# design 1

Fig. 1: design 1, a small window of the routed layout
Window x 9 to 34, y 9 to 34 um. Cells in grey, sequential cells in the stronger grey; small squares are vias.
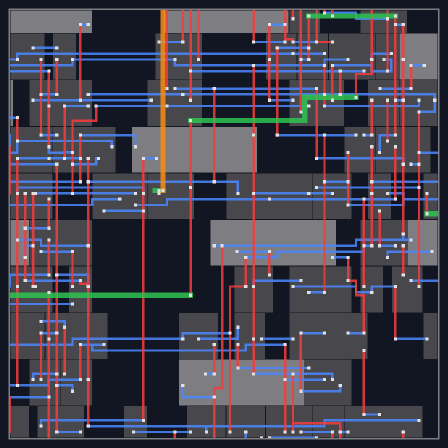

===== config.mk =====
export PLATFORM = sky130hd
export DESIGN_NAME = seq_serializer
export DESIGN_NICKNAME = d
export VERILOG_FILES = /design/src/rtl/seq_serializer.sv
export SDC_FILE = /design/constraint.sdc
export NUM_CORES = 1
export LEC_CHECK = 0
export ABC_CLOCK_PERIOD_IN_PS = 4400
export CORE_UTILIZATION = 39
export DETAILED_ROUTE_END_ITERATION = 6
export PLACE_DENSITY_LB_ADDON = 0.3
export SYNTH_ARGS = -nofsm -noshare
export SYNTH_HDL_FRONTEND = slang
export SYNTH_SLANG_ARGS = --single-unit

===== constraint.sdc =====
create_clock -name i_clk -period 4.4 [get_ports i_clk]
set_input_delay 1.1 -clock i_clk [delete_from_list [all_inputs] [get_ports i_clk]]
set_output_delay 1.1 -clock i_clk [all_outputs]
set_load 0.02 [all_outputs]

===== src/rtl/seq_serializer.sv =====
// Purpose : parallel-to-serial feeder for the sequence detector; one bit per clock.
// Latency : first bit on o_seq one cycle after the handshake edge; BW_DATA bits back to back.
// Backpr. : o_ready only in IDLE or on the last bit; a held i_valid reloads with no bubble.
//
// Ports:
//   i_clk, i_rstn             clock, synchronous active-low reset
//   i_data, i_valid, o_ready  parallel word in, valid/ready handshake
//   o_seq, o_seq_vld          serial bit and its qualifier (registered, o_seq=0 when idle)
//   o_busy                    high while shifting (registered)
//   o_word_done               marks the cycle carrying the last bit of a word
module seq_serializer #(
  parameter int BW_DATA   = 8,
  parameter bit MSB_FIRST = 1'b1
) (
  input  logic               i_clk,
  input  logic               i_rstn,
  input  logic [BW_DATA-1:0] i_data,
  input  logic               i_valid,
  output logic               o_ready,
  output logic               o_seq,
  output logic               o_seq_vld,
  output logic               o_busy,
  output logic               o_word_done
);

  localparam int               CNT_W    = $clog2(BW_DATA);
  localparam logic [CNT_W-1:0] CNT_LAST = CNT_W'(BW_DATA - 1);

  typedef enum logic {
    IDLE  = 1'b0,
    SHIFT = 1'b1
  } state_t;

  state_t             state;
  logic [CNT_W-1:0]   cnt;
  logic [BW_DATA-1:0] sreg;

  logic at_last;
  logic xfer;
  logic first_bit;
  logic next_bit;

  // The bit currently on o_seq always sits at the outgoing end of sreg,
  // so the next bit to send is its neighbour.
  assign at_last     = (state == SHIFT) && (cnt == CNT_LAST);
  assign o_ready     = (state == IDLE) || at_last;
  assign xfer        = i_valid && o_ready;
  assign o_word_done = o_seq_vld && (cnt == CNT_LAST);
  assign first_bit   = MSB_FIRST ? i_data[BW_DATA-1] : i_data[0];
  assign next_bit    = MSB_FIRST ? sreg[BW_DATA-2] : sreg[1];

  always_ff @(posedge i_clk) begin
    if (!i_rstn) begin
      state     <= IDLE;
      cnt       <= '0;
      sreg      <= '0;
      o_seq     <= 1'b0;
      o_seq_vld <= 1'b0;
      o_busy    <= 1'b0;
    end else begin
      case (state)
        IDLE: begin
          if (xfer) begin
            state     <= SHIFT;
            cnt       <= '0;
            sreg      <= i_data;
            o_seq     <= first_bit;
            o_seq_vld <= 1'b1;
            o_busy    <= 1'b1;
          end else begin
            o_seq     <= 1'b0;
            o_seq_vld <= 1'b0;
            o_busy    <= 1'b0;
          end
        end

        SHIFT: begin
          if (cnt != CNT_LAST) begin
            cnt   <= cnt + CNT_W'(1);
            sreg  <= MSB_FIRST ? (sreg << 1) : (sreg >> 1);
            o_seq <= next_bit;
          end else if (xfer) begin
            // Reload on the last bit so consecutive words abut without a gap.
            cnt   <= '0;
            sreg  <= i_data;
            o_seq <= first_bit;
          end else begin
            state     <= IDLE;
            cnt       <= '0;
            sreg      <= '0;
            o_seq     <= 1'b0;
            o_seq_vld <= 1'b0;
            o_busy    <= 1'b0;
          end
        end

        default: begin
          state     <= IDLE;
          cnt       <= '0;
          sreg      <= '0;
          o_seq     <= 1'b0;
          o_seq_vld <= 1'b0;
          o_busy    <= 1'b0;
        end
      endcase
    end
  end

endmodule


# design 2

### config.mk
export PLATFORM = sky130hd
export DESIGN_NAME = mem_arbiter_flat
export DESIGN_NICKNAME = d
export VERILOG_FILES = /design/src/rtl/mem_arbiter_if.sv /design/src/rtl/mem_arbiter.sv /design/src/flat_wrapper.sv
export SDC_FILE = /design/constraint.sdc
export NUM_CORES = 1
export LEC_CHECK = 0
export CORE_AREA = 2 2 349 351
export DETAILED_ROUTE_END_ITERATION = 16
export DIE_AREA = 0 0 351 353
export GPL_TIMING_DRIVEN = 0
export HOLD_SLACK_MARGIN = 0.1
export PLACE_DENSITY = 0.3
export SETUP_SLACK_MARGIN = 0.4
export SYNTH_ARGS = -nofsm -noshare
export SYNTH_HDL_FRONTEND = slang
export SYNTH_SLANG_ARGS = --single-unit
export TNS_END_PERCENT = 30
### constraint.sdc
create_clock -name clk -period 2.25 [get_ports clk]
set_clock_uncertainty 0.1 [all_clocks]
set_input_delay 0.45 -clock clk [delete_from_list [all_inputs] [get_ports clk]]
set_output_delay 0.45 -clock clk [all_outputs]
set_load 0.05 [all_outputs]
### src/rtl/mem_arbiter_if.sv
// Bundle of the two cache-side block ports, the shared memory port and the
// per-requester transaction counters seen by the memory arbiter.
interface mem_arbiter_if #(
    parameter int ADDR_W = 28,
    parameter int DATA_W = 128,
    parameter int CNT_W  = 16
);
    logic              i_mem_read;
    logic              i_mem_write;
    logic [ADDR_W-1:0] i_mem_addr;
    logic [DATA_W-1:0] i_mem_wdata;
    logic [DATA_W-1:0] i_mem_rdata;
    logic              i_mem_ready;

    logic              d_mem_read;
    logic              d_mem_write;
    logic [ADDR_W-1:0] d_mem_addr;
    logic [DATA_W-1:0] d_mem_wdata;
    logic [DATA_W-1:0] d_mem_rdata;
    logic              d_mem_ready;

    logic              mem_read;
    logic              mem_write;
    logic [ADDR_W-1:0] mem_addr;
    logic [DATA_W-1:0] mem_wdata;
    logic [DATA_W-1:0] mem_rdata;
    logic              mem_ready;

    logic [CNT_W-1:0]  i_txn_cnt;
    logic [CNT_W-1:0]  d_txn_cnt;

    // Arbiter side: masters the memory port, serves both caches.
    modport master (
        input  i_mem_read, i_mem_write, i_mem_addr, i_mem_wdata,
        output i_mem_rdata, i_mem_ready,
        input  d_mem_read, d_mem_write, d_mem_addr, d_mem_wdata,
        output d_mem_rdata, d_mem_ready,
        output mem_read, mem_write, mem_addr, mem_wdata,
        input  mem_rdata, mem_ready,
        output i_txn_cnt, d_txn_cnt
    );

    // Environment side: the two caches and main memory.
    modport slave (
        output i_mem_read, i_mem_write, i_mem_addr, i_mem_wdata,
        input  i_mem_rdata, i_mem_ready,
        output d_mem_read, d_mem_write, d_mem_addr, d_mem_wdata,
        input  d_mem_rdata, d_mem_ready,
        input  mem_read, mem_write, mem_addr, mem_wdata,
        output mem_rdata, mem_ready,
        input  i_txn_cnt, d_txn_cnt
    );
endinterface

### src/rtl/mem_arbiter.sv
// Round-robin arbiter sharing one block memory port between the I-cache and
// D-cache; one whole block transaction per grant, with saturating counters.
module mem_arbiter #(
    parameter int ADDR_W = 28,
    parameter int DATA_W = 128,
    parameter int CNT_W  = 16
) (
    input  logic           clk,
    input  logic           proc_reset,
    mem_arbiter_if.master  bus
);
    localparam int   N_REQ = 2;
    localparam logic REQ_I = 1'b0;
    localparam logic REQ_D = 1'b1;

    typedef enum logic [1:0] {
        IDLE    = 2'd0,
        GRANT_I = 2'd1,
        GRANT_D = 2'd2
    } state_t;

    state_t            r_state;
    state_t            w_next_state;
    logic              r_last_grant;

    logic              w_req_rd    [N_REQ];
    logic              w_req_wr    [N_REQ];
    logic [ADDR_W-1:0] w_req_addr  [N_REQ];
    logic [DATA_W-1:0] w_req_wdata [N_REQ];
    logic              w_active    [N_REQ];
    logic              w_done      [N_REQ];
    logic [CNT_W-1:0]  r_cnt       [N_REQ];

    logic              w_granted;
    logic              w_sel;

    assign w_req_rd[REQ_I]    = bus.i_mem_read;
    assign w_req_wr[REQ_I]    = bus.i_mem_write;
    assign w_req_addr[REQ_I]  = bus.i_mem_addr;
    assign w_req_wdata[REQ_I] = bus.i_mem_wdata;
    assign w_req_rd[REQ_D]    = bus.d_mem_read;
    assign w_req_wr[REQ_D]    = bus.d_mem_write;
    assign w_req_addr[REQ_D]  = bus.d_mem_addr;
    assign w_req_wdata[REQ_D] = bus.d_mem_wdata;

    // Completion is gated by reset so an abandoned access never routes a ready.
    generate
        for (genvar gi = 0; gi < N_REQ; gi++) begin : g_req
            assign w_active[gi] = w_req_rd[gi] | w_req_wr[gi];
            assign w_done[gi]   = w_granted && (w_sel == 1'(gi))
                                  && bus.mem_ready && !proc_reset;

            always_ff @(posedge clk) begin
                if (proc_reset) begin
                    r_cnt[gi] <= '0;
                end else if (w_done[gi] && (r_cnt[gi] != '1)) begin
                    r_cnt[gi] <= r_cnt[gi] + CNT_W'(1);
                end
            end
        end
    endgenerate

    always_ff @(posedge clk) begin
        if (proc_reset) begin
            r_state <= IDLE;
        end else begin
            r_state <= w_next_state;
        end
    end

    // Abort leaves last_grant alone; only a completed transaction moves it.
    always_ff @(posedge clk) begin
        if (proc_reset) begin
            r_last_grant <= REQ_I;
        end else if (w_done[REQ_I]) begin
            r_last_grant <= REQ_I;
        end else if (w_done[REQ_D]) begin
            r_last_grant <= REQ_D;
        end
    end

    always_comb begin
        w_next_state = r_state;
        w_granted    = 1'b0;
        w_sel        = REQ_I;
        case (r_state)
            IDLE: begin
                if (w_active[REQ_I] && w_active[REQ_D]) begin
                    w_next_state = (r_last_grant == REQ_I) ? GRANT_D : GRANT_I;
                end else if (w_active[REQ_I]) begin
                    w_next_state = GRANT_I;
                end else if (w_active[REQ_D]) begin
                    w_next_state = GRANT_D;
                end
            end
            GRANT_I: begin
                w_granted = 1'b1;
                w_sel     = REQ_I;
                if (bus.mem_ready || !w_active[REQ_I]) begin
                    w_next_state = IDLE;
                end
            end
            GRANT_D: begin
                w_granted = 1'b1;
                w_sel     = REQ_D;
                if (bus.mem_ready || !w_active[REQ_D]) begin
                    w_next_state = IDLE;
                end
            end
            default: begin
                w_next_state = IDLE;
            end
        endcase
    end

    assign bus.mem_read    = w_granted & w_req_rd[w_sel];
    assign bus.mem_write   = w_granted & w_req_wr[w_sel];
    assign bus.mem_addr    = w_granted ? w_req_addr[w_sel]  : '0;
    assign bus.mem_wdata   = w_granted ? w_req_wdata[w_sel] : '0;

    assign bus.i_mem_ready = w_done[REQ_I];
    assign bus.d_mem_ready = w_done[REQ_D];
    assign bus.i_mem_rdata = bus.mem_rdata;
    assign bus.d_mem_rdata = bus.mem_rdata;

    assign bus.i_txn_cnt   = r_cnt[REQ_I];
    assign bus.d_txn_cnt   = r_cnt[REQ_D];
endmodule

### src/flat_wrapper.sv
// flat-port wrapper written by rule: the top's interface ports become plain ports
module mem_arbiter_flat 
#(
    parameter int ADDR_W = 28,
    parameter int DATA_W = 128,
    parameter int CNT_W  = 16
)
  (clk, proc_reset, bus_i_mem_read, bus_i_mem_write, bus_i_mem_addr, bus_i_mem_wdata, bus_i_mem_rdata, bus_i_mem_ready, bus_d_mem_read, bus_d_mem_write, bus_d_mem_addr, bus_d_mem_wdata, bus_d_mem_rdata, bus_d_mem_ready, bus_mem_read, bus_mem_write, bus_mem_addr, bus_mem_wdata, bus_mem_rdata, bus_mem_ready, bus_i_txn_cnt, bus_d_txn_cnt);
  mem_arbiter_if #(.ADDR_W(ADDR_W), .DATA_W(DATA_W), .CNT_W(CNT_W)) bus_i ();
  input  logic clk;
  input  logic proc_reset;
  input wire logic [$bits(bus_i.i_mem_read)-1:0] bus_i_mem_read;
  input wire logic [$bits(bus_i.i_mem_write)-1:0] bus_i_mem_write;
  input wire logic [$bits(bus_i.i_mem_addr)-1:0] bus_i_mem_addr;
  input wire logic [$bits(bus_i.i_mem_wdata)-1:0] bus_i_mem_wdata;
  output wire logic [$bits(bus_i.i_mem_rdata)-1:0] bus_i_mem_rdata;
  output wire logic [$bits(bus_i.i_mem_ready)-1:0] bus_i_mem_ready;
  input wire logic [$bits(bus_i.d_mem_read)-1:0] bus_d_mem_read;
  input wire logic [$bits(bus_i.d_mem_write)-1:0] bus_d_mem_write;
  input wire logic [$bits(bus_i.d_mem_addr)-1:0] bus_d_mem_addr;
  input wire logic [$bits(bus_i.d_mem_wdata)-1:0] bus_d_mem_wdata;
  output wire logic [$bits(bus_i.d_mem_rdata)-1:0] bus_d_mem_rdata;
  output wire logic [$bits(bus_i.d_mem_ready)-1:0] bus_d_mem_ready;
  output wire logic [$bits(bus_i.mem_read)-1:0] bus_mem_read;
  output wire logic [$bits(bus_i.mem_write)-1:0] bus_mem_write;
  output wire logic [$bits(bus_i.mem_addr)-1:0] bus_mem_addr;
  output wire logic [$bits(bus_i.mem_wdata)-1:0] bus_mem_wdata;
  input wire logic [$bits(bus_i.mem_rdata)-1:0] bus_mem_rdata;
  input wire logic [$bits(bus_i.mem_ready)-1:0] bus_mem_ready;
  output wire logic [$bits(bus_i.i_txn_cnt)-1:0] bus_i_txn_cnt;
  output wire logic [$bits(bus_i.d_txn_cnt)-1:0] bus_d_txn_cnt;
  assign bus_i.i_mem_read = bus_i_mem_read;
  assign bus_i.i_mem_write = bus_i_mem_write;
  assign bus_i.i_mem_addr = bus_i_mem_addr;
  assign bus_i.i_mem_wdata = bus_i_mem_wdata;
  assign bus_i_mem_rdata = bus_i.i_mem_rdata;
  assign bus_i_mem_ready = bus_i.i_mem_ready;
  assign bus_i.d_mem_read = bus_d_mem_read;
  assign bus_i.d_mem_write = bus_d_mem_write;
  assign bus_i.d_mem_addr = bus_d_mem_addr;
  assign bus_i.d_mem_wdata = bus_d_mem_wdata;
  assign bus_d_mem_rdata = bus_i.d_mem_rdata;
  assign bus_d_mem_ready = bus_i.d_mem_ready;
  assign bus_mem_read = bus_i.mem_read;
  assign bus_mem_write = bus_i.mem_write;
  assign bus_mem_addr = bus_i.mem_addr;
  assign bus_mem_wdata = bus_i.mem_wdata;
  assign bus_i.mem_rdata = bus_mem_rdata;
  assign bus_i.mem_ready = bus_mem_ready;
  assign bus_i_txn_cnt = bus_i.i_txn_cnt;
  assign bus_d_txn_cnt = bus_i.d_txn_cnt;
  mem_arbiter #(.ADDR_W(ADDR_W), .DATA_W(DATA_W), .CNT_W(CNT_W)) u_core (.clk(clk), .proc_reset(proc_reset), .bus(bus_i));
endmodule
Fig. 2: design 1, signal wires on met2
Drawn at 8 px/um.
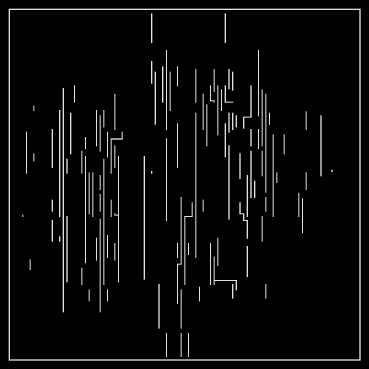
The layer holds 43% of the routed length. The longest straight run is 27.9 um. The layer carries 507 um of wire. The wires run mostly vertical. 77 nets have wire on it.

## Picture notes: Fig. 1
Orange shows M4. Green shows M3. Blue shows M1. Red shows M2.
Most frequent: mux2i_1 (5), o21ai_1 (4). 48 logic cells have their middle in the window. Sequential cells in the window: 3. Netlist names of flops here include cnt (2), state (1).

==> notes.md, design 1 <==
flow finished, numbers: total of cells resized after clock tree synthesis=0, total net switching power=0.0656 mW, headroom to the max-slew limit=51.6%, Post-Syn Instances=71, Leak=0.337 nW, Adder Area Share=3.70%, end point of the critical path=o_ready, number of design rule violations left after detail routing=2, setup bufs post-CTS=0, Final Max-Slew Violation Tally=0, clock transition at the registers of the reported paths=0.08 ns, post-synth top area cell=sky130_fd_sc_hd__dfxtp_1, wire length of the first global-routing pass=1.90 mm, placeable core area=0.00156 sq mm, outcome=finished with violations, Total Power Consumption=0.249 mW, number of hold buffers added after cts=0, failing checks=DRC, path depth of the worst reg2reg path=5, metal2 WL=507 um, startpoint of the most critical hold path=sreg[6], share of synthesized area occupied by flip-flops and latches=38.4%, Vias/cell=5.30, share of total power in sequential cells=52.4%, leading cell type by number of instances after synthesis=sky130_fd_sc_hd__dfxtp_1, fraction of final layout cells with drive strength greater than 1=7.23%, y dimension of the die=43.7 um
-- design 1: power by group through the flow --
stage | Combinational (mW) | Sequential [mW] | Clock, mW
2_1_floorplan | 0.0287 | 0.132 | 0
3_3_place_gp | 0.0417 | 0.133 | 0
3_5_place_dp | 0.0420 | 0.133 | 0
4_1_cts | 0.0422 | 0.131 | 0.0801
5_1_grt | 0.0455 | 0.132 | 0.0861
6_report | 0.0420 | 0.131 | 0.0766
-- design 1: worst max-delay path: stages, from the launching register on --
cell,delay (ns)
sky130_fd_sc_hd__dfxtp_1,0.33
sky130_fd_sc_hd__ha_1,0.20
sky130_fd_sc_hd__ha_1,0.32
sky130_fd_sc_hd__nor2b_4,0.28
sky130_fd_sc_hd__inv_2,0.07
sky130_fd_sc_hd__clkdlybuf4s50_1,0.54
-- design 1: area by class of cell --
class                      instances  area, sq um  area share (%)
clock buffer                       4         26.3            3.24
inverter                           5         18.8            2.31
multi-input combinational         46          337            41.4
sequential                        13          260            32.0
tap                               16         20.0            2.47
timing repair buffer              15          150            18.5
-- design 1: sequential cells by signal (all words and copies together) (netlist names) --
name,flops
o_seq,1
o_busy,1
cnt,3
sreg,7
state,1
Fig. 3: design 2, track usage over the die
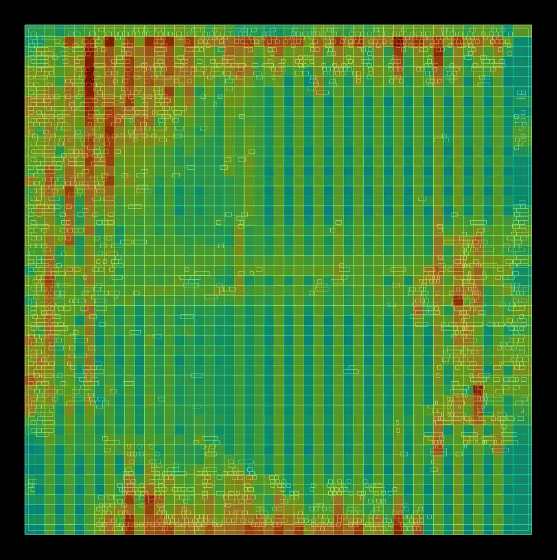
GR Layer Usage met3: 3.00%
grt peak-use layer: met2

==> notes.md, design 2 <==
flow finished, numbers: synth unique cells=37, Worst Slack Setup Final=-0.372 ns, buffers from clock root to sink, at most=2, TritonCTS clock tree=done, post-synth top area cell=sky130_fd_sc_hd__buf_4, failing checks=setup timing, number of input and output port buffers inserted=766, number of endpoints failing setup at the final stage=171, most frequent standard cell in the layout excluding fill and tap cells=sky130_fd_sc_hd__buf_4, clock transition at the registers of the reported paths=0.06 ns, Simple Share, Synth=22.9%, outcome=finished with violations, flops & latches, synth=35, headroom to the max-slew limit=58.7%, routed wire length=65.9 mm
-- design 2: flip-flops by register name (all words and copies together), names as in the netlist --
register and count:
u_core.r_state 2, u_core.r_cnt 32, u_core.r_last_grant 1
-- design 2: repair_timing --
action	in CTS	in global routing
pin swaps	3	18
resized	1420	382
cloned	13	1
setup buffers	25	16
endpoints found under the setup margin	510	513
hold buffers	0	0
-- design 2: metal layers --
layer | GRT usage, % | part of all wire (%) | vias to the layer above
met5 | 0 | 0.11 | -
met4 | 0.747 | 0.65 | 12
met3 | 3.00 | 7.7 | 26
met2 | 17.8 | 50 | 355
met1 | 12.2 | 41 | 4149
li1 | - | - | 4092
-- design 2: cell type report --
cell class | count | area (sq um) | share of cell area (%)
timing repair buffer | 821 | 8460 | 43.1
multi-input combinational | 467 | 5280 | 26.9
clock buffer | 5 | 125 | 0.637
antenna | 6 | 15.0 | 0.0765
clock inverter | 2 | 8.76 | 0.0446
buffer | 293 | 2660 | 13.5
inverter | 10 | 40.0 | 0.204
tap | 1625 | 2030 | 10.4
sequential | 35 | 1030 | 5.22

# design 3

Fig. 4: design 3, where the registers sit
Drawn at 6 px/um.
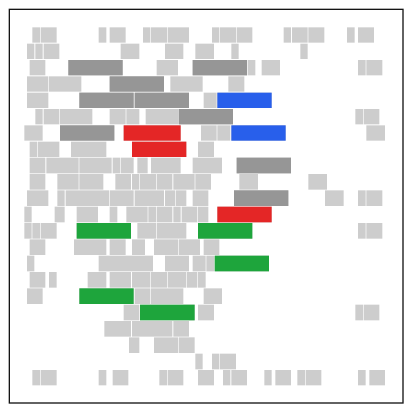

### src/rtl/fpu_seq_defs.sv
// fpu_seq_defs: shared definitions for the FPU sequencer.
// Holds the 3-bit state encoding, the FPU opcode constants and the
// flag-write mask bit positions used by fpu_seq and its users.
package fpu_seq_defs;

  typedef enum logic [2:0] {
    S_IDLE   = 3'd0,
    S_ISSUE  = 3'd1,
    S_WAIT   = 3'd2,
    S_COMMIT = 3'd3,
    S_ERR    = 3'd4
  } state_t;

  // FPU opcodes carried on FPUOpIn / FPUOpOut
  localparam logic [1:0] FADD = 2'd0;
  localparam logic [1:0] FMUL = 2'd1;
  localparam logic [1:0] FSUB = 2'd2;
  localparam logic [1:0] FDIV = 2'd3;

  // bit positions inside the 2-bit flag-write mask
  localparam int FLAG_NZ = 1;
  localparam int FLAG_CV = 0;

endpackage

### src/rtl/fpu_seq_timer.sv
// fpu_seq_timer: clearable, enable-driven up-counter used as the FPU wait timeout.
// Ports: clk, reset (async, active low), clr (sync clear), en (count enable),
//        tc (count has reached TIMEOUT-1; the counter holds there).
module fpu_seq_timer #(
  parameter int TIMEOUT = 32
) (
  input  logic clk,
  input  logic reset,
  input  logic clr,
  input  logic en,
  output logic tc
);

  localparam int CW = (TIMEOUT > 2) ? $clog2(TIMEOUT) : 1;

  logic [CW-1:0] cnt;

  assign tc = (cnt == CW'(TIMEOUT - 1));

  always_ff @(posedge clk or negedge reset) begin
    if (!reset) begin
      cnt <= '0;
    end else if (clr) begin
      cnt <= '0;
    end else if (en && !tc) begin
      cnt <= cnt + 1'b1;
    end
  end

endmodule

### src/rtl/fpu_seq.sv
// fpu_seq: sequences one multi-cycle FPU op for a single-cycle core.
// Inputs : clk, reset (async, active low), FPOp, CondEx, FPUOpIn, FPURegW, FPUFlagWIn, FPUDone.
// Outputs: Stall, FPUStart, FPUOpOut, FPUAbort, FPURegWrite, FPUFlagW, Busy, Fault, StallCount.
// Optional: define FPU_SEQ_PERF_EN to build the saturating stall-cycle counter on StallCount.
module fpu_seq
  import fpu_seq_defs::*;
#(
  parameter int TIMEOUT = 32,
  parameter int OP_W    = 2
) (
  input  logic            clk,
  input  logic            reset,
  input  logic            FPOp,
  input  logic            CondEx,
  input  logic [OP_W-1:0] FPUOpIn,
  input  logic            FPURegW,
  input  logic [1:0]      FPUFlagWIn,
  input  logic            FPUDone,
  output logic            Stall,
  output logic            FPUStart,
  output logic [OP_W-1:0] FPUOpOut,
  output logic            FPUAbort,
  output logic            FPURegWrite,
  output logic [1:0]      FPUFlagW,
  output logic            Busy,
  output logic            Fault,
  output logic [31:0]     StallCount
);

  state_t          state;
  logic [OP_W-1:0] op_q;
  logic            regw_q;
  logic [1:0]      flagw_q;
  logic            start_q;
  logic            abort_q;
  logic            regwrite_q;
  logic [1:0]      flagw_out_q;
  logic            fault_q;
  logic            issue;
  logic            tmo;

  assign issue = FPOp & CondEx;

  // Counter is zeroed during ISSUE so the first WAIT cycle sees 0.
  fpu_seq_timer #(.TIMEOUT(TIMEOUT)) u_timer (
    .clk   (clk),
    .reset (reset),
    .clr   (state == S_ISSUE),
    .en    (state == S_WAIT),
    .tc    (tmo)
  );

  // Pulse outputs are registered alongside the transition that enters
  // the state they belong to, so they are pure flop outputs.
  always_ff @(posedge clk or negedge reset) begin
    if (!reset) begin
      state       <= S_IDLE;
      op_q        <= '0;
      regw_q      <= 1'b0;
      flagw_q     <= 2'b00;
      start_q     <= 1'b0;
      abort_q     <= 1'b0;
      regwrite_q  <= 1'b0;
      flagw_out_q <= 2'b00;
      fault_q     <= 1'b0;
    end else begin
      start_q     <= 1'b0;
      abort_q     <= 1'b0;
      regwrite_q  <= 1'b0;
      flagw_out_q <= 2'b00;
      case (state)
        S_IDLE: begin
          if (issue) begin
            state   <= S_ISSUE;
            op_q    <= FPUOpIn;
            regw_q  <= FPURegW;
            flagw_q <= FPUFlagWIn;
            start_q <= 1'b1;
          end
        end
        S_ISSUE: begin
          if (FPUDone) begin
            state       <= S_COMMIT;
            regwrite_q  <= regw_q;
            flagw_out_q <= flagw_q;
          end else begin
            state <= S_WAIT;
          end
        end
        S_WAIT: begin
          // a completion arriving on the timeout cycle still commits
          if (FPUDone) begin
            state       <= S_COMMIT;
            regwrite_q  <= regw_q;
            flagw_out_q <= flagw_q;
          end else if (tmo) begin
            state   <= S_ERR;
            abort_q <= 1'b1;
            fault_q <= 1'b1;
          end
        end
        S_COMMIT: state <= S_IDLE;
        S_ERR:    state <= S_IDLE;
        default:  state <= S_IDLE;
      endcase
    end
  end

  // Stall is Mealy in IDLE so the PC holds on the issuing cycle; gated
  // by reset so it is 0 while reset is held even with FPOp&CondEx high.
  assign Stall = reset & (((state == S_IDLE) & issue) |
                          (state == S_ISSUE) | (state == S_WAIT));

  assign FPUStart    = start_q;
  assign FPUAbort    = abort_q;
  assign FPURegWrite = regwrite_q;
  assign FPUFlagW    = flagw_out_q;
  assign FPUOpOut    = op_q;
  assign Busy        = (state != S_IDLE);
  assign Fault       = fault_q;

`ifdef FPU_SEQ_PERF_EN
  logic [31:0] stall_cnt;

  always_ff @(posedge clk or negedge reset) begin
    if (!reset) begin
      stall_cnt <= '0;
    end else if (Stall && (stall_cnt != 32'hFFFF_FFFF)) begin
      stall_cnt <= stall_cnt + 32'd1;
    end
  end

  assign StallCount = stall_cnt;
`else
  assign StallCount = 32'd0;
`endif

endmodule
### config.mk
export PLATFORM = sky130hd
export DESIGN_NAME = fpu_seq
export DESIGN_NICKNAME = d
export VERILOG_FILES = /design/src/rtl/fpu_seq_defs.sv /design/src/rtl/fpu_seq_timer.sv /design/src/rtl/fpu_seq.sv
export SDC_FILE = /design/constraint.sdc
export NUM_CORES = 1
export LEC_CHECK = 0
export CORE_MARGIN = 2
export CORE_UTILIZATION = 30
export DETAILED_ROUTE_END_ITERATION = 7
export GPL_TIMING_DRIVEN = 0
export PLACE_DENSITY = 0.75
export SLEW_MARGIN = 20
export SYNTH_ARGS = -nofsm -noshare
export SYNTH_HDL_FRONTEND = slang
export SYNTH_SLANG_ARGS = --single-unit
### constraint.sdc
create_clock -name clk -period 1.63 [get_ports clk]
set_clock_uncertainty 0.1 [all_clocks]
set_input_delay 0.326 -clock clk [delete_from_list [all_inputs] [get_ports clk]]
set_output_delay 0.326 -clock clk [all_outputs]
set_load 0.03 [all_outputs]
# design 4

$ cat config.mk
export PLATFORM = sky130hd
export DESIGN_NAME = disp_scan
export DESIGN_NICKNAME = d
export VERILOG_FILES = /design/src/rtl/disp_pkg.sv /design/src/rtl/disp_scan_timing.sv /design/src/rtl/disp_scan.sv
export SDC_FILE = /design/constraint.sdc
export NUM_CORES = 1
export LEC_CHECK = 0
export CAP_MARGIN = 5
export CORE_UTILIZATION = 50
export DETAILED_ROUTE_END_ITERATION = 6
export PLACE_DENSITY = 0.73
export REMOVE_ABC_BUFFERS = 1
export SLEW_MARGIN = 20
export SYNTH_ARGS = -nofsm -noshare
export SYNTH_HDL_FRONTEND = slang
export SYNTH_SLANG_ARGS = --single-unit
$ cat constraint.sdc
create_clock -name clk -period 1.91 [get_ports clk]
set_input_delay 0.382 -clock clk [delete_from_list [all_inputs] [get_ports clk]]
set_output_delay 0.382 -clock clk [all_outputs]
set_load 0.03 [all_outputs]
$ cat src/rtl/disp_pkg.sv
// rtl/disp_pkg.sv - shared geometry constants and scan state type for the display scanner
package disp_pkg;
    localparam int ROWS   = 32;
    localparam int COLS   = 32;
    localparam int ADDR_W = 10;
    localparam int ROW_W  = 5;
    localparam int COL_W  = 5;

    typedef enum logic [1:0] {IDLE, ACTIVE, HBLANK, VBLANK} scan_state_t;
endpackage

$ cat src/rtl/disp_scan_timing.sv
// rtl/disp_scan_timing.sv - raster counters, scan FSM, memory address and unaligned pixel tags
module disp_scan_timing
    import disp_pkg::*;
#(
    parameter int DIV      = 2,
    parameter int HB_SLOTS = 4,
    parameter int VB_LINES = 2
) (
    input  logic              clk,
    input  logic              reset,
    input  logic              en,
    output logic [ADDR_W-1:0] mem_addr,
    output logic              raw_valid,
    output logic [ROW_W-1:0]  raw_row,
    output logic [COL_W-1:0]  raw_col,
    output logic              raw_line_start,
    output logic              raw_frame_start,
    output logic              frame_done,
    output logic              busy
);
    localparam int SLOTS  = COLS + HB_SLOTS;
    localparam int LINES  = ROWS + VB_LINES;
    localparam int DIV_W  = $clog2(DIV + 1);
    localparam int SLOT_W = $clog2(SLOTS + 1);
    localparam int LINE_W = $clog2(LINES + 1);

    localparam logic [DIV_W-1:0]  DIV_LAST  = DIV_W'(DIV - 1);
    localparam logic [SLOT_W-1:0] SLOT_LAST = SLOT_W'(SLOTS - 1);
    localparam logic [SLOT_W-1:0] COL_LAST  = SLOT_W'(COLS - 1);
    localparam logic [LINE_W-1:0] LINE_LAST = LINE_W'(LINES - 1);
    localparam logic [LINE_W-1:0] ROW_LAST  = LINE_W'(ROWS - 1);

    scan_state_t       state;
    logic [DIV_W-1:0]  div_cnt;
    logic [SLOT_W-1:0] slot_cnt;
    logic [LINE_W-1:0] line_cnt;
    logic [ADDR_W-1:0] addr_hold;
    logic              div_wrap;
    logic              slot_wrap;
    logic              line_wrap;

    assign div_wrap  = div_cnt == DIV_LAST;
    assign slot_wrap = div_wrap && (slot_cnt == SLOT_LAST);
    assign line_wrap = slot_wrap && (line_cnt == LINE_LAST);

    always_ff @(posedge clk) begin
        if (reset) begin
            state     <= IDLE;
            div_cnt   <= '0;
            slot_cnt  <= '0;
            line_cnt  <= '0;
            addr_hold <= '0;
        end else begin
            addr_hold <= mem_addr;
            // Counters wrap to zero on the last clock of a frame, so IDLE always restarts at (0,0)
            if (state != IDLE) begin
                div_cnt <= div_wrap ? '0 : div_cnt + 1'b1;
                if (div_wrap)
                    slot_cnt <= slot_wrap ? '0 : slot_cnt + 1'b1;
                if (slot_wrap)
                    line_cnt <= line_wrap ? '0 : line_cnt + 1'b1;
            end
            case (state)
                IDLE:    if (en) state <= ACTIVE;
                ACTIVE:  if (div_wrap && (slot_cnt == COL_LAST)) state <= HBLANK;
                HBLANK:  if (slot_wrap) begin
                    if (line_cnt != ROW_LAST)
                        state <= ACTIVE;
                    else if (VB_LINES > 0)
                        state <= VBLANK;
                    else
                        state <= en ? ACTIVE : IDLE;
                end
                VBLANK:  if (line_wrap) state <= en ? ACTIVE : IDLE;
                default: state <= IDLE;
            endcase
        end
    end

    assign busy            = state != IDLE;
    assign raw_valid       = state == ACTIVE;
    assign raw_row         = line_cnt[ROW_W-1:0];
    assign raw_col         = slot_cnt[COL_W-1:0];
    assign raw_line_start  = raw_valid && (slot_cnt == '0) && (div_cnt == '0);
    assign raw_frame_start = raw_line_start && (line_cnt == '0);
    assign frame_done      = busy && line_wrap;
    // Address parks on the last visible pixel during blanking and idle
    assign mem_addr        = raw_valid ? {raw_row, raw_col} : addr_hold;
endmodule

$ cat src/rtl/disp_scan.sv
// rtl/disp_scan.sv - raster scanner top: timing core plus two-stage tag alignment to memory data
module disp_scan
    import disp_pkg::*;
#(
    parameter int DIV    = 2,
    parameter int HBLANK = 4,
    parameter int VBLANK = 2
) (
    input  logic              clk,
    input  logic              reset,
    input  logic              en,
    output logic [ADDR_W-1:0] mem_addr,
    input  logic              mem_d,
    output logic              pix_o,
    output logic              pix_valid,
    output logic [ROW_W-1:0]  row_o,
    output logic [COL_W-1:0]  col_o,
    output logic              line_start,
    output logic              frame_start,
    output logic              frame_done,
    output logic              busy
);
    logic             raw_valid;
    logic [ROW_W-1:0] raw_row;
    logic [COL_W-1:0] raw_col;
    logic             raw_line_start;
    logic             raw_frame_start;

    logic             s1_valid;
    logic [ROW_W-1:0] s1_row;
    logic [COL_W-1:0] s1_col;
    logic             s1_line_start;
    logic             s1_frame_start;

    disp_scan_timing #(
        .DIV      (DIV),
        .HB_SLOTS (HBLANK),
        .VB_LINES (VBLANK)
    ) u_timing (
        .clk             (clk),
        .reset           (reset),
        .en              (en),
        .mem_addr        (mem_addr),
        .raw_valid       (raw_valid),
        .raw_row         (raw_row),
        .raw_col         (raw_col),
        .raw_line_start  (raw_line_start),
        .raw_frame_start (raw_frame_start),
        .frame_done      (frame_done),
        .busy            (busy)
    );

    // Stage 1 tracks the memory's read register; stage 2 lands alongside the sampled mem_d
    always_ff @(posedge clk) begin
        if (reset) begin
            s1_valid       <= 1'b0;
            s1_row         <= '0;
            s1_col         <= '0;
            s1_line_start  <= 1'b0;
            s1_frame_start <= 1'b0;
            pix_valid      <= 1'b0;
            pix_o          <= 1'b0;
            row_o          <= '0;
            col_o          <= '0;
            line_start     <= 1'b0;
            frame_start    <= 1'b0;
        end else begin
            s1_valid       <= raw_valid;
            s1_row         <= raw_valid ? raw_row : '0;
            s1_col         <= raw_valid ? raw_col : '0;
            s1_line_start  <= raw_line_start;
            s1_frame_start <= raw_frame_start;
            pix_valid      <= s1_valid;
            pix_o          <= s1_valid & mem_d;
            row_o          <= s1_row;
            col_o          <= s1_col;
            line_start     <= s1_line_start;
            frame_start    <= s1_frame_start;
        end
    end
endmodule

# design 5

**src/rtl/z88_pkg.sv**
```systemverilog
// Shared types and constants for the Z88 memory-slot controller.
package z88_pkg;

  localparam int unsigned NUM_SLOTS_DEF = 5;
  localparam int unsigned ADDR_W_DEF    = 22;
  localparam int unsigned MEM_AW_DEF    = 20;
  localparam int unsigned WAIT_W_DEF    = 3;
  localparam int unsigned DATA_W        = 8;

  localparam int unsigned SLOT_ROM   = 0;
  localparam int unsigned SLOT_RAM   = 1;
  localparam int unsigned SLOT_CARD1 = 2;
  localparam int unsigned SLOT_CARD2 = 3;
  localparam int unsigned SLOT_CARD3 = 4;

  localparam logic [DATA_W-1:0] RDATA_IDLE = 8'hFF;

  typedef enum logic [1:0] {
    ST_IDLE   = 2'd0,
    ST_STROBE = 2'd1,
    ST_HOLD   = 2'd2
  } state_t;

endpackage

```
**src/rtl/z88_slot_ctrl_if.sv**
```systemverilog
// Blink-side request bus plus memory-side strobes of the slot controller.
interface z88_slot_ctrl_if #(
  parameter int unsigned NUM_SLOTS = z88_pkg::NUM_SLOTS_DEF,
  parameter int unsigned ADDR_W    = z88_pkg::ADDR_W_DEF,
  parameter int unsigned MEM_AW    = z88_pkg::MEM_AW_DEF,
  parameter int unsigned WAIT_W    = z88_pkg::WAIT_W_DEF
) ();

  logic [NUM_SLOTS-1:0]        sel_n;
  logic [ADDR_W-1:0]           ma;
  logic                        roe_n;
  logic                        wrb_n;
  logic [7:0]                  wdata;
  logic [NUM_SLOTS*WAIT_W-1:0] wait_cfg;
  logic [NUM_SLOTS-1:0]        wp;
  logic [NUM_SLOTS*8-1:0]      mem_do;

  logic [MEM_AW-1:0]           mem_a;
  logic [7:0]                  mem_di;
  logic [NUM_SLOTS-1:0]        mem_ce_n;
  logic                        mem_oe_n;
  logic                        mem_we_n;
  logic [7:0]                  rdata;
  logic                        wait_n;
  logic                        wp_hit;
  logic                        sel_err;

  modport master (
    output sel_n, ma, roe_n, wrb_n, wdata, wait_cfg, wp, mem_do,
    input  mem_a, mem_di, mem_ce_n, mem_oe_n, mem_we_n, rdata, wait_n, wp_hit, sel_err
  );

  modport slave (
    input  sel_n, ma, roe_n, wrb_n, wdata, wait_cfg, wp, mem_do,
    output mem_a, mem_di, mem_ce_n, mem_oe_n, mem_we_n, rdata, wait_n, wp_hit, sel_err
  );

endinterface

```
**src/rtl/z88_slot_prio.sv**
```systemverilog
// Lowest-index priority encoder over active-high slot selects.
module z88_slot_prio #(
  parameter int unsigned N  = 5,
  parameter int unsigned SW = 3
) (
  input  logic [N-1:0]  i_sel,
  output logic [SW-1:0] o_slot_c,
  output logic          o_any_c,
  output logic          o_multi_c
);

  // Scan from the top so the lowest set bit wins.
  always_comb begin
    o_slot_c = '0;
    for (int i = N - 1; i >= 0; i--) begin
      if (i_sel[i]) o_slot_c = SW'(i);
    end
  end

  assign o_any_c   = |i_sel;
  assign o_multi_c = |(i_sel & (i_sel - N'(1)));

endmodule

```
**src/rtl/z88_slot_ctrl.sv**
```systemverilog
// Per-slot wait-state engine: strobes one memory, stretches Z80 wait_n,
// registers read data and blocks writes to protected slots.
module z88_slot_ctrl
  import z88_pkg::*;
#(
  parameter int unsigned NUM_SLOTS = NUM_SLOTS_DEF,
  parameter int unsigned ADDR_W    = ADDR_W_DEF,
  parameter int unsigned MEM_AW    = MEM_AW_DEF,
  parameter int unsigned WAIT_W    = WAIT_W_DEF
) (
  input logic            clk,
  input logic            reset,
  z88_slot_ctrl_if.slave bus
);

  localparam int unsigned SLOT_W = (NUM_SLOTS > 1) ? $clog2(NUM_SLOTS) : 1;

  state_t               r_state, w_state_nxt;
  logic [SLOT_W-1:0]    r_slot, w_slot_nxt;
  logic                 r_rd, w_rd_nxt;
  logic                 r_blk, w_blk_nxt;
  logic [WAIT_W-1:0]    r_cnt, w_cnt_nxt;
  logic [NUM_SLOTS-1:0] r_ce_n, w_ce_n_nxt;
  logic                 r_oe_n, w_oe_n_nxt;
  logic                 r_we_n, w_we_n_nxt;
  logic [MEM_AW-1:0]    r_a, w_a_nxt;
  logic [7:0]           r_di, w_di_nxt;
  logic [7:0]           r_rdata, w_rdata_nxt;
  logic                 r_wp_hit, w_wp_hit_nxt;
  logic                 r_sel_err, w_sel_err_nxt;

  logic [SLOT_W-1:0]    w_slot;
  logic                 w_any, w_multi, w_rd, w_wr, w_req;
  logic [WAIT_W-1:0]    w_cfg_sel;
  logic                 w_wp_sel;
  logic [7:0]           w_do_sel;
  logic                 w_unused_ma;

  assign w_rd        = ~bus.roe_n;
  assign w_wr        = ~bus.wrb_n;
  assign w_req       = w_any & (w_rd | w_wr);
  assign w_unused_ma = ^bus.ma[ADDR_W-1:MEM_AW];

  z88_slot_prio #(
    .N  (NUM_SLOTS),
    .SW (SLOT_W)
  ) u_prio (
    .i_sel     (~bus.sel_n),
    .o_slot_c  (w_slot),
    .o_any_c   (w_any),
    .o_multi_c (w_multi)
  );

  // Per-slot config for the requesting slot, read data for the latched slot.
  always_comb begin
    w_cfg_sel = '0;
    w_wp_sel  = 1'b0;
    w_do_sel  = '0;
    for (int i = 0; i < NUM_SLOTS; i++) begin
      if (w_slot == SLOT_W'(i)) begin
        w_cfg_sel = bus.wait_cfg[i*WAIT_W +: WAIT_W];
        w_wp_sel  = bus.wp[i];
      end
      if (r_slot == SLOT_W'(i)) w_do_sel = bus.mem_do[i*8 +: 8];
    end
  end

  always_comb begin
    w_state_nxt   = r_state;
    w_slot_nxt    = r_slot;
    w_rd_nxt      = r_rd;
    w_blk_nxt     = r_blk;
    w_cnt_nxt     = r_cnt;
    w_ce_n_nxt    = r_ce_n;
    w_oe_n_nxt    = r_oe_n;
    w_we_n_nxt    = r_we_n;
    w_a_nxt       = r_a;
    w_di_nxt      = r_di;
    w_rdata_nxt   = r_rdata;
    w_wp_hit_nxt  = 1'b0;
    w_sel_err_nxt = r_sel_err;
    case (r_state)
      ST_IDLE: begin
        if (w_req) begin
          w_state_nxt = ST_STROBE;
          w_slot_nxt  = w_slot;
          w_rd_nxt    = w_rd;
          w_blk_nxt   = ~w_rd & w_wp_sel;
          w_cnt_nxt   = w_cfg_sel;
          w_a_nxt     = bus.ma[MEM_AW-1:0];
          w_di_nxt    = bus.wdata;
          w_ce_n_nxt  = ~(NUM_SLOTS'(1) << w_slot);
          w_oe_n_nxt  = ~w_rd;
          w_we_n_nxt  = w_rd | w_wp_sel;
          if (w_multi) w_sel_err_nxt = 1'b1;
        end
      end
      // The count always runs to completion, even if the request is withdrawn.
      ST_STROBE: begin
        if (r_cnt == '0) begin
          w_state_nxt  = ST_HOLD;
          w_ce_n_nxt   = '1;
          w_oe_n_nxt   = 1'b1;
          w_we_n_nxt   = 1'b1;
          w_wp_hit_nxt = r_blk;
          if (r_rd) w_rdata_nxt = w_do_sel;
        end else begin
          w_cnt_nxt = r_cnt - WAIT_W'(1);
        end
      end
      ST_HOLD: begin
        if (!w_req) w_state_nxt = ST_IDLE;
      end
      default: w_state_nxt = ST_IDLE;
    endcase
  end

  always_ff @(posedge clk or posedge reset) begin
    if (reset) begin
      r_state   <= ST_IDLE;
      r_slot    <= '0;
      r_rd      <= 1'b0;
      r_blk     <= 1'b0;
      r_cnt     <= '0;
      r_ce_n    <= '1;
      r_oe_n    <= 1'b1;
      r_we_n    <= 1'b1;
      r_a       <= '0;
      r_di      <= '0;
      r_rdata   <= RDATA_IDLE;
      r_wp_hit  <= 1'b0;
      r_sel_err <= 1'b0;
    end else begin
      r_state   <= w_state_nxt;
      r_slot    <= w_slot_nxt;
      r_rd      <= w_rd_nxt;
      r_blk     <= w_blk_nxt;
      r_cnt     <= w_cnt_nxt;
      r_ce_n    <= w_ce_n_nxt;
      r_oe_n    <= w_oe_n_nxt;
      r_we_n    <= w_we_n_nxt;
      r_a       <= w_a_nxt;
      r_di      <= w_di_nxt;
      r_rdata   <= w_rdata_nxt;
      r_wp_hit  <= w_wp_hit_nxt;
      r_sel_err <= w_sel_err_nxt;
    end
  end

  // wait_n drops in the request cycle itself, before the FSM has moved.
  assign bus.wait_n   = reset | ~(((r_state == ST_IDLE) & w_req) | (r_state == ST_STROBE));
  assign bus.mem_a    = r_a;
  assign bus.mem_di   = r_di;
  assign bus.mem_ce_n = r_ce_n;
  assign bus.mem_oe_n = r_oe_n;
  assign bus.mem_we_n = r_we_n;
  assign bus.rdata    = r_rdata;
  assign bus.wp_hit   = r_wp_hit;
  assign bus.sel_err  = r_sel_err;

endmodule

```
**src/flat_wrapper.sv**
```systemverilog
// flat-port wrapper written by rule: the top's interface ports become plain ports
module z88_slot_ctrl_flat import z88_pkg::*;
#(
  parameter int unsigned NUM_SLOTS = NUM_SLOTS_DEF,
  parameter int unsigned ADDR_W    = ADDR_W_DEF,
  parameter int unsigned MEM_AW    = MEM_AW_DEF,
  parameter int unsigned WAIT_W    = WAIT_W_DEF
)
  (clk, reset, bus_sel_n, bus_ma, bus_roe_n, bus_wrb_n, bus_wdata, bus_wait_cfg, bus_wp, bus_mem_do, bus_mem_a, bus_mem_di, bus_mem_ce_n, bus_mem_oe_n, bus_mem_we_n, bus_rdata, bus_wait_n, bus_wp_hit, bus_sel_err);
  z88_slot_ctrl_if #(.NUM_SLOTS(NUM_SLOTS), .ADDR_W(ADDR_W), .MEM_AW(MEM_AW), .WAIT_W(WAIT_W)) bus_i ();
  input logic clk;
  input logic reset;
  input wire logic [$bits(bus_i.sel_n)-1:0] bus_sel_n;
  input wire logic [$bits(bus_i.ma)-1:0] bus_ma;
  input wire logic [$bits(bus_i.roe_n)-1:0] bus_roe_n;
  input wire logic [$bits(bus_i.wrb_n)-1:0] bus_wrb_n;
  input wire logic [$bits(bus_i.wdata)-1:0] bus_wdata;
  input wire logic [$bits(bus_i.wait_cfg)-1:0] bus_wait_cfg;
  input wire logic [$bits(bus_i.wp)-1:0] bus_wp;
  input wire logic [$bits(bus_i.mem_do)-1:0] bus_mem_do;
  output wire logic [$bits(bus_i.mem_a)-1:0] bus_mem_a;
  output wire logic [$bits(bus_i.mem_di)-1:0] bus_mem_di;
  output wire logic [$bits(bus_i.mem_ce_n)-1:0] bus_mem_ce_n;
  output wire logic [$bits(bus_i.mem_oe_n)-1:0] bus_mem_oe_n;
  output wire logic [$bits(bus_i.mem_we_n)-1:0] bus_mem_we_n;
  output wire logic [$bits(bus_i.rdata)-1:0] bus_rdata;
  output wire logic [$bits(bus_i.wait_n)-1:0] bus_wait_n;
  output wire logic [$bits(bus_i.wp_hit)-1:0] bus_wp_hit;
  output wire logic [$bits(bus_i.sel_err)-1:0] bus_sel_err;
  assign bus_i.sel_n = bus_sel_n;
  assign bus_i.ma = bus_ma;
  assign bus_i.roe_n = bus_roe_n;
  assign bus_i.wrb_n = bus_wrb_n;
  assign bus_i.wdata = bus_wdata;
  assign bus_i.wait_cfg = bus_wait_cfg;
  assign bus_i.wp = bus_wp;
  assign bus_i.mem_do = bus_mem_do;
  assign bus_mem_a = bus_i.mem_a;
  assign bus_mem_di = bus_i.mem_di;
  assign bus_mem_ce_n = bus_i.mem_ce_n;
  assign bus_mem_oe_n = bus_i.mem_oe_n;
  assign bus_mem_we_n = bus_i.mem_we_n;
  assign bus_rdata = bus_i.rdata;
  assign bus_wait_n = bus_i.wait_n;
  assign bus_wp_hit = bus_i.wp_hit;
  assign bus_sel_err = bus_i.sel_err;
  z88_slot_ctrl #(.NUM_SLOTS(NUM_SLOTS), .ADDR_W(ADDR_W), .MEM_AW(MEM_AW), .WAIT_W(WAIT_W)) u_core (.clk(clk), .reset(reset), .bus(bus_i));
endmodule
```
**config.mk**
```make
export PLATFORM = sky130hd
export DESIGN_NAME = z88_slot_ctrl_flat
export DESIGN_NICKNAME = d
export VERILOG_FILES = /design/src/rtl/z88_pkg.sv /design/src/rtl/z88_slot_ctrl_if.sv /design/src/rtl/z88_slot_prio.sv /design/src/rtl/z88_slot_ctrl.sv /design/src/flat_wrapper.sv
export SDC_FILE = /design/constraint.sdc
export NUM_CORES = 1
export LEC_CHECK = 0
export ABC_AREA = 1
export ABC_CLOCK_PERIOD_IN_PS = 2100
export CAP_MARGIN = 20
export CORE_MARGIN = 5
export CORE_UTILIZATION = 39
export CTS_CLUSTER_DIAMETER = 80
export DETAILED_ROUTE_END_ITERATION = 10
export HOLD_SLACK_MARGIN = 0.08
export PLACE_DENSITY = 0.82
export SLEW_MARGIN = 25
export SYNTH_ARGS = -nofsm -noshare
export SYNTH_HDL_FRONTEND = slang
export SYNTH_HIERARCHICAL = 1
export SYNTH_SLANG_ARGS = --single-unit
```
**constraint.sdc**
```tcl
create_clock -name clk -period 2.1 [get_ports clk]
set_input_delay 0.315 -clock clk [delete_from_list [all_inputs] [get_ports clk]]
set_output_delay 0.315 -clock clk [all_outputs]
set_load 0.01 [all_outputs]
```
Fig. 5: design 4, cell sizes after repair
Drawn at 8 px/um.
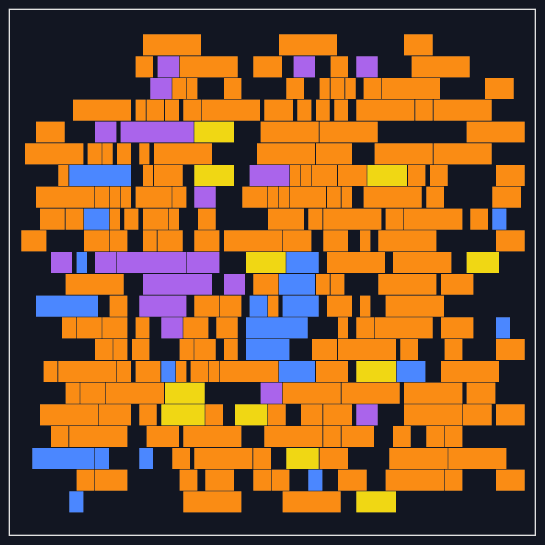
Yellow shows x6 and larger, cells 11, share 4.7%. Orange shows x1 and smaller, cells 186, share 79%. Purple shows x3 and x4, cells 18, share 7.7%. Blue shows x2, cells 20, share 8.5%.

==> notes.md, design 4 <==
flow finished, numbers: flops & latches, synth=53, number of flops mapped to enable cells by yosys=0, average wire length per cell after detail routing=14.0 um, met2 Usage GRT=36.7%, setup bufs post-CTS=0, core utilization before placement=53.6%, setup slack on the worst flop-to-flop path=0.17 ns, type of destination of the critical path=output pin, type of the most critical hold path=register to register, Final Max-Slew Violation Tally=0, cell depth of the worst setup path=4, failing checks=setup timing, outcome=finished with violations, Fin. Hold Viols=0, share of cell area taken by flip-flops and latches=42.1%, total of cells resized after clock tree synthesis=39, RSZ-0062 raised after global routing=yes, metal2 WL=2.03 mm, number of endpoints failing setup at the final stage=1, count of clock-net buffers in the final layout=7, post-detail-place hpwl=2.74 mm, Worst Slack Setup Final=-0.0379 ns, number of sequential cells in the layout=53, grt peak-use layer=met2
[design 4: metrics by stage]
stage | cell area, sq um | hold WS, ns
finish | 2540 | 0.443
global route | 2540 | 0.456
floorplan | 1990 | 0.414
global placement | 2410 | 0.416
CTS | 2520 | 0.445
detailed placement | 2410 | 0.425
[design 4: logic make-up (layout without fill, tap and decap cells)]
family | count (synthesis) | in the layout | share of synthesized area [%]
compound gates | 17 | 17 | 6.01
mux | 7 | 7 | 3.84
xor+xnor | 10 | 10 | 4.33
flops | 53 | 53 | 52.5
fa+ha+maj | 5 | 5 | 3.10
simple gates | 89 | 89 | 27.4
buf+inv | 14 | 54 | 2.79
[design 4: registers in the layout (all words and copies together) (netlist names), 2 cells and up]
| register | count |
|---|---|
| u_timing.state | 2 |
| u_timing.line_cnt | 6 |
| u_timing.div_cnt | 2 |
| s1_row | 5 |
| row_o | 5 |
| s1_col | 5 |
| col_o | 5 |
| u_timing.addr_hold | 10 |
| u_timing.slot_cnt | 6 |
[design 4: power breakdown]
part	internal, mW	total [mW]	switching, mW
combinational	0.0778	0.188	0.110
clock	0.328	0.668	0.341
sequential	1.12	1.14	0.0180
total	1.53	2.00	0.468
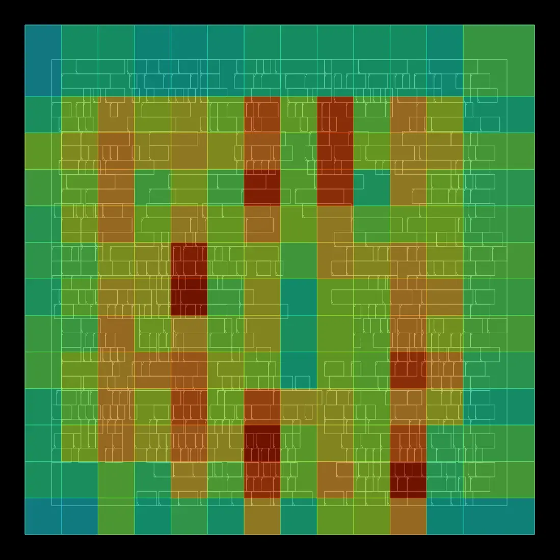
Fig. 6. Track usage over the die (design 5).
grt peak-use layer: met2
met2 Usage GRT: 32.4%
average wire length per cell after detail routing: 13.3 um
Overall Global Routing Usage: 18.4%

Fig. 7: design 5, a small window of the routed layout
Window x 36 to 61, y 36 to 61 um. Cells in grey, sequential cells in the stronger grey; small squares are vias.
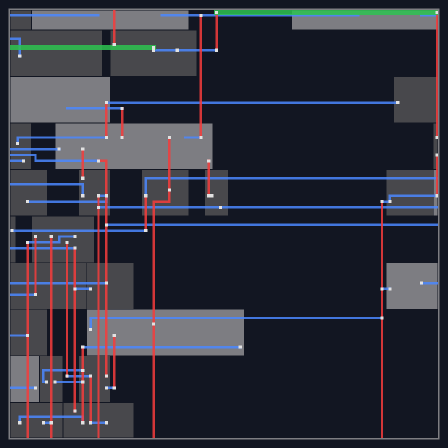
Green shows M3. Blue shows M1. Red shows M2.
Sequential cells in the window: 3. Most frequent: inv_1 (3), buf_4 (3). 18 logic cells have their middle in the window.

==> notes.md, design 5 <==
flow finished, numbers: most frequent standard cell in the layout excluding fill and tap cells=sky130_fd_sc_hd__nand2_1, headroom to the max-slew limit=56.3%, worst slack at placement=-0.308 ns, final RePlAce weighted congestion=0.855, post-route clock skew=0.0131 ns, number of core rows=31, outcome=finished, final reports clean, Vias/cell=4.71, Syn Std Cell Area=0.00290 sq mm, main area contributors after synthesis=sky130_fd_sc_hd__dfrtp_1 (34%), sky130_fd_sc_hd__nand2_1 (20%), sky130_fd_sc_hd__dfstp_2 (14%), Critical Path Fanout Max=3, share of cell area taken by flip-flops and latches=30.0%, top cell type's share of synthesized area=34.5%, total number of tap cells=99, Post-Syn Instances=386, main power-consuming group=combinational cells, crit start category=input pin, total vias in the final route=3,034, count of tool warnings=29, cell internal pwr=3.35 mW, top-level port count=145, routed wire length=8.58 mm, synthesized net count=487
[design 5: logic make-up after synthesis]
kind of cell	Yosys count
AND/OR/NAND/NOR	226
AND-OR/OR-AND	48
adder cells (fa/ha/maj)	2
flip-flops	55
buffers and inverters	55
[design 5: path summary, 6_finish.rpt]
kind	start	to	slack, ns	depth (start not counted)
max	bus_sel_n[2]	bus_wait_n	0.09	8
min	u_core/bus.mem_ce_n[2]	u_core/bus.mem_ce_n[2]	0.47	2
max reg2reg	u_core/r_state[0]	u_core/r_slot[0]	0.47	8
min reg2reg	u_core/bus.mem_ce_n[2]	u_core/bus.mem_ce_n[2]	0.47	2
max in group asynchronous	reset	u_core/bus.mem_a[11]	1.05	3
min in group asynchronous	reset	u_core/bus.mem_a[15]	0.62	3
[design 5: registers in the layout, indices dropped and copies added, names as in the netlist, 2 cells and up]
signal               flops
u_core/r_cnt             3
u_core/bus.rdata         8
u_core/bus.mem_a        20
u_core/r_slot            3
u_core/bus.mem_ce_n      5
u_core/bus.mem_di        8
u_core/r_state           2
[design 5: metal layers]
layer  wire length [um]  vias up  GRT usage [%]
li1                   -     1529              -
met1               3470     1375           23.0
met2               4260      119           32.4
met3                764       11           3.99
met4                 85        0           4.50
met5                  0        -              0
Fig. 8: design 3, a small window of the routed layout
Window x 20 to 45, y 20 to 45 um. Cells in grey, sequential cells in the stronger grey; small squares are vias.
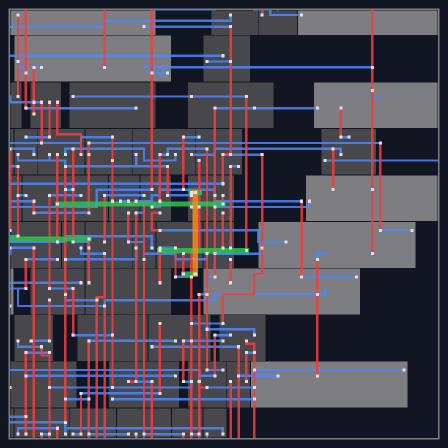
Green shows M3. Blue shows M1. Red shows M2. Orange shows M4.
Sequential cells in the window: 8. Most frequent: dfrtp_1 (7), buf_4 (6), clkbuf_8 (3). Netlist names of flops here include state (3), u_timer.cnt (2). 44 logic cells have their middle in the window.

## Picture notes: Fig. 4
Green shows u_timer.cnt, placed flops 5. Red shows state, placed flops 3. Blue shows FPUFlagW, placed flops 2.
Another 9 sequential cells are not coloured.
power in sequential cells: 0.731 mW
sequential cell area: 477 sq um
final core utilization: 46.8%

==> notes.md, design 3 <==
flow finished, numbers: outcome=finished with violations, final net count=183, post-detail-place hpwl=1.37 mm, register ranked first by flip-flop count=u_timer.cnt, failing checks=setup timing, Sum Neg Setup Slack=-0.769 ns, top logic cells by instance count in the layout=sky130_fd_sc_hd__buf_4 (44), sky130_fd_sc_hd__conb_1 (32), sky130_fd_sc_hd__dfrtp_1 (18), sky130_fd_sc_hd__clkdlybuf4s50_1 (8), sky130_fd_sc_hd__dlygate4sd2_1 (8), power dissipated in combinational cells=1.23 mW, Worst Slack Setup Final=-0.228 ns, per-instance average area after synthesis=11.0 sq um, Overflow after GRT=0, CP Data Arrival Time=1.43 ns, count of tool warnings=29, number of endpoints failing setup at the final stage=8, combinational share of power=53.7%, area of all placed cells without fillers=0.00170 sq mm, main area contributors after synthesis=sky130_fd_sc_hd__dfrtp_1 (42%), sky130_fd_sc_hd__buf_4 (21%), sky130_fd_sc_hd__mux2_4 (6.6%), crit start category=register, post-synthesis compound-gate area fraction=7.75%, Final Max-Slew Violation Tally=0
==> design 3: final cells by class <==
class	instances	area, sq um
inverter	1	3.75
clock buffer	3	41.3
clock inverter	1	5.00
buffer	33	244
timing repair buffer	34	294
tap	48	60.1
multi-input combinational	79	577
sequential	19	477
fill	347	1930
==> design 3: worst paths after layout <==
| check | start | endpoint | slack [ns] | depth (start not counted) |
|---|---|---|---|---|
| setup / recovery | state[2] | Stall | -0.23 | 4 |
| hold / removal | Fault | Fault | 0.38 | 1 |
| setup reg to reg | u_timer.cnt[0] | u_timer.cnt[3] | -0.16 | 6 |
| hold reg to reg | Fault | Fault | 0.38 | 1 |
| max in group asynchronous | reset | state[0] | 0.21 | 2 |
| min in group asynchronous | reset | u_timer.cnt[4] | 0.65 | 2 |
==> design 3: worst max-delay path, delay by kind of cell (launching register included) <==
| family | cells | cell delay (ns) |
|---|---|---|
| and+or+nand+nor | 2 | 0.53 |
| buffers and inverters | 1 | 0.12 |
| AOI/OAI and AO/OA | 1 | 0.13 |
| DFF | 1 | 0.41 |

# design 6

Fig. 9: design 6, signal wires on met2
Drawn at 2 px/um.
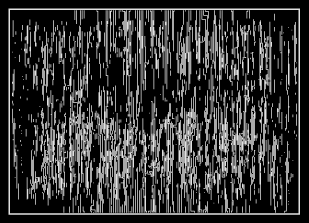

File: src/rtl/fetch_if.sv
// Fetch-stage bundle: hazard/redirect controls in, instruction-memory handshake
// and IF/ID payload out.
interface fetch_if;
    logic        pc_write;
    logic        branch_taken;
    logic [31:0] branch_target;
    logic        jump;
    logic [31:0] jump_target;
    logic        imem_req;
    logic [31:0] imem_addr;
    logic        imem_ready;
    logic [31:0] imem_rdata;
    logic [31:0] pc;
    logic [31:0] next_instruct;
    logic [31:0] current_instruct;
    logic        fetch_valid;
    logic        flush;

    modport master (
        input  pc_write, branch_taken, branch_target, jump, jump_target,
        input  imem_ready, imem_rdata,
        output imem_req, imem_addr, pc, next_instruct, current_instruct,
        output fetch_valid, flush
    );

    modport slave (
        output pc_write, branch_taken, branch_target, jump, jump_target,
        output imem_ready, imem_rdata,
        input  imem_req, imem_addr, pc, next_instruct, current_instruct,
        input  fetch_valid, flush
    );
endinterface

File: src/rtl/fetch_stage.sv
// Instruction-fetch stage: owns the PC, requests instruction memory, buffers a
// word across hazard stalls and applies branch/jump redirects.
module fetch_stage #(
    parameter logic [31:0] RESET_PC = 32'h0000_0000,
    parameter logic [31:0] PC_STEP  = 32'd4
) (
    input  logic clock,
    input  logic clear,
    fetch_if.master bus
);

    typedef enum logic [1:0] {IDLE, REQ, HOLD} state_e;

    state_e      state_q, state_d;
    logic [31:0] pc_q, pc_d;
    logic [31:0] cur_q, cur_d;
    logic [31:0] next_q, next_d;
    logic [31:0] hold_q, hold_d;
    logic        fv_q, fv_d;
    logic        flush_q, flush_d;
    logic [31:0] pc_plus;

    assign pc_plus = pc_q + PC_STEP;

    always_comb begin
        state_d = state_q;
        pc_d    = pc_q;
        cur_d   = cur_q;
        next_d  = next_q;
        hold_d  = hold_q;
        fv_d    = 1'b0;
        flush_d = 1'b0;
        // Redirects override stalls and discard any word returned this cycle.
        if (bus.branch_taken) begin
            pc_d    = bus.branch_target;
            flush_d = 1'b1;
            state_d = REQ;
        end else if (bus.jump) begin
            pc_d    = bus.jump_target;
            flush_d = 1'b1;
            state_d = REQ;
        end else begin
            case (state_q)
                IDLE: state_d = REQ;
                REQ: begin
                    if (bus.imem_ready) begin
                        if (bus.pc_write) begin
                            cur_d  = bus.imem_rdata;
                            next_d = pc_plus;
                            fv_d   = 1'b1;
                            pc_d   = pc_plus;
                        end else begin
                            hold_d  = bus.imem_rdata;
                            state_d = HOLD;
                        end
                    end
                end
                HOLD: begin
                    if (bus.pc_write) begin
                        cur_d   = hold_q;
                        next_d  = pc_plus;
                        fv_d    = 1'b1;
                        pc_d    = pc_plus;
                        state_d = REQ;
                    end
                end
                default: state_d = IDLE;
            endcase
        end
    end

    always_ff @(posedge clock) begin
        if (clear) begin
            state_q <= IDLE;
            pc_q    <= RESET_PC;
            cur_q   <= 32'h0;
            next_q  <= 32'h0;
            hold_q  <= 32'h0;
            fv_q    <= 1'b0;
            flush_q <= 1'b0;
        end else begin
            state_q <= state_d;
            pc_q    <= pc_d;
            cur_q   <= cur_d;
            next_q  <= next_d;
            hold_q  <= hold_d;
            fv_q    <= fv_d;
            flush_q <= flush_d;
        end
    end

    assign bus.imem_req         = (state_q == REQ);
    assign bus.imem_addr        = pc_q;
    assign bus.pc               = pc_q;
    assign bus.current_instruct = cur_q;
    assign bus.next_instruct    = next_q;
    assign bus.fetch_valid      = fv_q;
    assign bus.flush            = flush_q;

endmodule
File: src/flat_wrapper.sv
// flat-port wrapper written by rule: the top's interface ports become plain ports
module fetch_stage_flat 
#(
    parameter logic [31:0] RESET_PC = 32'h0000_0000,
    parameter logic [31:0] PC_STEP  = 32'd4
)
  (clock, clear, bus_pc_write, bus_branch_taken, bus_branch_target, bus_jump, bus_jump_target, bus_imem_ready, bus_imem_rdata, bus_imem_req, bus_imem_addr, bus_pc, bus_next_instruct, bus_current_instruct, bus_fetch_valid, bus_flush);
  fetch_if bus_i ();
  input  logic clock;
  input  logic clear;
  input wire logic [$bits(bus_i.pc_write)-1:0] bus_pc_write;
  input wire logic [$bits(bus_i.branch_taken)-1:0] bus_branch_taken;
  input wire logic [$bits(bus_i.branch_target)-1:0] bus_branch_target;
  input wire logic [$bits(bus_i.jump)-1:0] bus_jump;
  input wire logic [$bits(bus_i.jump_target)-1:0] bus_jump_target;
  input wire logic [$bits(bus_i.imem_ready)-1:0] bus_imem_ready;
  input wire logic [$bits(bus_i.imem_rdata)-1:0] bus_imem_rdata;
  output wire logic [$bits(bus_i.imem_req)-1:0] bus_imem_req;
  output wire logic [$bits(bus_i.imem_addr)-1:0] bus_imem_addr;
  output wire logic [$bits(bus_i.pc)-1:0] bus_pc;
  output wire logic [$bits(bus_i.next_instruct)-1:0] bus_next_instruct;
  output wire logic [$bits(bus_i.current_instruct)-1:0] bus_current_instruct;
  output wire logic [$bits(bus_i.fetch_valid)-1:0] bus_fetch_valid;
  output wire logic [$bits(bus_i.flush)-1:0] bus_flush;
  assign bus_i.pc_write = bus_pc_write;
  assign bus_i.branch_taken = bus_branch_taken;
  assign bus_i.branch_target = bus_branch_target;
  assign bus_i.jump = bus_jump;
  assign bus_i.jump_target = bus_jump_target;
  assign bus_i.imem_ready = bus_imem_ready;
  assign bus_i.imem_rdata = bus_imem_rdata;
  assign bus_imem_req = bus_i.imem_req;
  assign bus_imem_addr = bus_i.imem_addr;
  assign bus_pc = bus_i.pc;
  assign bus_next_instruct = bus_i.next_instruct;
  assign bus_current_instruct = bus_i.current_instruct;
  assign bus_fetch_valid = bus_i.fetch_valid;
  assign bus_flush = bus_i.flush;
  fetch_stage #(.RESET_PC(RESET_PC), .PC_STEP(PC_STEP)) u_core (.clock(clock), .clear(clear), .bus(bus_i));
endmodule
File: config.mk
export PLATFORM = sky130hd
export DESIGN_NAME = fetch_stage_flat
export DESIGN_NICKNAME = d
export VERILOG_FILES = /design/src/rtl/fetch_if.sv /design/src/rtl/fetch_stage.sv /design/src/flat_wrapper.sv
export SDC_FILE = /design/constraint.sdc
export NUM_CORES = 1
export LEC_CHECK = 0
export CORE_ASPECT_RATIO = 0.7
export CORE_UTILIZATION = 51
export CTS_BUF_LIST = sky130_fd_sc_hd__clkbuf_8
export CTS_CLUSTER_DIAMETER = 100
export CTS_CLUSTER_SIZE = 8
export DETAILED_ROUTE_END_ITERATION = 8
export GPL_ROUTABILITY_DRIVEN = 0
export PLACE_DENSITY_LB_ADDON = 0.08
export RECOVER_POWER = 25
export SYNTH_ARGS = -nofsm -noshare
export SYNTH_HDL_FRONTEND = slang
export SYNTH_SLANG_ARGS = --single-unit
File: constraint.sdc
create_clock -name clock -period 5.9 [get_ports clock]
set_input_delay 1.77 -clock clock [delete_from_list [all_inputs] [get_ports clock]]
set_output_delay 1.77 -clock clock [all_outputs]
set_load 0.01 [all_outputs]
# design 7

$ cat config.mk
export PLATFORM = sky130hd
export DESIGN_NAME = morse_encoder
export DESIGN_NICKNAME = d
export VERILOG_FILES = /design/src/rtl/morse_encoder.sv
export SDC_FILE = /design/constraint.sdc
export NUM_CORES = 1
export LEC_CHECK = 0
export CAP_MARGIN = 20
export CORE_MARGIN = 8
export CORE_UTILIZATION = 62
export CTS_CLUSTER_DIAMETER = 80
export CTS_CLUSTER_SIZE = 40
export DETAILED_ROUTE_END_ITERATION = 10
export PLACE_DENSITY = 0.89
export SLEW_MARGIN = 20
export SYNTH_ARGS = -nofsm -noshare
export SYNTH_HDL_FRONTEND = slang
export SYNTH_SLANG_ARGS = --single-unit
$ cat constraint.sdc
create_clock -name clk -period 3.32 [get_ports clk]
set_clock_uncertainty 0.05 [all_clocks]
set_input_delay 0.498 -clock clk [delete_from_list [all_inputs] [get_ports clk]]
set_output_delay 0.498 -clock clk [all_outputs]
set_load 0.01 [all_outputs]
$ cat src/rtl/morse_encoder.sv
// rtl/morse_encoder.sv - ASCII to Morse key-line encoder
//
// Accepts one ASCII character per valid/ready handshake and keys it out as
// dot/dash marks separated by symbol, character and word gaps.
//
// Ports:
//   clk           in   system clock
//   rst_n         in   synchronous active-low reset
//   char_i        in   ASCII character (held stable until accepted)
//   char_valid_i  in   char_i is valid
//   char_ready_o  out  encoder is idle and can accept a character
//   key_o         out  1 = key down (mark), 0 = key up
//   busy_o        out  a character or word gap is in progress
//   err_o         out  one-cycle pulse: unsupported character dropped

module morse_encoder #(
    parameter int unsigned DOT_TICKS      = 15_000_000,
    parameter int unsigned DASH_TICKS     = 60_000_000,
    parameter int unsigned SYM_GAP_TICKS  = 25_000_000,
    parameter int unsigned CHAR_GAP_TICKS = 200_000_000,
    parameter int unsigned WORD_GAP_TICKS = 100_000_000,
    parameter int unsigned CNT_W          = 29
) (
    input  logic       clk,
    input  logic       rst_n,
    input  logic [7:0] char_i,
    input  logic       char_valid_i,
    output logic       char_ready_o,
    output logic       key_o,
    output logic       busy_o,
    output logic       err_o
);

    // Counters are loaded with N-1 so each state lasts exactly N cycles.
    localparam logic [CNT_W-1:0] DOT_LOAD  = CNT_W'(DOT_TICKS - 1);
    localparam logic [CNT_W-1:0] DASH_LOAD = CNT_W'(DASH_TICKS - 1);
    localparam logic [CNT_W-1:0] SYM_LOAD  = CNT_W'(SYM_GAP_TICKS - 1);
    localparam logic [CNT_W-1:0] CHAR_LOAD = CNT_W'(CHAR_GAP_TICKS - 1);
    localparam logic [CNT_W-1:0] WORD_LOAD = CNT_W'(WORD_GAP_TICKS - 1);

    typedef enum logic [2:0] {
        S_IDLE,
        S_MARK,
        S_SYM_GAP,
        S_CHAR_GAP,
        S_WORD_GAP
    } state_t;

    state_t           r_state;
    logic [CNT_W-1:0] r_cnt;
    logic [4:0]       r_pattern;
    logic [2:0]       r_len;
    logic             r_key;
    logic             r_err;

    logic [7:0]       w_upper;
    logic [7:0]       w_lut;
    logic [4:0]       w_lut_pattern;
    logic [2:0]       w_lut_len;

    // Fold lowercase onto uppercase so the table only lists capitals.
    assign w_upper = (char_i >= 8'h61 && char_i <= 8'h7a) ? (char_i - 8'h20) : char_i;

    // {pattern[4:0], len[2:0]}; dash = 1, first symbol in bit 4.
    // len == 0 marks an unsupported character.
    always_comb begin
        w_lut = 8'h00;
        case (w_upper)
            "A": w_lut = {5'b01000, 3'd2};
            "B": w_lut = {5'b10000, 3'd4};
            "C": w_lut = {5'b10100, 3'd4};
            "D": w_lut = {5'b10000, 3'd3};
            "E": w_lut = {5'b00000, 3'd1};
            "F": w_lut = {5'b00100, 3'd4};
            "G": w_lut = {5'b11000, 3'd3};
            "H": w_lut = {5'b00000, 3'd4};
            "I": w_lut = {5'b00000, 3'd2};
            "J": w_lut = {5'b01110, 3'd4};
            "K": w_lut = {5'b10100, 3'd3};
            "L": w_lut = {5'b01000, 3'd4};
            "M": w_lut = {5'b11000, 3'd2};
            "N": w_lut = {5'b10000, 3'd2};
            "O": w_lut = {5'b11100, 3'd3};
            "P": w_lut = {5'b01100, 3'd4};
            "Q": w_lut = {5'b11010, 3'd4};
            "R": w_lut = {5'b01000, 3'd3};
            "S": w_lut = {5'b00000, 3'd3};
            "T": w_lut = {5'b10000, 3'd1};
            "U": w_lut = {5'b00100, 3'd3};
            "V": w_lut = {5'b00010, 3'd4};
            "W": w_lut = {5'b01100, 3'd3};
            "X": w_lut = {5'b10010, 3'd4};
            "Y": w_lut = {5'b10110, 3'd4};
            "Z": w_lut = {5'b11000, 3'd4};
            "0": w_lut = {5'b11111, 3'd5};
            "1": w_lut = {5'b01111, 3'd5};
            "2": w_lut = {5'b00111, 3'd5};
            "3": w_lut = {5'b00011, 3'd5};
            "4": w_lut = {5'b00001, 3'd5};
            "5": w_lut = {5'b00000, 3'd5};
            "6": w_lut = {5'b10000, 3'd5};
            "7": w_lut = {5'b11000, 3'd5};
            "8": w_lut = {5'b11100, 3'd5};
            "9": w_lut = {5'b11110, 3'd5};
            default: w_lut = 8'h00;
        endcase
    end

    assign w_lut_pattern = w_lut[7:3];
    assign w_lut_len     = w_lut[2:0];

    always_ff @(posedge clk) begin
        if (!rst_n) begin
            r_state   <= S_IDLE;
            r_cnt     <= '0;
            r_pattern <= '0;
            r_len     <= '0;
            r_key     <= 1'b0;
            r_err     <= 1'b0;
        end else begin
            r_err <= 1'b0;
            case (r_state)
                S_IDLE: begin
                    if (char_valid_i) begin
                        if (w_lut_len != 3'd0) begin
                            r_state   <= S_MARK;
                            r_key     <= 1'b1;
                            r_pattern <= w_lut_pattern;
                            r_len     <= w_lut_len;
                            r_cnt     <= w_lut_pattern[4] ? DASH_LOAD : DOT_LOAD;
                        end else if (char_i == 8'h20) begin
                            r_state <= S_WORD_GAP;
                            r_cnt   <= WORD_LOAD;
                        end else begin
                            // Dropped without leaving IDLE, so the next
                            // character can be taken on the following cycle.
                            r_err <= 1'b1;
                        end
                    end
                end

                S_MARK: begin
                    if (r_cnt == '0) begin
                        r_key <= 1'b0;
                        r_len <= r_len - 3'd1;
                        if (r_len > 3'd1) begin
                            r_state   <= S_SYM_GAP;
                            r_cnt     <= SYM_LOAD;
                            r_pattern <= {r_pattern[3:0], 1'b0};
                        end else begin
                            r_state <= S_CHAR_GAP;
                            r_cnt   <= CHAR_LOAD;
                        end
                    end else begin
                        r_cnt <= r_cnt - 1'b1;
                    end
                end

                S_SYM_GAP: begin
                    if (r_cnt == '0) begin
                        r_state <= S_MARK;
                        r_key   <= 1'b1;
                        r_cnt   <= r_pattern[4] ? DASH_LOAD : DOT_LOAD;
                    end else begin
                        r_cnt <= r_cnt - 1'b1;
                    end
                end

                S_CHAR_GAP, S_WORD_GAP: begin
                    if (r_cnt == '0) begin
                        r_state <= S_IDLE;
                    end else begin
                        r_cnt <= r_cnt - 1'b1;
                    end
                end

                default: begin
                    r_state <= S_IDLE;
                    r_key   <= 1'b0;
                end
            endcase
        end
    end

    assign char_ready_o = (r_state == S_IDLE);
    assign busy_o       = ~char_ready_o;
    assign key_o        = r_key;
    assign err_o        = r_err;

endmodule

# design 8

[config.mk]
export PLATFORM = sky130hd
export DESIGN_NAME = npc_predictor
export DESIGN_NICKNAME = d
export VERILOG_FILES = /design/src/rtl/npc_pred_pkg.sv /design/src/rtl/npc_ras.sv /design/src/rtl/npc_predictor.sv
export SDC_FILE = /design/constraint.sdc
export NUM_CORES = 2
export LEC_CHECK = 0
export ABC_AREA = 1
export CORE_MARGIN = 10
export CORE_UTILIZATION = 30
export CTS_CLUSTER_DIAMETER = 80
export CTS_CLUSTER_SIZE = 24
export DETAILED_ROUTE_END_ITERATION = 10
export SYNTH_ARGS = -nofsm -noshare
export SYNTH_HDL_FRONTEND = slang
export SYNTH_HIERARCHICAL = 1
export SYNTH_SLANG_ARGS = --single-unit
[constraint.sdc]
create_clock -name clk -period 3.2 [get_ports clk]
set_clock_uncertainty 0.1 [all_clocks]
set_input_delay 0.32 -clock clk [delete_from_list [all_inputs] [get_ports clk]]
set_output_delay 0.32 -clock clk [all_outputs]
set_load 0.02 [all_outputs]
[src/rtl/npc_pred_pkg.sv]
// npc_pred_pkg
//   Shared derivations and helpers for the next-PC predictor.
//   - index_w / tag_w : BTB index and tag widths from PC width and entry count
//   - ctr_max / ctr_wnt / ctr_wt : direction counter constants for a given width
//   - ctr_step : saturating increment/decrement used for every counter update
package npc_pred_pkg;

    function automatic int index_w(input int entries);
        return $clog2(entries);
    endfunction

    function automatic int tag_w(input int pc_w, input int entries);
        return pc_w - $clog2(entries) - 2;
    endfunction

    function automatic int ctr_max(input int ctr_w);
        return (1 << ctr_w) - 1;
    endfunction

    // weakly-not-taken: just below the MSB threshold
    function automatic int ctr_wnt(input int ctr_w);
        return (1 << (ctr_w - 1)) - 1;
    endfunction

    // weakly-taken: lowest value with the MSB set
    function automatic int ctr_wt(input int ctr_w);
        return 1 << (ctr_w - 1);
    endfunction

    // Counter is carried in a 32-bit container so one function serves any CTR_W.
    function automatic logic [31:0] ctr_step(input logic [31:0] ctr, input logic inc,
                                             input int ctr_w);
        logic [31:0] lim;
        lim = 32'(ctr_max(ctr_w));
        if (inc)
            return (ctr >= lim) ? lim : ctr + 32'd1;
        else
            return (ctr == 32'd0) ? 32'd0 : ctr - 32'd1;
    endfunction

endpackage

[src/rtl/npc_ras.sv]
// npc_ras
//   Circular return-address stack. Pop is applied before push in the same
//   cycle, so both together replace the top. Pushing while full overwrites the
//   oldest entry; popping while empty does nothing.
// Ports
//   clk, reset    clock / synchronous active-high reset
//   i_push        push i_push_data this cycle
//   i_pop         pop the top entry this cycle
//   i_push_data   return address to push
//   o_top         current top of stack (meaningful only when !o_empty)
//   o_empty       stack holds no entries
module npc_ras #(
    parameter int W     = 32,
    parameter int DEPTH = 4
) (
    input  logic         clk,
    input  logic         reset,
    input  logic         i_push,
    input  logic         i_pop,
    input  logic [W-1:0] i_push_data,
    output logic [W-1:0] o_top,
    output logic         o_empty
);

    localparam int PTR_W = (DEPTH > 1) ? $clog2(DEPTH) : 1;
    localparam int CNT_W = $clog2(DEPTH + 1);
    localparam logic [PTR_W-1:0] PTR_LAST = PTR_W'(DEPTH - 1);
    localparam logic [CNT_W-1:0] CNT_FULL = CNT_W'(DEPTH);

    logic [W-1:0]     r_mem [DEPTH];
    logic [PTR_W-1:0] r_ptr;
    logic [CNT_W-1:0] r_cnt;

    logic             w_do_pop;
    logic [PTR_W-1:0] w_ptr_pop;
    logic [PTR_W-1:0] w_ptr_push;
    logic [CNT_W-1:0] w_cnt_pop;

    always_comb begin
        w_do_pop   = i_pop && (r_cnt != '0);
        w_ptr_pop  = r_ptr;
        w_cnt_pop  = r_cnt;
        if (w_do_pop) begin
            w_ptr_pop = (r_ptr == '0) ? PTR_LAST : r_ptr - PTR_W'(1);
            w_cnt_pop = r_cnt - CNT_W'(1);
        end
        w_ptr_push = (w_ptr_pop == PTR_LAST) ? '0 : w_ptr_pop + PTR_W'(1);
    end

    always_ff @(posedge clk) begin
        if (reset) begin
            r_ptr <= '0;
            r_cnt <= '0;
        end else if (i_push) begin
            r_ptr <= w_ptr_push;
            r_cnt <= (w_cnt_pop == CNT_FULL) ? CNT_FULL : w_cnt_pop + CNT_W'(1);
        end else begin
            r_ptr <= w_ptr_pop;
            r_cnt <= w_cnt_pop;
        end
    end

    always_ff @(posedge clk) begin
        if (!reset && i_push)
            r_mem[w_ptr_push] <= i_push_data;
    end

    assign o_top   = r_mem[r_ptr];
    assign o_empty = (r_cnt == '0);

endmodule

[src/rtl/npc_predictor.sv]
// npc_predictor
//   Next-PC predictor: direct-mapped BTB with saturating direction counters.
//   Lookup is combinational off the registered table (no bypass of a
//   same-cycle update); training happens at posedge from the ID stage.
//   Optional feature macro: NPC_RAS_EN adds a return-address stack that
//   overrides the target of entries trained as returns.
// Ports
//   clk, reset     clock / synchronous active-high reset
//   lu_pc          IF-stage PC being fetched
//   lu_hit         valid entry with matching tag
//   lu_taken       hit and counter MSB set
//   lu_target      predicted next PC (lu_pc+4 when not taken)
//   upd_valid      a control-transfer instruction resolved this cycle
//   upd_pc         its PC
//   upd_taken      actual outcome
//   upd_target     actual target when taken
//   upd_is_call    taken call (RAS push of upd_pc+8)
//   upd_is_ret     jr $ra (RAS pop)
module npc_predictor
    import npc_pred_pkg::*;
#(
    parameter int PC_W      = 32,
    parameter int ENTRIES   = 16,
    parameter int CTR_W     = 2,
    parameter int RAS_DEPTH = 4
) (
    input  logic            clk,
    input  logic            reset,
    input  logic [PC_W-1:0] lu_pc,
    output logic            lu_hit,
    output logic            lu_taken,
    output logic [PC_W-1:0] lu_target,
    input  logic            upd_valid,
    input  logic [PC_W-1:0] upd_pc,
    input  logic            upd_taken,
    input  logic [PC_W-1:0] upd_target,
    input  logic            upd_is_call,
    input  logic            upd_is_ret
);

    localparam int IDX_W = index_w(ENTRIES);
    localparam int TAG_W = tag_w(PC_W, ENTRIES);
    localparam logic [CTR_W-1:0] CTR_WNT = CTR_W'(ctr_wnt(CTR_W));
    localparam logic [CTR_W-1:0] CTR_WT  = CTR_W'(ctr_wt(CTR_W));

    typedef struct packed {
        logic             valid;
        logic [TAG_W-1:0] tag;
        logic [PC_W-1:0]  target;
        logic [CTR_W-1:0] ctr;
        logic             is_ret;
    } entry_t;

    entry_t r_tab [ENTRIES];

    logic [IDX_W-1:0] w_lu_idx, w_upd_idx;
    logic [TAG_W-1:0] w_lu_tag, w_upd_tag;
    entry_t           w_lu_e;
    logic             w_upd_hit;
    logic [CTR_W-1:0] w_ctr_inc, w_ctr_dec;
    logic [PC_W-1:0]  w_pred_tgt;
    logic             w_new_is_ret;

    assign w_lu_idx  = lu_pc[IDX_W+1:2];
    assign w_lu_tag  = lu_pc[PC_W-1:IDX_W+2];
    assign w_upd_idx = upd_pc[IDX_W+1:2];
    assign w_upd_tag = upd_pc[PC_W-1:IDX_W+2];

    assign w_lu_e    = r_tab[w_lu_idx];
    assign lu_hit    = w_lu_e.valid && (w_lu_e.tag == w_lu_tag);
    assign lu_taken  = lu_hit && w_lu_e.ctr[CTR_W-1];
    assign lu_target = lu_taken ? w_pred_tgt : lu_pc + PC_W'(4);

    assign w_upd_hit = r_tab[w_upd_idx].valid && (r_tab[w_upd_idx].tag == w_upd_tag);
    assign w_ctr_inc = CTR_W'(ctr_step(32'(r_tab[w_upd_idx].ctr), 1'b1, CTR_W));
    assign w_ctr_dec = CTR_W'(ctr_step(32'(r_tab[w_upd_idx].ctr), 1'b0, CTR_W));

`ifdef NPC_RAS_EN
    logic            w_ras_empty;
    logic [PC_W-1:0] w_ras_top;

    // call returns past its delay slot
    npc_ras #(.W(PC_W), .DEPTH(RAS_DEPTH)) u_ras (
        .clk         (clk),
        .reset       (reset),
        .i_push      (upd_valid && upd_is_call),
        .i_pop       (upd_valid && upd_is_ret),
        .i_push_data (upd_pc + PC_W'(8)),
        .o_top       (w_ras_top),
        .o_empty     (w_ras_empty)
    );

    assign w_pred_tgt   = (w_lu_e.is_ret && !w_ras_empty) ? w_ras_top : w_lu_e.target;
    assign w_new_is_ret = upd_is_ret;
`else
    logic w_unused_cfg;

    assign w_pred_tgt   = w_lu_e.target;
    assign w_new_is_ret = 1'b0;
    assign w_unused_cfg = ^{upd_is_call, upd_is_ret, upd_pc[1:0], w_lu_e.is_ret,
                            32'(RAS_DEPTH)};
`endif

    always_ff @(posedge clk) begin
        if (reset) begin
            for (int i = 0; i < ENTRIES; i++) begin
                r_tab[i] <= '{valid: 1'b0, tag: '0, target: '0, ctr: CTR_WNT, is_ret: 1'b0};
            end
        end else if (upd_valid) begin
            if (w_upd_hit) begin
                if (upd_taken) begin
                    r_tab[w_upd_idx].ctr    <= w_ctr_inc;
                    r_tab[w_upd_idx].target <= upd_target;
                    r_tab[w_upd_idx].is_ret <= w_new_is_ret;
                end else begin
                    r_tab[w_upd_idx].ctr <= w_ctr_dec;
                end
            end else if (upd_taken) begin
                r_tab[w_upd_idx] <= '{valid: 1'b1, tag: w_upd_tag, target: upd_target,
                                      ctr: CTR_WT, is_ret: w_new_is_ret};
            end
        end
    end

endmodule
# design 9

## src/rtl/time_set_controller_pkg.sv

```systemverilog
// rtl/time_set_controller_pkg.sv - shared state encoding and BCD limits for the clock setters
package clock_pkg;

   typedef enum logic [1:0] {
      ST_IDLE,
      ST_ENTER,
      ST_LOAD,
      ST_ERROR
   } state_t;

   localparam logic [3:0] MAX_MS_HR      = 4'd1;
   localparam logic [3:0] MAX_LS_HR_TEEN = 4'd2;
   localparam logic [3:0] MAX_MS_MIN     = 4'd5;
   localparam logic [3:0] MAX_BCD        = 4'd9;

endpackage

```

## src/rtl/time_set_controller_if.sv

```systemverilog
// rtl/time_set_controller_if.sv - keypad-side and counter-side signals of the time setter
interface time_set_if;

   logic       time_button;
   logic       key_valid;
   logic [3:0] key_digit;
   logic       am_key;
   logic       enter;
   logic       cancel;
   logic       one_minute;
   logic [3:0] new_current_time_ls_min;
   logic [3:0] new_current_time_ms_min;
   logic [3:0] new_current_time_ls_hr;
   logic [3:0] new_current_time_ms_hr;
   logic       new_current_time_AM;
   logic       load_new_c;
   logic       one_minute_gated;
   logic       set_mode;
   logic       entry_error;

   modport master (
      output time_button, key_valid, key_digit, am_key, enter, cancel, one_minute,
      input  new_current_time_ls_min, new_current_time_ms_min,
      input  new_current_time_ls_hr, new_current_time_ms_hr, new_current_time_AM,
      input  load_new_c, one_minute_gated, set_mode, entry_error
   );

   modport slave (
      input  time_button, key_valid, key_digit, am_key, enter, cancel, one_minute,
      output new_current_time_ls_min, new_current_time_ms_min,
      output new_current_time_ls_hr, new_current_time_ms_hr, new_current_time_AM,
      output load_new_c, one_minute_gated, set_mode, entry_error
   );

endinterface

```

## src/rtl/bcd_time_validator.sv

```systemverilog
// rtl/bcd_time_validator.sv - checks four BCD digits form a 12-hour time 01:00..12:59
module bcd_time_validator
   import clock_pkg::*;
(
   input  logic [3:0] i_ms_hr,
   input  logic [3:0] i_ls_hr,
   input  logic [3:0] i_ms_min,
   input  logic [3:0] i_ls_min,
   output logic       o_valid
);

   logic w_hr_ok;
   logic w_min_ok;

   always_comb begin
      w_hr_ok  = ((i_ms_hr == 4'd0) && (i_ls_hr <= MAX_BCD) && (i_ls_hr != 4'd0)) ||
                 ((i_ms_hr == MAX_MS_HR) && (i_ls_hr <= MAX_LS_HR_TEEN));
      w_min_ok = (i_ms_min <= MAX_MS_MIN) && (i_ls_min <= MAX_BCD);
      o_valid  = w_hr_ok && w_min_ok;
   end

endmodule

```

## src/rtl/time_set_controller.sv

```systemverilog
// rtl/time_set_controller.sv - keypad time entry, validation and load sequencing for counting_logic
module time_set_controller
   import clock_pkg::*;
#(
   parameter int TIMEOUT_CYCLES = 1000,
   parameter int ERR_CYCLES     = 8
) (
   input  logic      clk,
   input  logic      reset,
   time_set_if.slave bus
);

   localparam int TW = (TIMEOUT_CYCLES > 2) ? $clog2(TIMEOUT_CYCLES) : 1;
   localparam int EW = (ERR_CYCLES > 2) ? $clog2(ERR_CYCLES) : 1;
   localparam logic [TW-1:0] TO_LAST  = TW'(TIMEOUT_CYCLES - 1);
   localparam logic [EW-1:0] ERR_LAST = EW'(ERR_CYCLES - 1);

   state_t        r_state;
   state_t        w_next;
   logic [3:0]    r_ms_hr, r_ls_hr, r_ms_min, r_ls_min;
   logic          r_am;
   logic [TW-1:0] r_timeout;
   logic [EW-1:0] r_err;
   logic          w_valid;
   logic          w_start, w_shift, w_toggle, w_to_inc;

   bcd_time_validator u_validator (
      .i_ms_hr (r_ms_hr),
      .i_ls_hr (r_ls_hr),
      .i_ms_min(r_ms_min),
      .i_ls_min(r_ls_min),
      .o_valid (w_valid)
   );

   always_ff @(posedge clk) begin
      if (reset) r_state <= ST_IDLE;
      else       r_state <= w_next;
   end

   // One action per ENTER cycle; an out-of-range digit counts as an idle cycle.
   always_comb begin
      w_next   = r_state;
      w_start  = 1'b0;
      w_shift  = 1'b0;
      w_toggle = 1'b0;
      w_to_inc = 1'b0;
      case (r_state)
         ST_IDLE: begin
            if (bus.time_button) begin
               w_next  = ST_ENTER;
               w_start = 1'b1;
            end
         end
         ST_ENTER: begin
            if (bus.cancel)                                  w_next = ST_IDLE;
            else if (bus.enter)                              w_next = w_valid ? ST_LOAD : ST_ERROR;
            else if (bus.key_valid && bus.key_digit <= MAX_BCD) w_shift = 1'b1;
            else if (bus.am_key && !bus.key_valid)           w_toggle = 1'b1;
            else if (r_timeout == TO_LAST)                   w_next = ST_IDLE;
            else                                             w_to_inc = 1'b1;
         end
         ST_LOAD:  w_next = ST_IDLE;
         ST_ERROR: if (r_err == ERR_LAST) w_next = ST_IDLE;
         default:  w_next = ST_IDLE;
      endcase
   end

   always_ff @(posedge clk) begin
      if (reset) begin
         r_ms_hr   <= 4'd0;
         r_ls_hr   <= 4'd0;
         r_ms_min  <= 4'd0;
         r_ls_min  <= 4'd0;
         r_am      <= 1'b0;
         r_timeout <= '0;
         r_err     <= '0;
      end else begin
         if (w_start) begin
            r_ms_hr  <= 4'd0;
            r_ls_hr  <= 4'd0;
            r_ms_min <= 4'd0;
            r_ls_min <= 4'd0;
         end else if (w_shift) begin
            r_ms_hr  <= r_ls_hr;
            r_ls_hr  <= r_ms_min;
            r_ms_min <= r_ls_min;
            r_ls_min <= bus.key_digit;
         end
         if (w_toggle) r_am <= ~r_am;
         if (w_start || w_shift || w_toggle) r_timeout <= '0;
         else if (w_to_inc)                  r_timeout <= r_timeout + 1'b1;
         r_err <= (r_state == ST_ERROR) ? r_err + 1'b1 : '0;
      end
   end

   assign bus.new_current_time_ms_hr  = r_ms_hr;
   assign bus.new_current_time_ls_hr  = r_ls_hr;
   assign bus.new_current_time_ms_min = r_ms_min;
   assign bus.new_current_time_ls_min = r_ls_min;
   assign bus.new_current_time_AM     = r_am;
   assign bus.load_new_c              = (r_state == ST_LOAD);
   assign bus.set_mode                = (r_state == ST_ENTER) || (r_state == ST_LOAD);
   assign bus.entry_error             = (r_state == ST_ERROR);
   assign bus.one_minute_gated        = bus.one_minute && (r_state == ST_IDLE);

endmodule

```

## src/flat_wrapper.sv

```systemverilog
// flat-port wrapper written by rule: the top's interface ports become plain ports
module time_set_controller_flat import clock_pkg::*;
#(
   parameter int TIMEOUT_CYCLES = 1000,
   parameter int ERR_CYCLES     = 8
)
  (clk, reset, bus_time_button, bus_key_valid, bus_key_digit, bus_am_key, bus_enter, bus_cancel, bus_one_minute, bus_new_current_time_ls_min, bus_new_current_time_ms_min, bus_new_current_time_ls_hr, bus_new_current_time_ms_hr, bus_new_current_time_AM, bus_load_new_c, bus_one_minute_gated, bus_set_mode, bus_entry_error);
  time_set_if bus_i ();
  input  logic clk;
  input  logic reset;
  input wire logic [$bits(bus_i.time_button)-1:0] bus_time_button;
  input wire logic [$bits(bus_i.key_valid)-1:0] bus_key_valid;
  input wire logic [$bits(bus_i.key_digit)-1:0] bus_key_digit;
  input wire logic [$bits(bus_i.am_key)-1:0] bus_am_key;
  input wire logic [$bits(bus_i.enter)-1:0] bus_enter;
  input wire logic [$bits(bus_i.cancel)-1:0] bus_cancel;
  input wire logic [$bits(bus_i.one_minute)-1:0] bus_one_minute;
  output wire logic [$bits(bus_i.new_current_time_ls_min)-1:0] bus_new_current_time_ls_min;
  output wire logic [$bits(bus_i.new_current_time_ms_min)-1:0] bus_new_current_time_ms_min;
  output wire logic [$bits(bus_i.new_current_time_ls_hr)-1:0] bus_new_current_time_ls_hr;
  output wire logic [$bits(bus_i.new_current_time_ms_hr)-1:0] bus_new_current_time_ms_hr;
  output wire logic [$bits(bus_i.new_current_time_AM)-1:0] bus_new_current_time_AM;
  output wire logic [$bits(bus_i.load_new_c)-1:0] bus_load_new_c;
  output wire logic [$bits(bus_i.one_minute_gated)-1:0] bus_one_minute_gated;
  output wire logic [$bits(bus_i.set_mode)-1:0] bus_set_mode;
  output wire logic [$bits(bus_i.entry_error)-1:0] bus_entry_error;
  assign bus_i.time_button = bus_time_button;
  assign bus_i.key_valid = bus_key_valid;
  assign bus_i.key_digit = bus_key_digit;
  assign bus_i.am_key = bus_am_key;
  assign bus_i.enter = bus_enter;
  assign bus_i.cancel = bus_cancel;
  assign bus_i.one_minute = bus_one_minute;
  assign bus_new_current_time_ls_min = bus_i.new_current_time_ls_min;
  assign bus_new_current_time_ms_min = bus_i.new_current_time_ms_min;
  assign bus_new_current_time_ls_hr = bus_i.new_current_time_ls_hr;
  assign bus_new_current_time_ms_hr = bus_i.new_current_time_ms_hr;
  assign bus_new_current_time_AM = bus_i.new_current_time_AM;
  assign bus_load_new_c = bus_i.load_new_c;
  assign bus_one_minute_gated = bus_i.one_minute_gated;
  assign bus_set_mode = bus_i.set_mode;
  assign bus_entry_error = bus_i.entry_error;
  time_set_controller #(.TIMEOUT_CYCLES(TIMEOUT_CYCLES), .ERR_CYCLES(ERR_CYCLES)) u_core (.clk(clk), .reset(reset), .bus(bus_i));
endmodule
```

## config.mk

```make
export PLATFORM = sky130hd
export DESIGN_NAME = time_set_controller_flat
export DESIGN_NICKNAME = d
export VERILOG_FILES = /design/src/rtl/time_set_controller_pkg.sv /design/src/rtl/time_set_controller_if.sv /design/src/rtl/bcd_time_validator.sv /design/src/rtl/time_set_controller.sv /design/src/flat_wrapper.sv
export SDC_FILE = /design/constraint.sdc
export NUM_CORES = 1
export LEC_CHECK = 0
export ABC_AREA = 1
export CORE_MARGIN = 4
export CORE_UTILIZATION = 48
export CTS_BUF_LIST = sky130_fd_sc_hd__clkbuf_8
export CTS_CLUSTER_DIAMETER = 100
export CTS_CLUSTER_SIZE = 8
export DETAILED_ROUTE_END_ITERATION = 8
export PLACE_DENSITY = 0.78
export SLEW_MARGIN = 20
export SYNTH_ARGS = -nofsm -noshare
export SYNTH_HDL_FRONTEND = slang
export SYNTH_HIERARCHICAL = 1
export SYNTH_SLANG_ARGS = --single-unit
export TNS_END_PERCENT = 30
```

## constraint.sdc

```tcl
create_clock -name clk -period 1.4 [get_ports clk]
set_input_delay 0.21 -clock clk [delete_from_list [all_inputs] [get_ports clk]]
set_output_delay 0.21 -clock clk [all_outputs]
set_load 0.01 [all_outputs]
```

Fig. 10: design 8, a small window of the routed layout
Window x 201 to 226, y 201 to 226 um. Cells in grey, sequential cells in the stronger grey; small squares are vias.
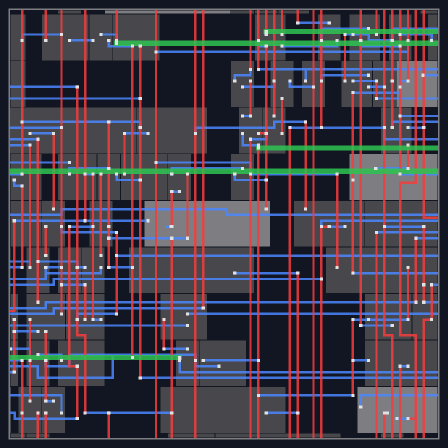
Blue shows M1. Green shows M3. Red shows M2.
Sequential cells in the window: 2. 47 logic cells have their middle in the window. Most frequent: nand2_1 (15), buf_4 (8), nor2_1 (7). Netlist names of flops here include r_tab (2).

==> notes.md, design 8 <==
flow finished, numbers: top logic cells by instance count in the layout=sky130_fd_sc_hd__nor2_1 (1,552), sky130_fd_sc_hd__nand2_1 (1,301), sky130_fd_sc_hd__edfxtp_1 (960), sky130_fd_sc_hd__o21ai_0 (535), sky130_fd_sc_hd__buf_4 (532), via count of the first global-routing pass=42,100, failing checks=setup timing, switching part of the total power=28.6%, Worst Slack Setup Final=-0.465 ns, type of the most critical hold path=register to register, TritonCTS clock tree=done, area reported by Yosys stat=0.0497 sq mm, number of endpoints failing setup at the final stage=34, final RePlAce weighted congestion=0.982, final-layout fill cell count=16,600, power attributed to the clock group=8.03 mW, post-detail-place hpwl=128 mm, top-level port count=136, outcome=finished with violations, power in sequential cells=14.9 mW, pin count of the biggest net entering global routing=77, average wire length per cell after detail routing=23.0 um, RR Endpoint=r_tab[3][57], total net switching power=7.89 mW, metal2 WL=89.4 mm, Overflow after GRT=0, Leak=24.7 nW, upper clock frequency limit=0.273 GHz, Critical Path Fanout Max=8
design 8: worst reg2reg max path: cells and delay by family (launching register included):
kind / cells / cell delay (ns)
AOI/OAI and AO/OA: 1 / 0.08
buffers and inverters: 4 / 0.60
and+or+nand+nor: 16 / 1.62
DFF: 1 / 0.41
design 8: cells by family after synthesis:
| family | count (synthesis) | share of synthesized area (%) |
|---|---|---|
| xor gates and xnor gates | 25 | 0.440 |
| and+or+nand+nor | 3150 | 24.5 |
| adders and majority gates | 1 | 0.0252 |
| buffers and inverters | 646 | 5.26 |
| AOI/OAI and AO/OA | 973 | 11.2 |
| DFF | 976 | 58.6 |
design 8: metrics by stage:
step	cell area, sq um	hold slack, ns	std cells
after floorplan	49800	0.338	5771
after global placement	58700	0.350	8313
after detailed placement	58700	0.352	8313
after CTS	60700	0.363	8414
after global routing	61400	0.392	8430
final	61400	0.373	8430
design 8: layout make-up:
| type | count | share of cell area (%) |
|---|---|---|
| clock inverters | 18 | 0.483 |
| clock buffers | 73 | 2.33 |
| well taps | 2189 | 4.46 |
| repair buffers | 809 | 13.6 |
| flip-flops and latches | 976 | 47.5 |
| multi-input cells | 4149 | 30.3 |
| inverters | 216 | 1.36 |
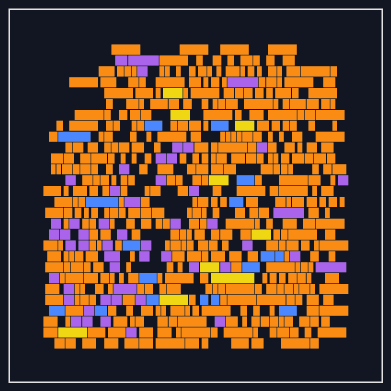
Fig. 11. Cell sizes after repair (design 7).
Drawn at 4 px/um.
Blue shows x2, cells 17, share 3.3%. Orange shows x1 and smaller, cells 435, share 85%. Yellow shows x6 and larger, cells 9, share 1.8%. Purple shows x3 and x4, cells 52, share 10%.

==> notes.md, design 7 <==
flow finished, numbers: outcome=finished, final reports clean, reg-to-reg startpoint=r_cnt[6], y dimension of the die=92.9 um, total net switching power=1.40 mW, flops & latches, synth=42, pin count of the biggest net entering global routing=33, fraction of synthesized cell area in xor and xnor cells=1.20%, number of core rows=28, number of flops mapped to enable cells by yosys=0, Simple Share, Synth=27.1%, TritonCTS clock tree=done, sequential cell area=841 sq um, Die Outline Area=0.00862 sq mm, main power-consuming group=combinational cells, via count of the first global-routing pass=4,160, die outline width=92.9 um, combinational gate count=383, Non-clock buffers, area share=12.1%, core utilization before placement=63.0%, Final period util=93.9%, Syn Std Cell Area=0.00366 sq mm, Most common reg cell=sky130_fd_sc_hd__dfxtp_1, multiplexer share of the synthesized area=2.36%, Logic area=0.00258 sq mm
## design 7: cells in the mapped netlist, drive strengths merged, types with 10 or more instances
master,n
nor2b,10
nand3,21
clkbuf,18
a211oi,10
buf,15
a31oi,17
ha,12
dfxtp,42
o21ai,31
o31ai,13
inv,21
nor3,23
nand2,37
a21oi,29
nor2,37
## design 7: cells by family (layout without fill, tap and decap cells)
logic type / after synthesis / after routing
buffers and inverters: 54 / 88
flip-flops: 42 / 42
AND-OR/OR-AND: 179 / 179
adder cells (fa/ha/maj): 12 / 12
multiplexers: 6 / 6
AND/OR/NAND/NOR: 181 / 181
XOR/XNOR: 5 / 5
## design 7: stage by stage
stage                     worst slack, ns  utilization [%]  area, sq um
after floorplan                     0.660                -         3660
after global placement             -0.132             70.5         4100
after detailed placement           -0.221             70.5         4100
after CTS                          0.0627             72.5         4220
after global routing                0.154             72.5         4220
final                               0.202             72.5         4220
## design 7: sequential cells by signal, summed over array words and instances, names as in the netlist
name / count
err_o: 1
key_o: 1
r_state: 3
r_pattern: 5
r_cnt: 29
r_len: 3
## design 7: repair_timing
action,CTS,global route
endpoints found under the setup margin,0,12
gates resized,0,1
endpoints found under the hold margin,0,0
Fig. 12: design 6, cell sizes after repair
Drawn at 3 px/um.
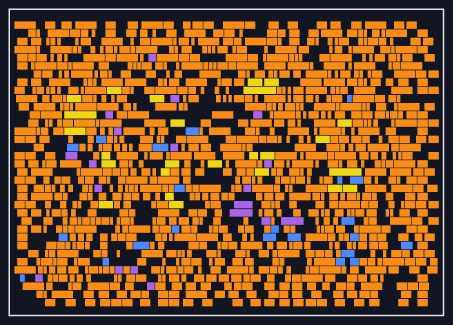
Yellow shows x6 and larger, cells 25, share 2.4%. Purple shows x3 and x4, cells 19, share 1.8%. Blue shows x2, cells 22, share 2.1%. Orange shows x1 and smaller, cells 967, share 94%.
Worst Slack Setup Final: 1.18 ns
area of all placed cells without fillers: 0.00959 sq mm

Notes on Fig. 9 above:
The layer holds 44% of the routed length. The layer carries 9,550 um of wire. The wires run mostly vertical. 905 nets have wire on it.

==> notes.md, design 6 <==
flow finished, numbers: crit start category=input pin, RR Endpoint=u_core.bus.current_instruct[8], die outline width=144 um, top logic cells by instance count in the layout=sky130_fd_sc_hd__clkdlybuf4s50_1 (170), sky130_fd_sc_hd__dfxtp_1 (132), sky130_fd_sc_hd__nand2_1 (102), sky130_fd_sc_hd__nor2_1 (90), sky130_fd_sc_hd__dlygate4sd3_1 (60), Post-Syn Instances=868, bufs w/o clock=243, cell depth of the worst setup path=7, antenna viol nets, final=0, post-synth top area cell=sky130_fd_sc_hd__dfxtp_1, Final Max-Slew Violation Tally=0, slowest cell on the critical path=sky130_fd_sc_hd__or2_0, Overflow after GRT=0, outcome=finished, final reports clean, met2 Usage GRT=46.1%, number of core rows=35, Vias/cell=5.83, Synth Warn #=0, ant diodes=0
==> design 6: cell families (layout without fill, tap and decap cells) <==
group	Yosys count	after routing	synth area share (%)
buffers and inverters	127	292	10.6
multiplexers	38	38	5.28
AND-OR/OR-AND	232	232	23.0
adder cells (fa/ha/maj)	5	5	0.866
flip-flops	132	132	36.6
AND/OR/NAND/NOR	321	321	22.2
XOR/XNOR	13	13	1.58
==> design 6: worst register-to-register path, stage by stage (launching register included) <==
cell and delay, ns:
sky130_fd_sc_hd__dfxtp_1 0.34, sky130_fd_sc_hd__inv_1 0.09, sky130_fd_sc_hd__ha_2 0.16, sky130_fd_sc_hd__buf_4 0.50, sky130_fd_sc_hd__mux2_2 0.31, sky130_fd_sc_hd__and3_4 0.60
sky130_fd_sc_hd__buf_12 0.34, sky130_fd_sc_hd__nor2_1 0.12, sky130_fd_sc_hd__a211oi_1 0.21
==> design 6: stage by stage <==
step,worst slack [ns],utilization (%)
final,1.18,71.1
after floorplan,2.77,-
after CTS,2.21,71.2
after global routing,1.12,71.1
after detailed placement,1.74,68.1
after global placement,1.82,68.1
Fig. 13: design 9, where the registers sit
Drawn at 6 px/um.
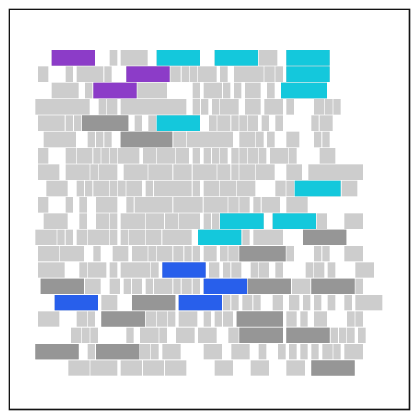
Blue shows u_core/bus.new_current_time_ms_min, placed flops 4. Purple shows u_core/r_err, placed flops 3. Cyan shows u_core/r_timeout, placed flops 10.

Fig. 14: design 9, signal wires on met2
Drawn at 6 px/um.
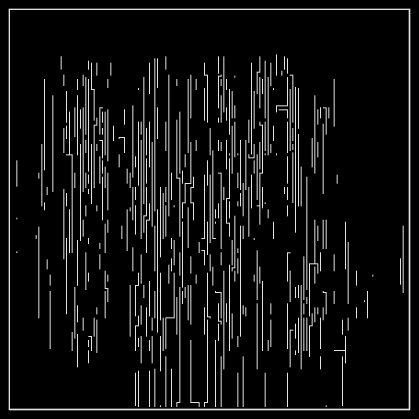
The layer carries 1,910 um of wire. The wires run mostly vertical. The layer holds 48% of the routed length.
routed wire length: 3.98 mm
met2 Usage GRT: 30.4%

==> notes.md, design 9 <==
flow finished, numbers: H-tree lvl count=2, Fin Hold WS=0.476 ns, Overflow after GRT=0, number of endpoints failing setup at the final stage=13, final net count=308, Final Max-Slew Violation Tally=0, outcome=finished with violations, worst slack at placement=-0.234 ns, type of destination of the critical path=register, failing checks=setup timing, Post-Syn Instances=237, reg-to-reg startpoint=u_core/r_state[1], total of cells resized after clock tree synthesis=41, most frequent standard cell in the layout excluding fill and tap cells=sky130_fd_sc_hd__nand2_1, Worst Slack Setup Final=-0.0378 ns, time the worst path needs with I/O delays and setup=1.44 ns
## design 9: kinds of logic (layout without fill, tap and decap cells)
logic type	after synthesis	count (layout)	synth area share (%)
buffers and inverters	33	86	8.08
AND-OR/OR-AND	33	33	10.3
adder cells (fa/ha/maj)	7	7	5.34
XOR/XNOR	7	7	3.74
flip-flops	32	32	39.1
AND/OR/NAND/NOR	125	125	33.5
## design 9: sequential cells by signal, indices dropped and copies added (netlist names)
name	flops
u_core/r_state	2
u_core/bus.new_current_time_ms_hr	4
u_core/bus.new_current_time_ls_hr	4
u_core/r_timeout	10
u_core/bus.new_current_time_AM	1
u_core/r_err	3
u_core/bus.new_current_time_ls_min	4
u_core/bus.new_current_time_ms_min	4
## design 9: worst min-delay path, stage by stage (launching register included)
cell and delay, ns:
sky130_fd_sc_hd__dfxtp_1 0.32, sky130_fd_sc_hd__nand2_1 0.06, sky130_fd_sc_hd__a21oi_1 0.05
## design 9: routing by layer
metal / up-vias / routed length (um) / GRT usage [%]
li1: 847 / - / -
met1: 754 / 1830 / 22.2
met2: 42 / 1910 / 30.4
met3: 7 / 178 / 4.89
met4: 0 / 59 / 7.87
met5: - / 0 / 0


==> gallery <==
Track usage over the die.
(a)
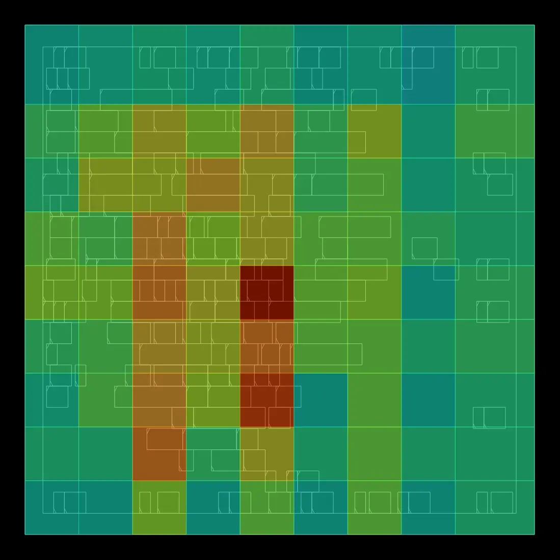
(b)
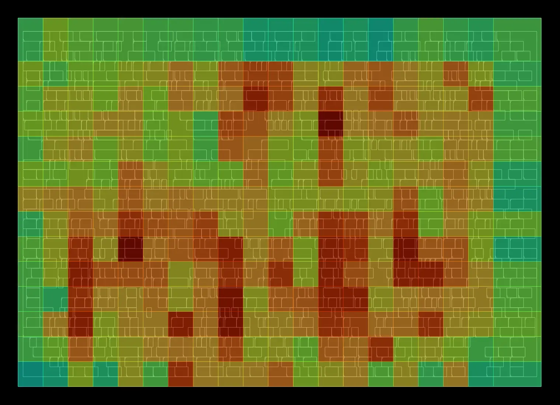
(c)
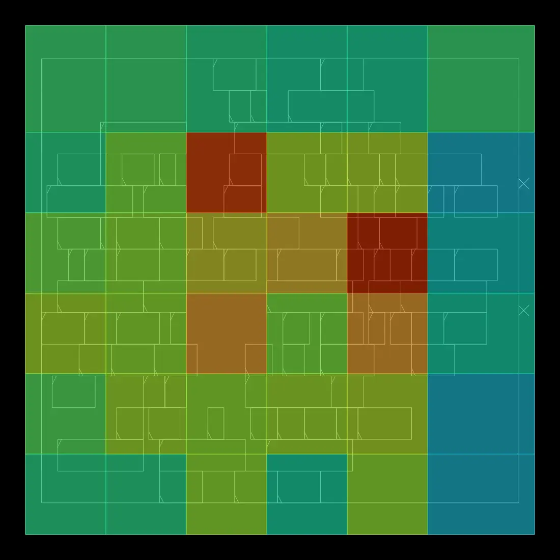
(d)
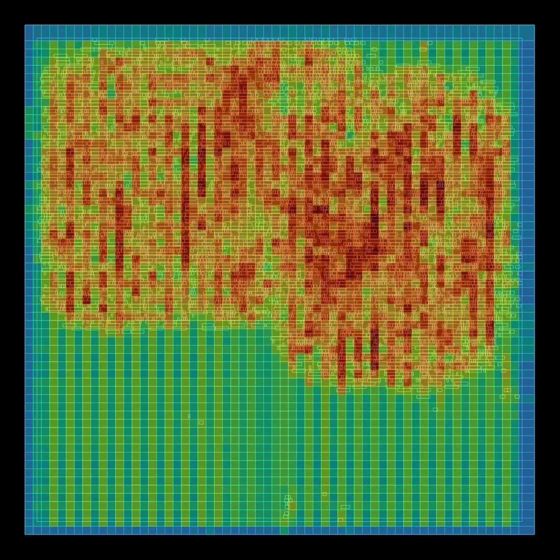
(e)
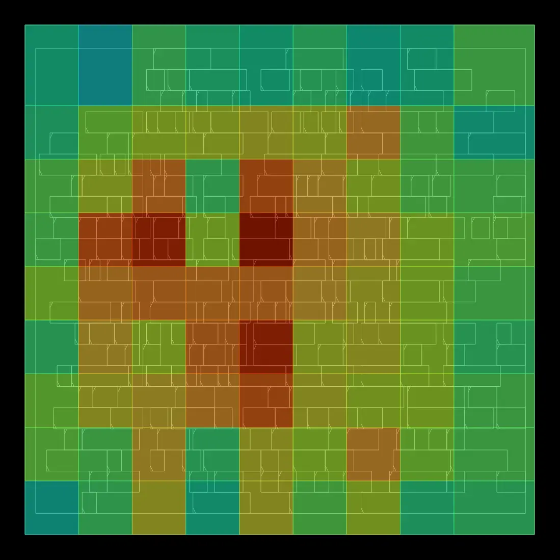
| picture | from |
|---|---|
| (a) | design 3 |
| (c) | design 1 |
| (e) | design 4 |
| (d) | design 8 |
| (b) | design 6 |
Of these, least wire per cell: (a)
Of these, most wire per cell: (d)


==> screenshots <==
Where the registers sit.
panel A
Drawn at 8 px/um.
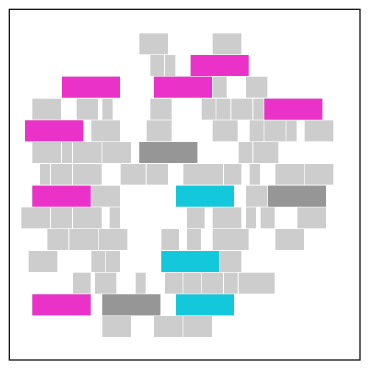
panel B
Drawn at 4 px/um.
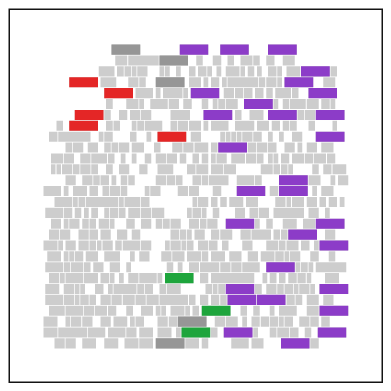
panel C
Drawn at 1 px/um.
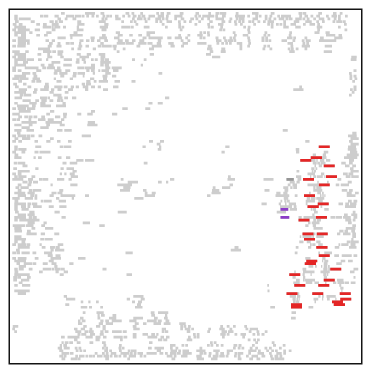
panel D
Drawn at 4 px/um.
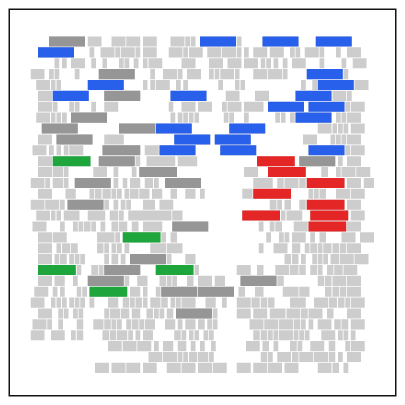
panel E
Drawn at 6 px/um.
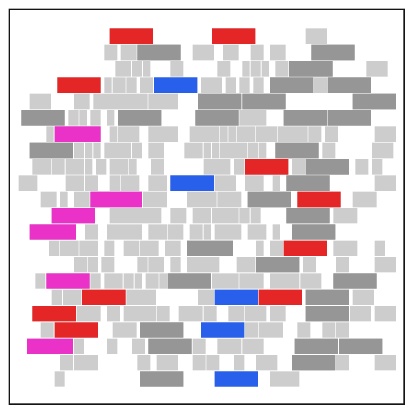
panel F
Drawn at 2 px/um.
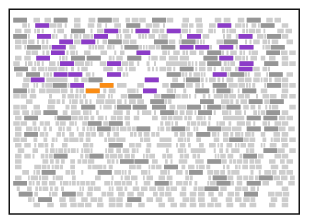
The one with the largest die is panel C.
The one with the fewest sequential cells is panel A.
- panel C = design 2
- panel E = design 4
- panel F = design 6
- panel B = design 7
- panel D = design 5
- panel A = design 1

Key to panel B:
Green shows r_state, placed flops 3. Red shows r_pattern, placed flops 5, where upper left. Purple shows r_cnt, placed flops 29.

Power and IR drop assume default switching activity.
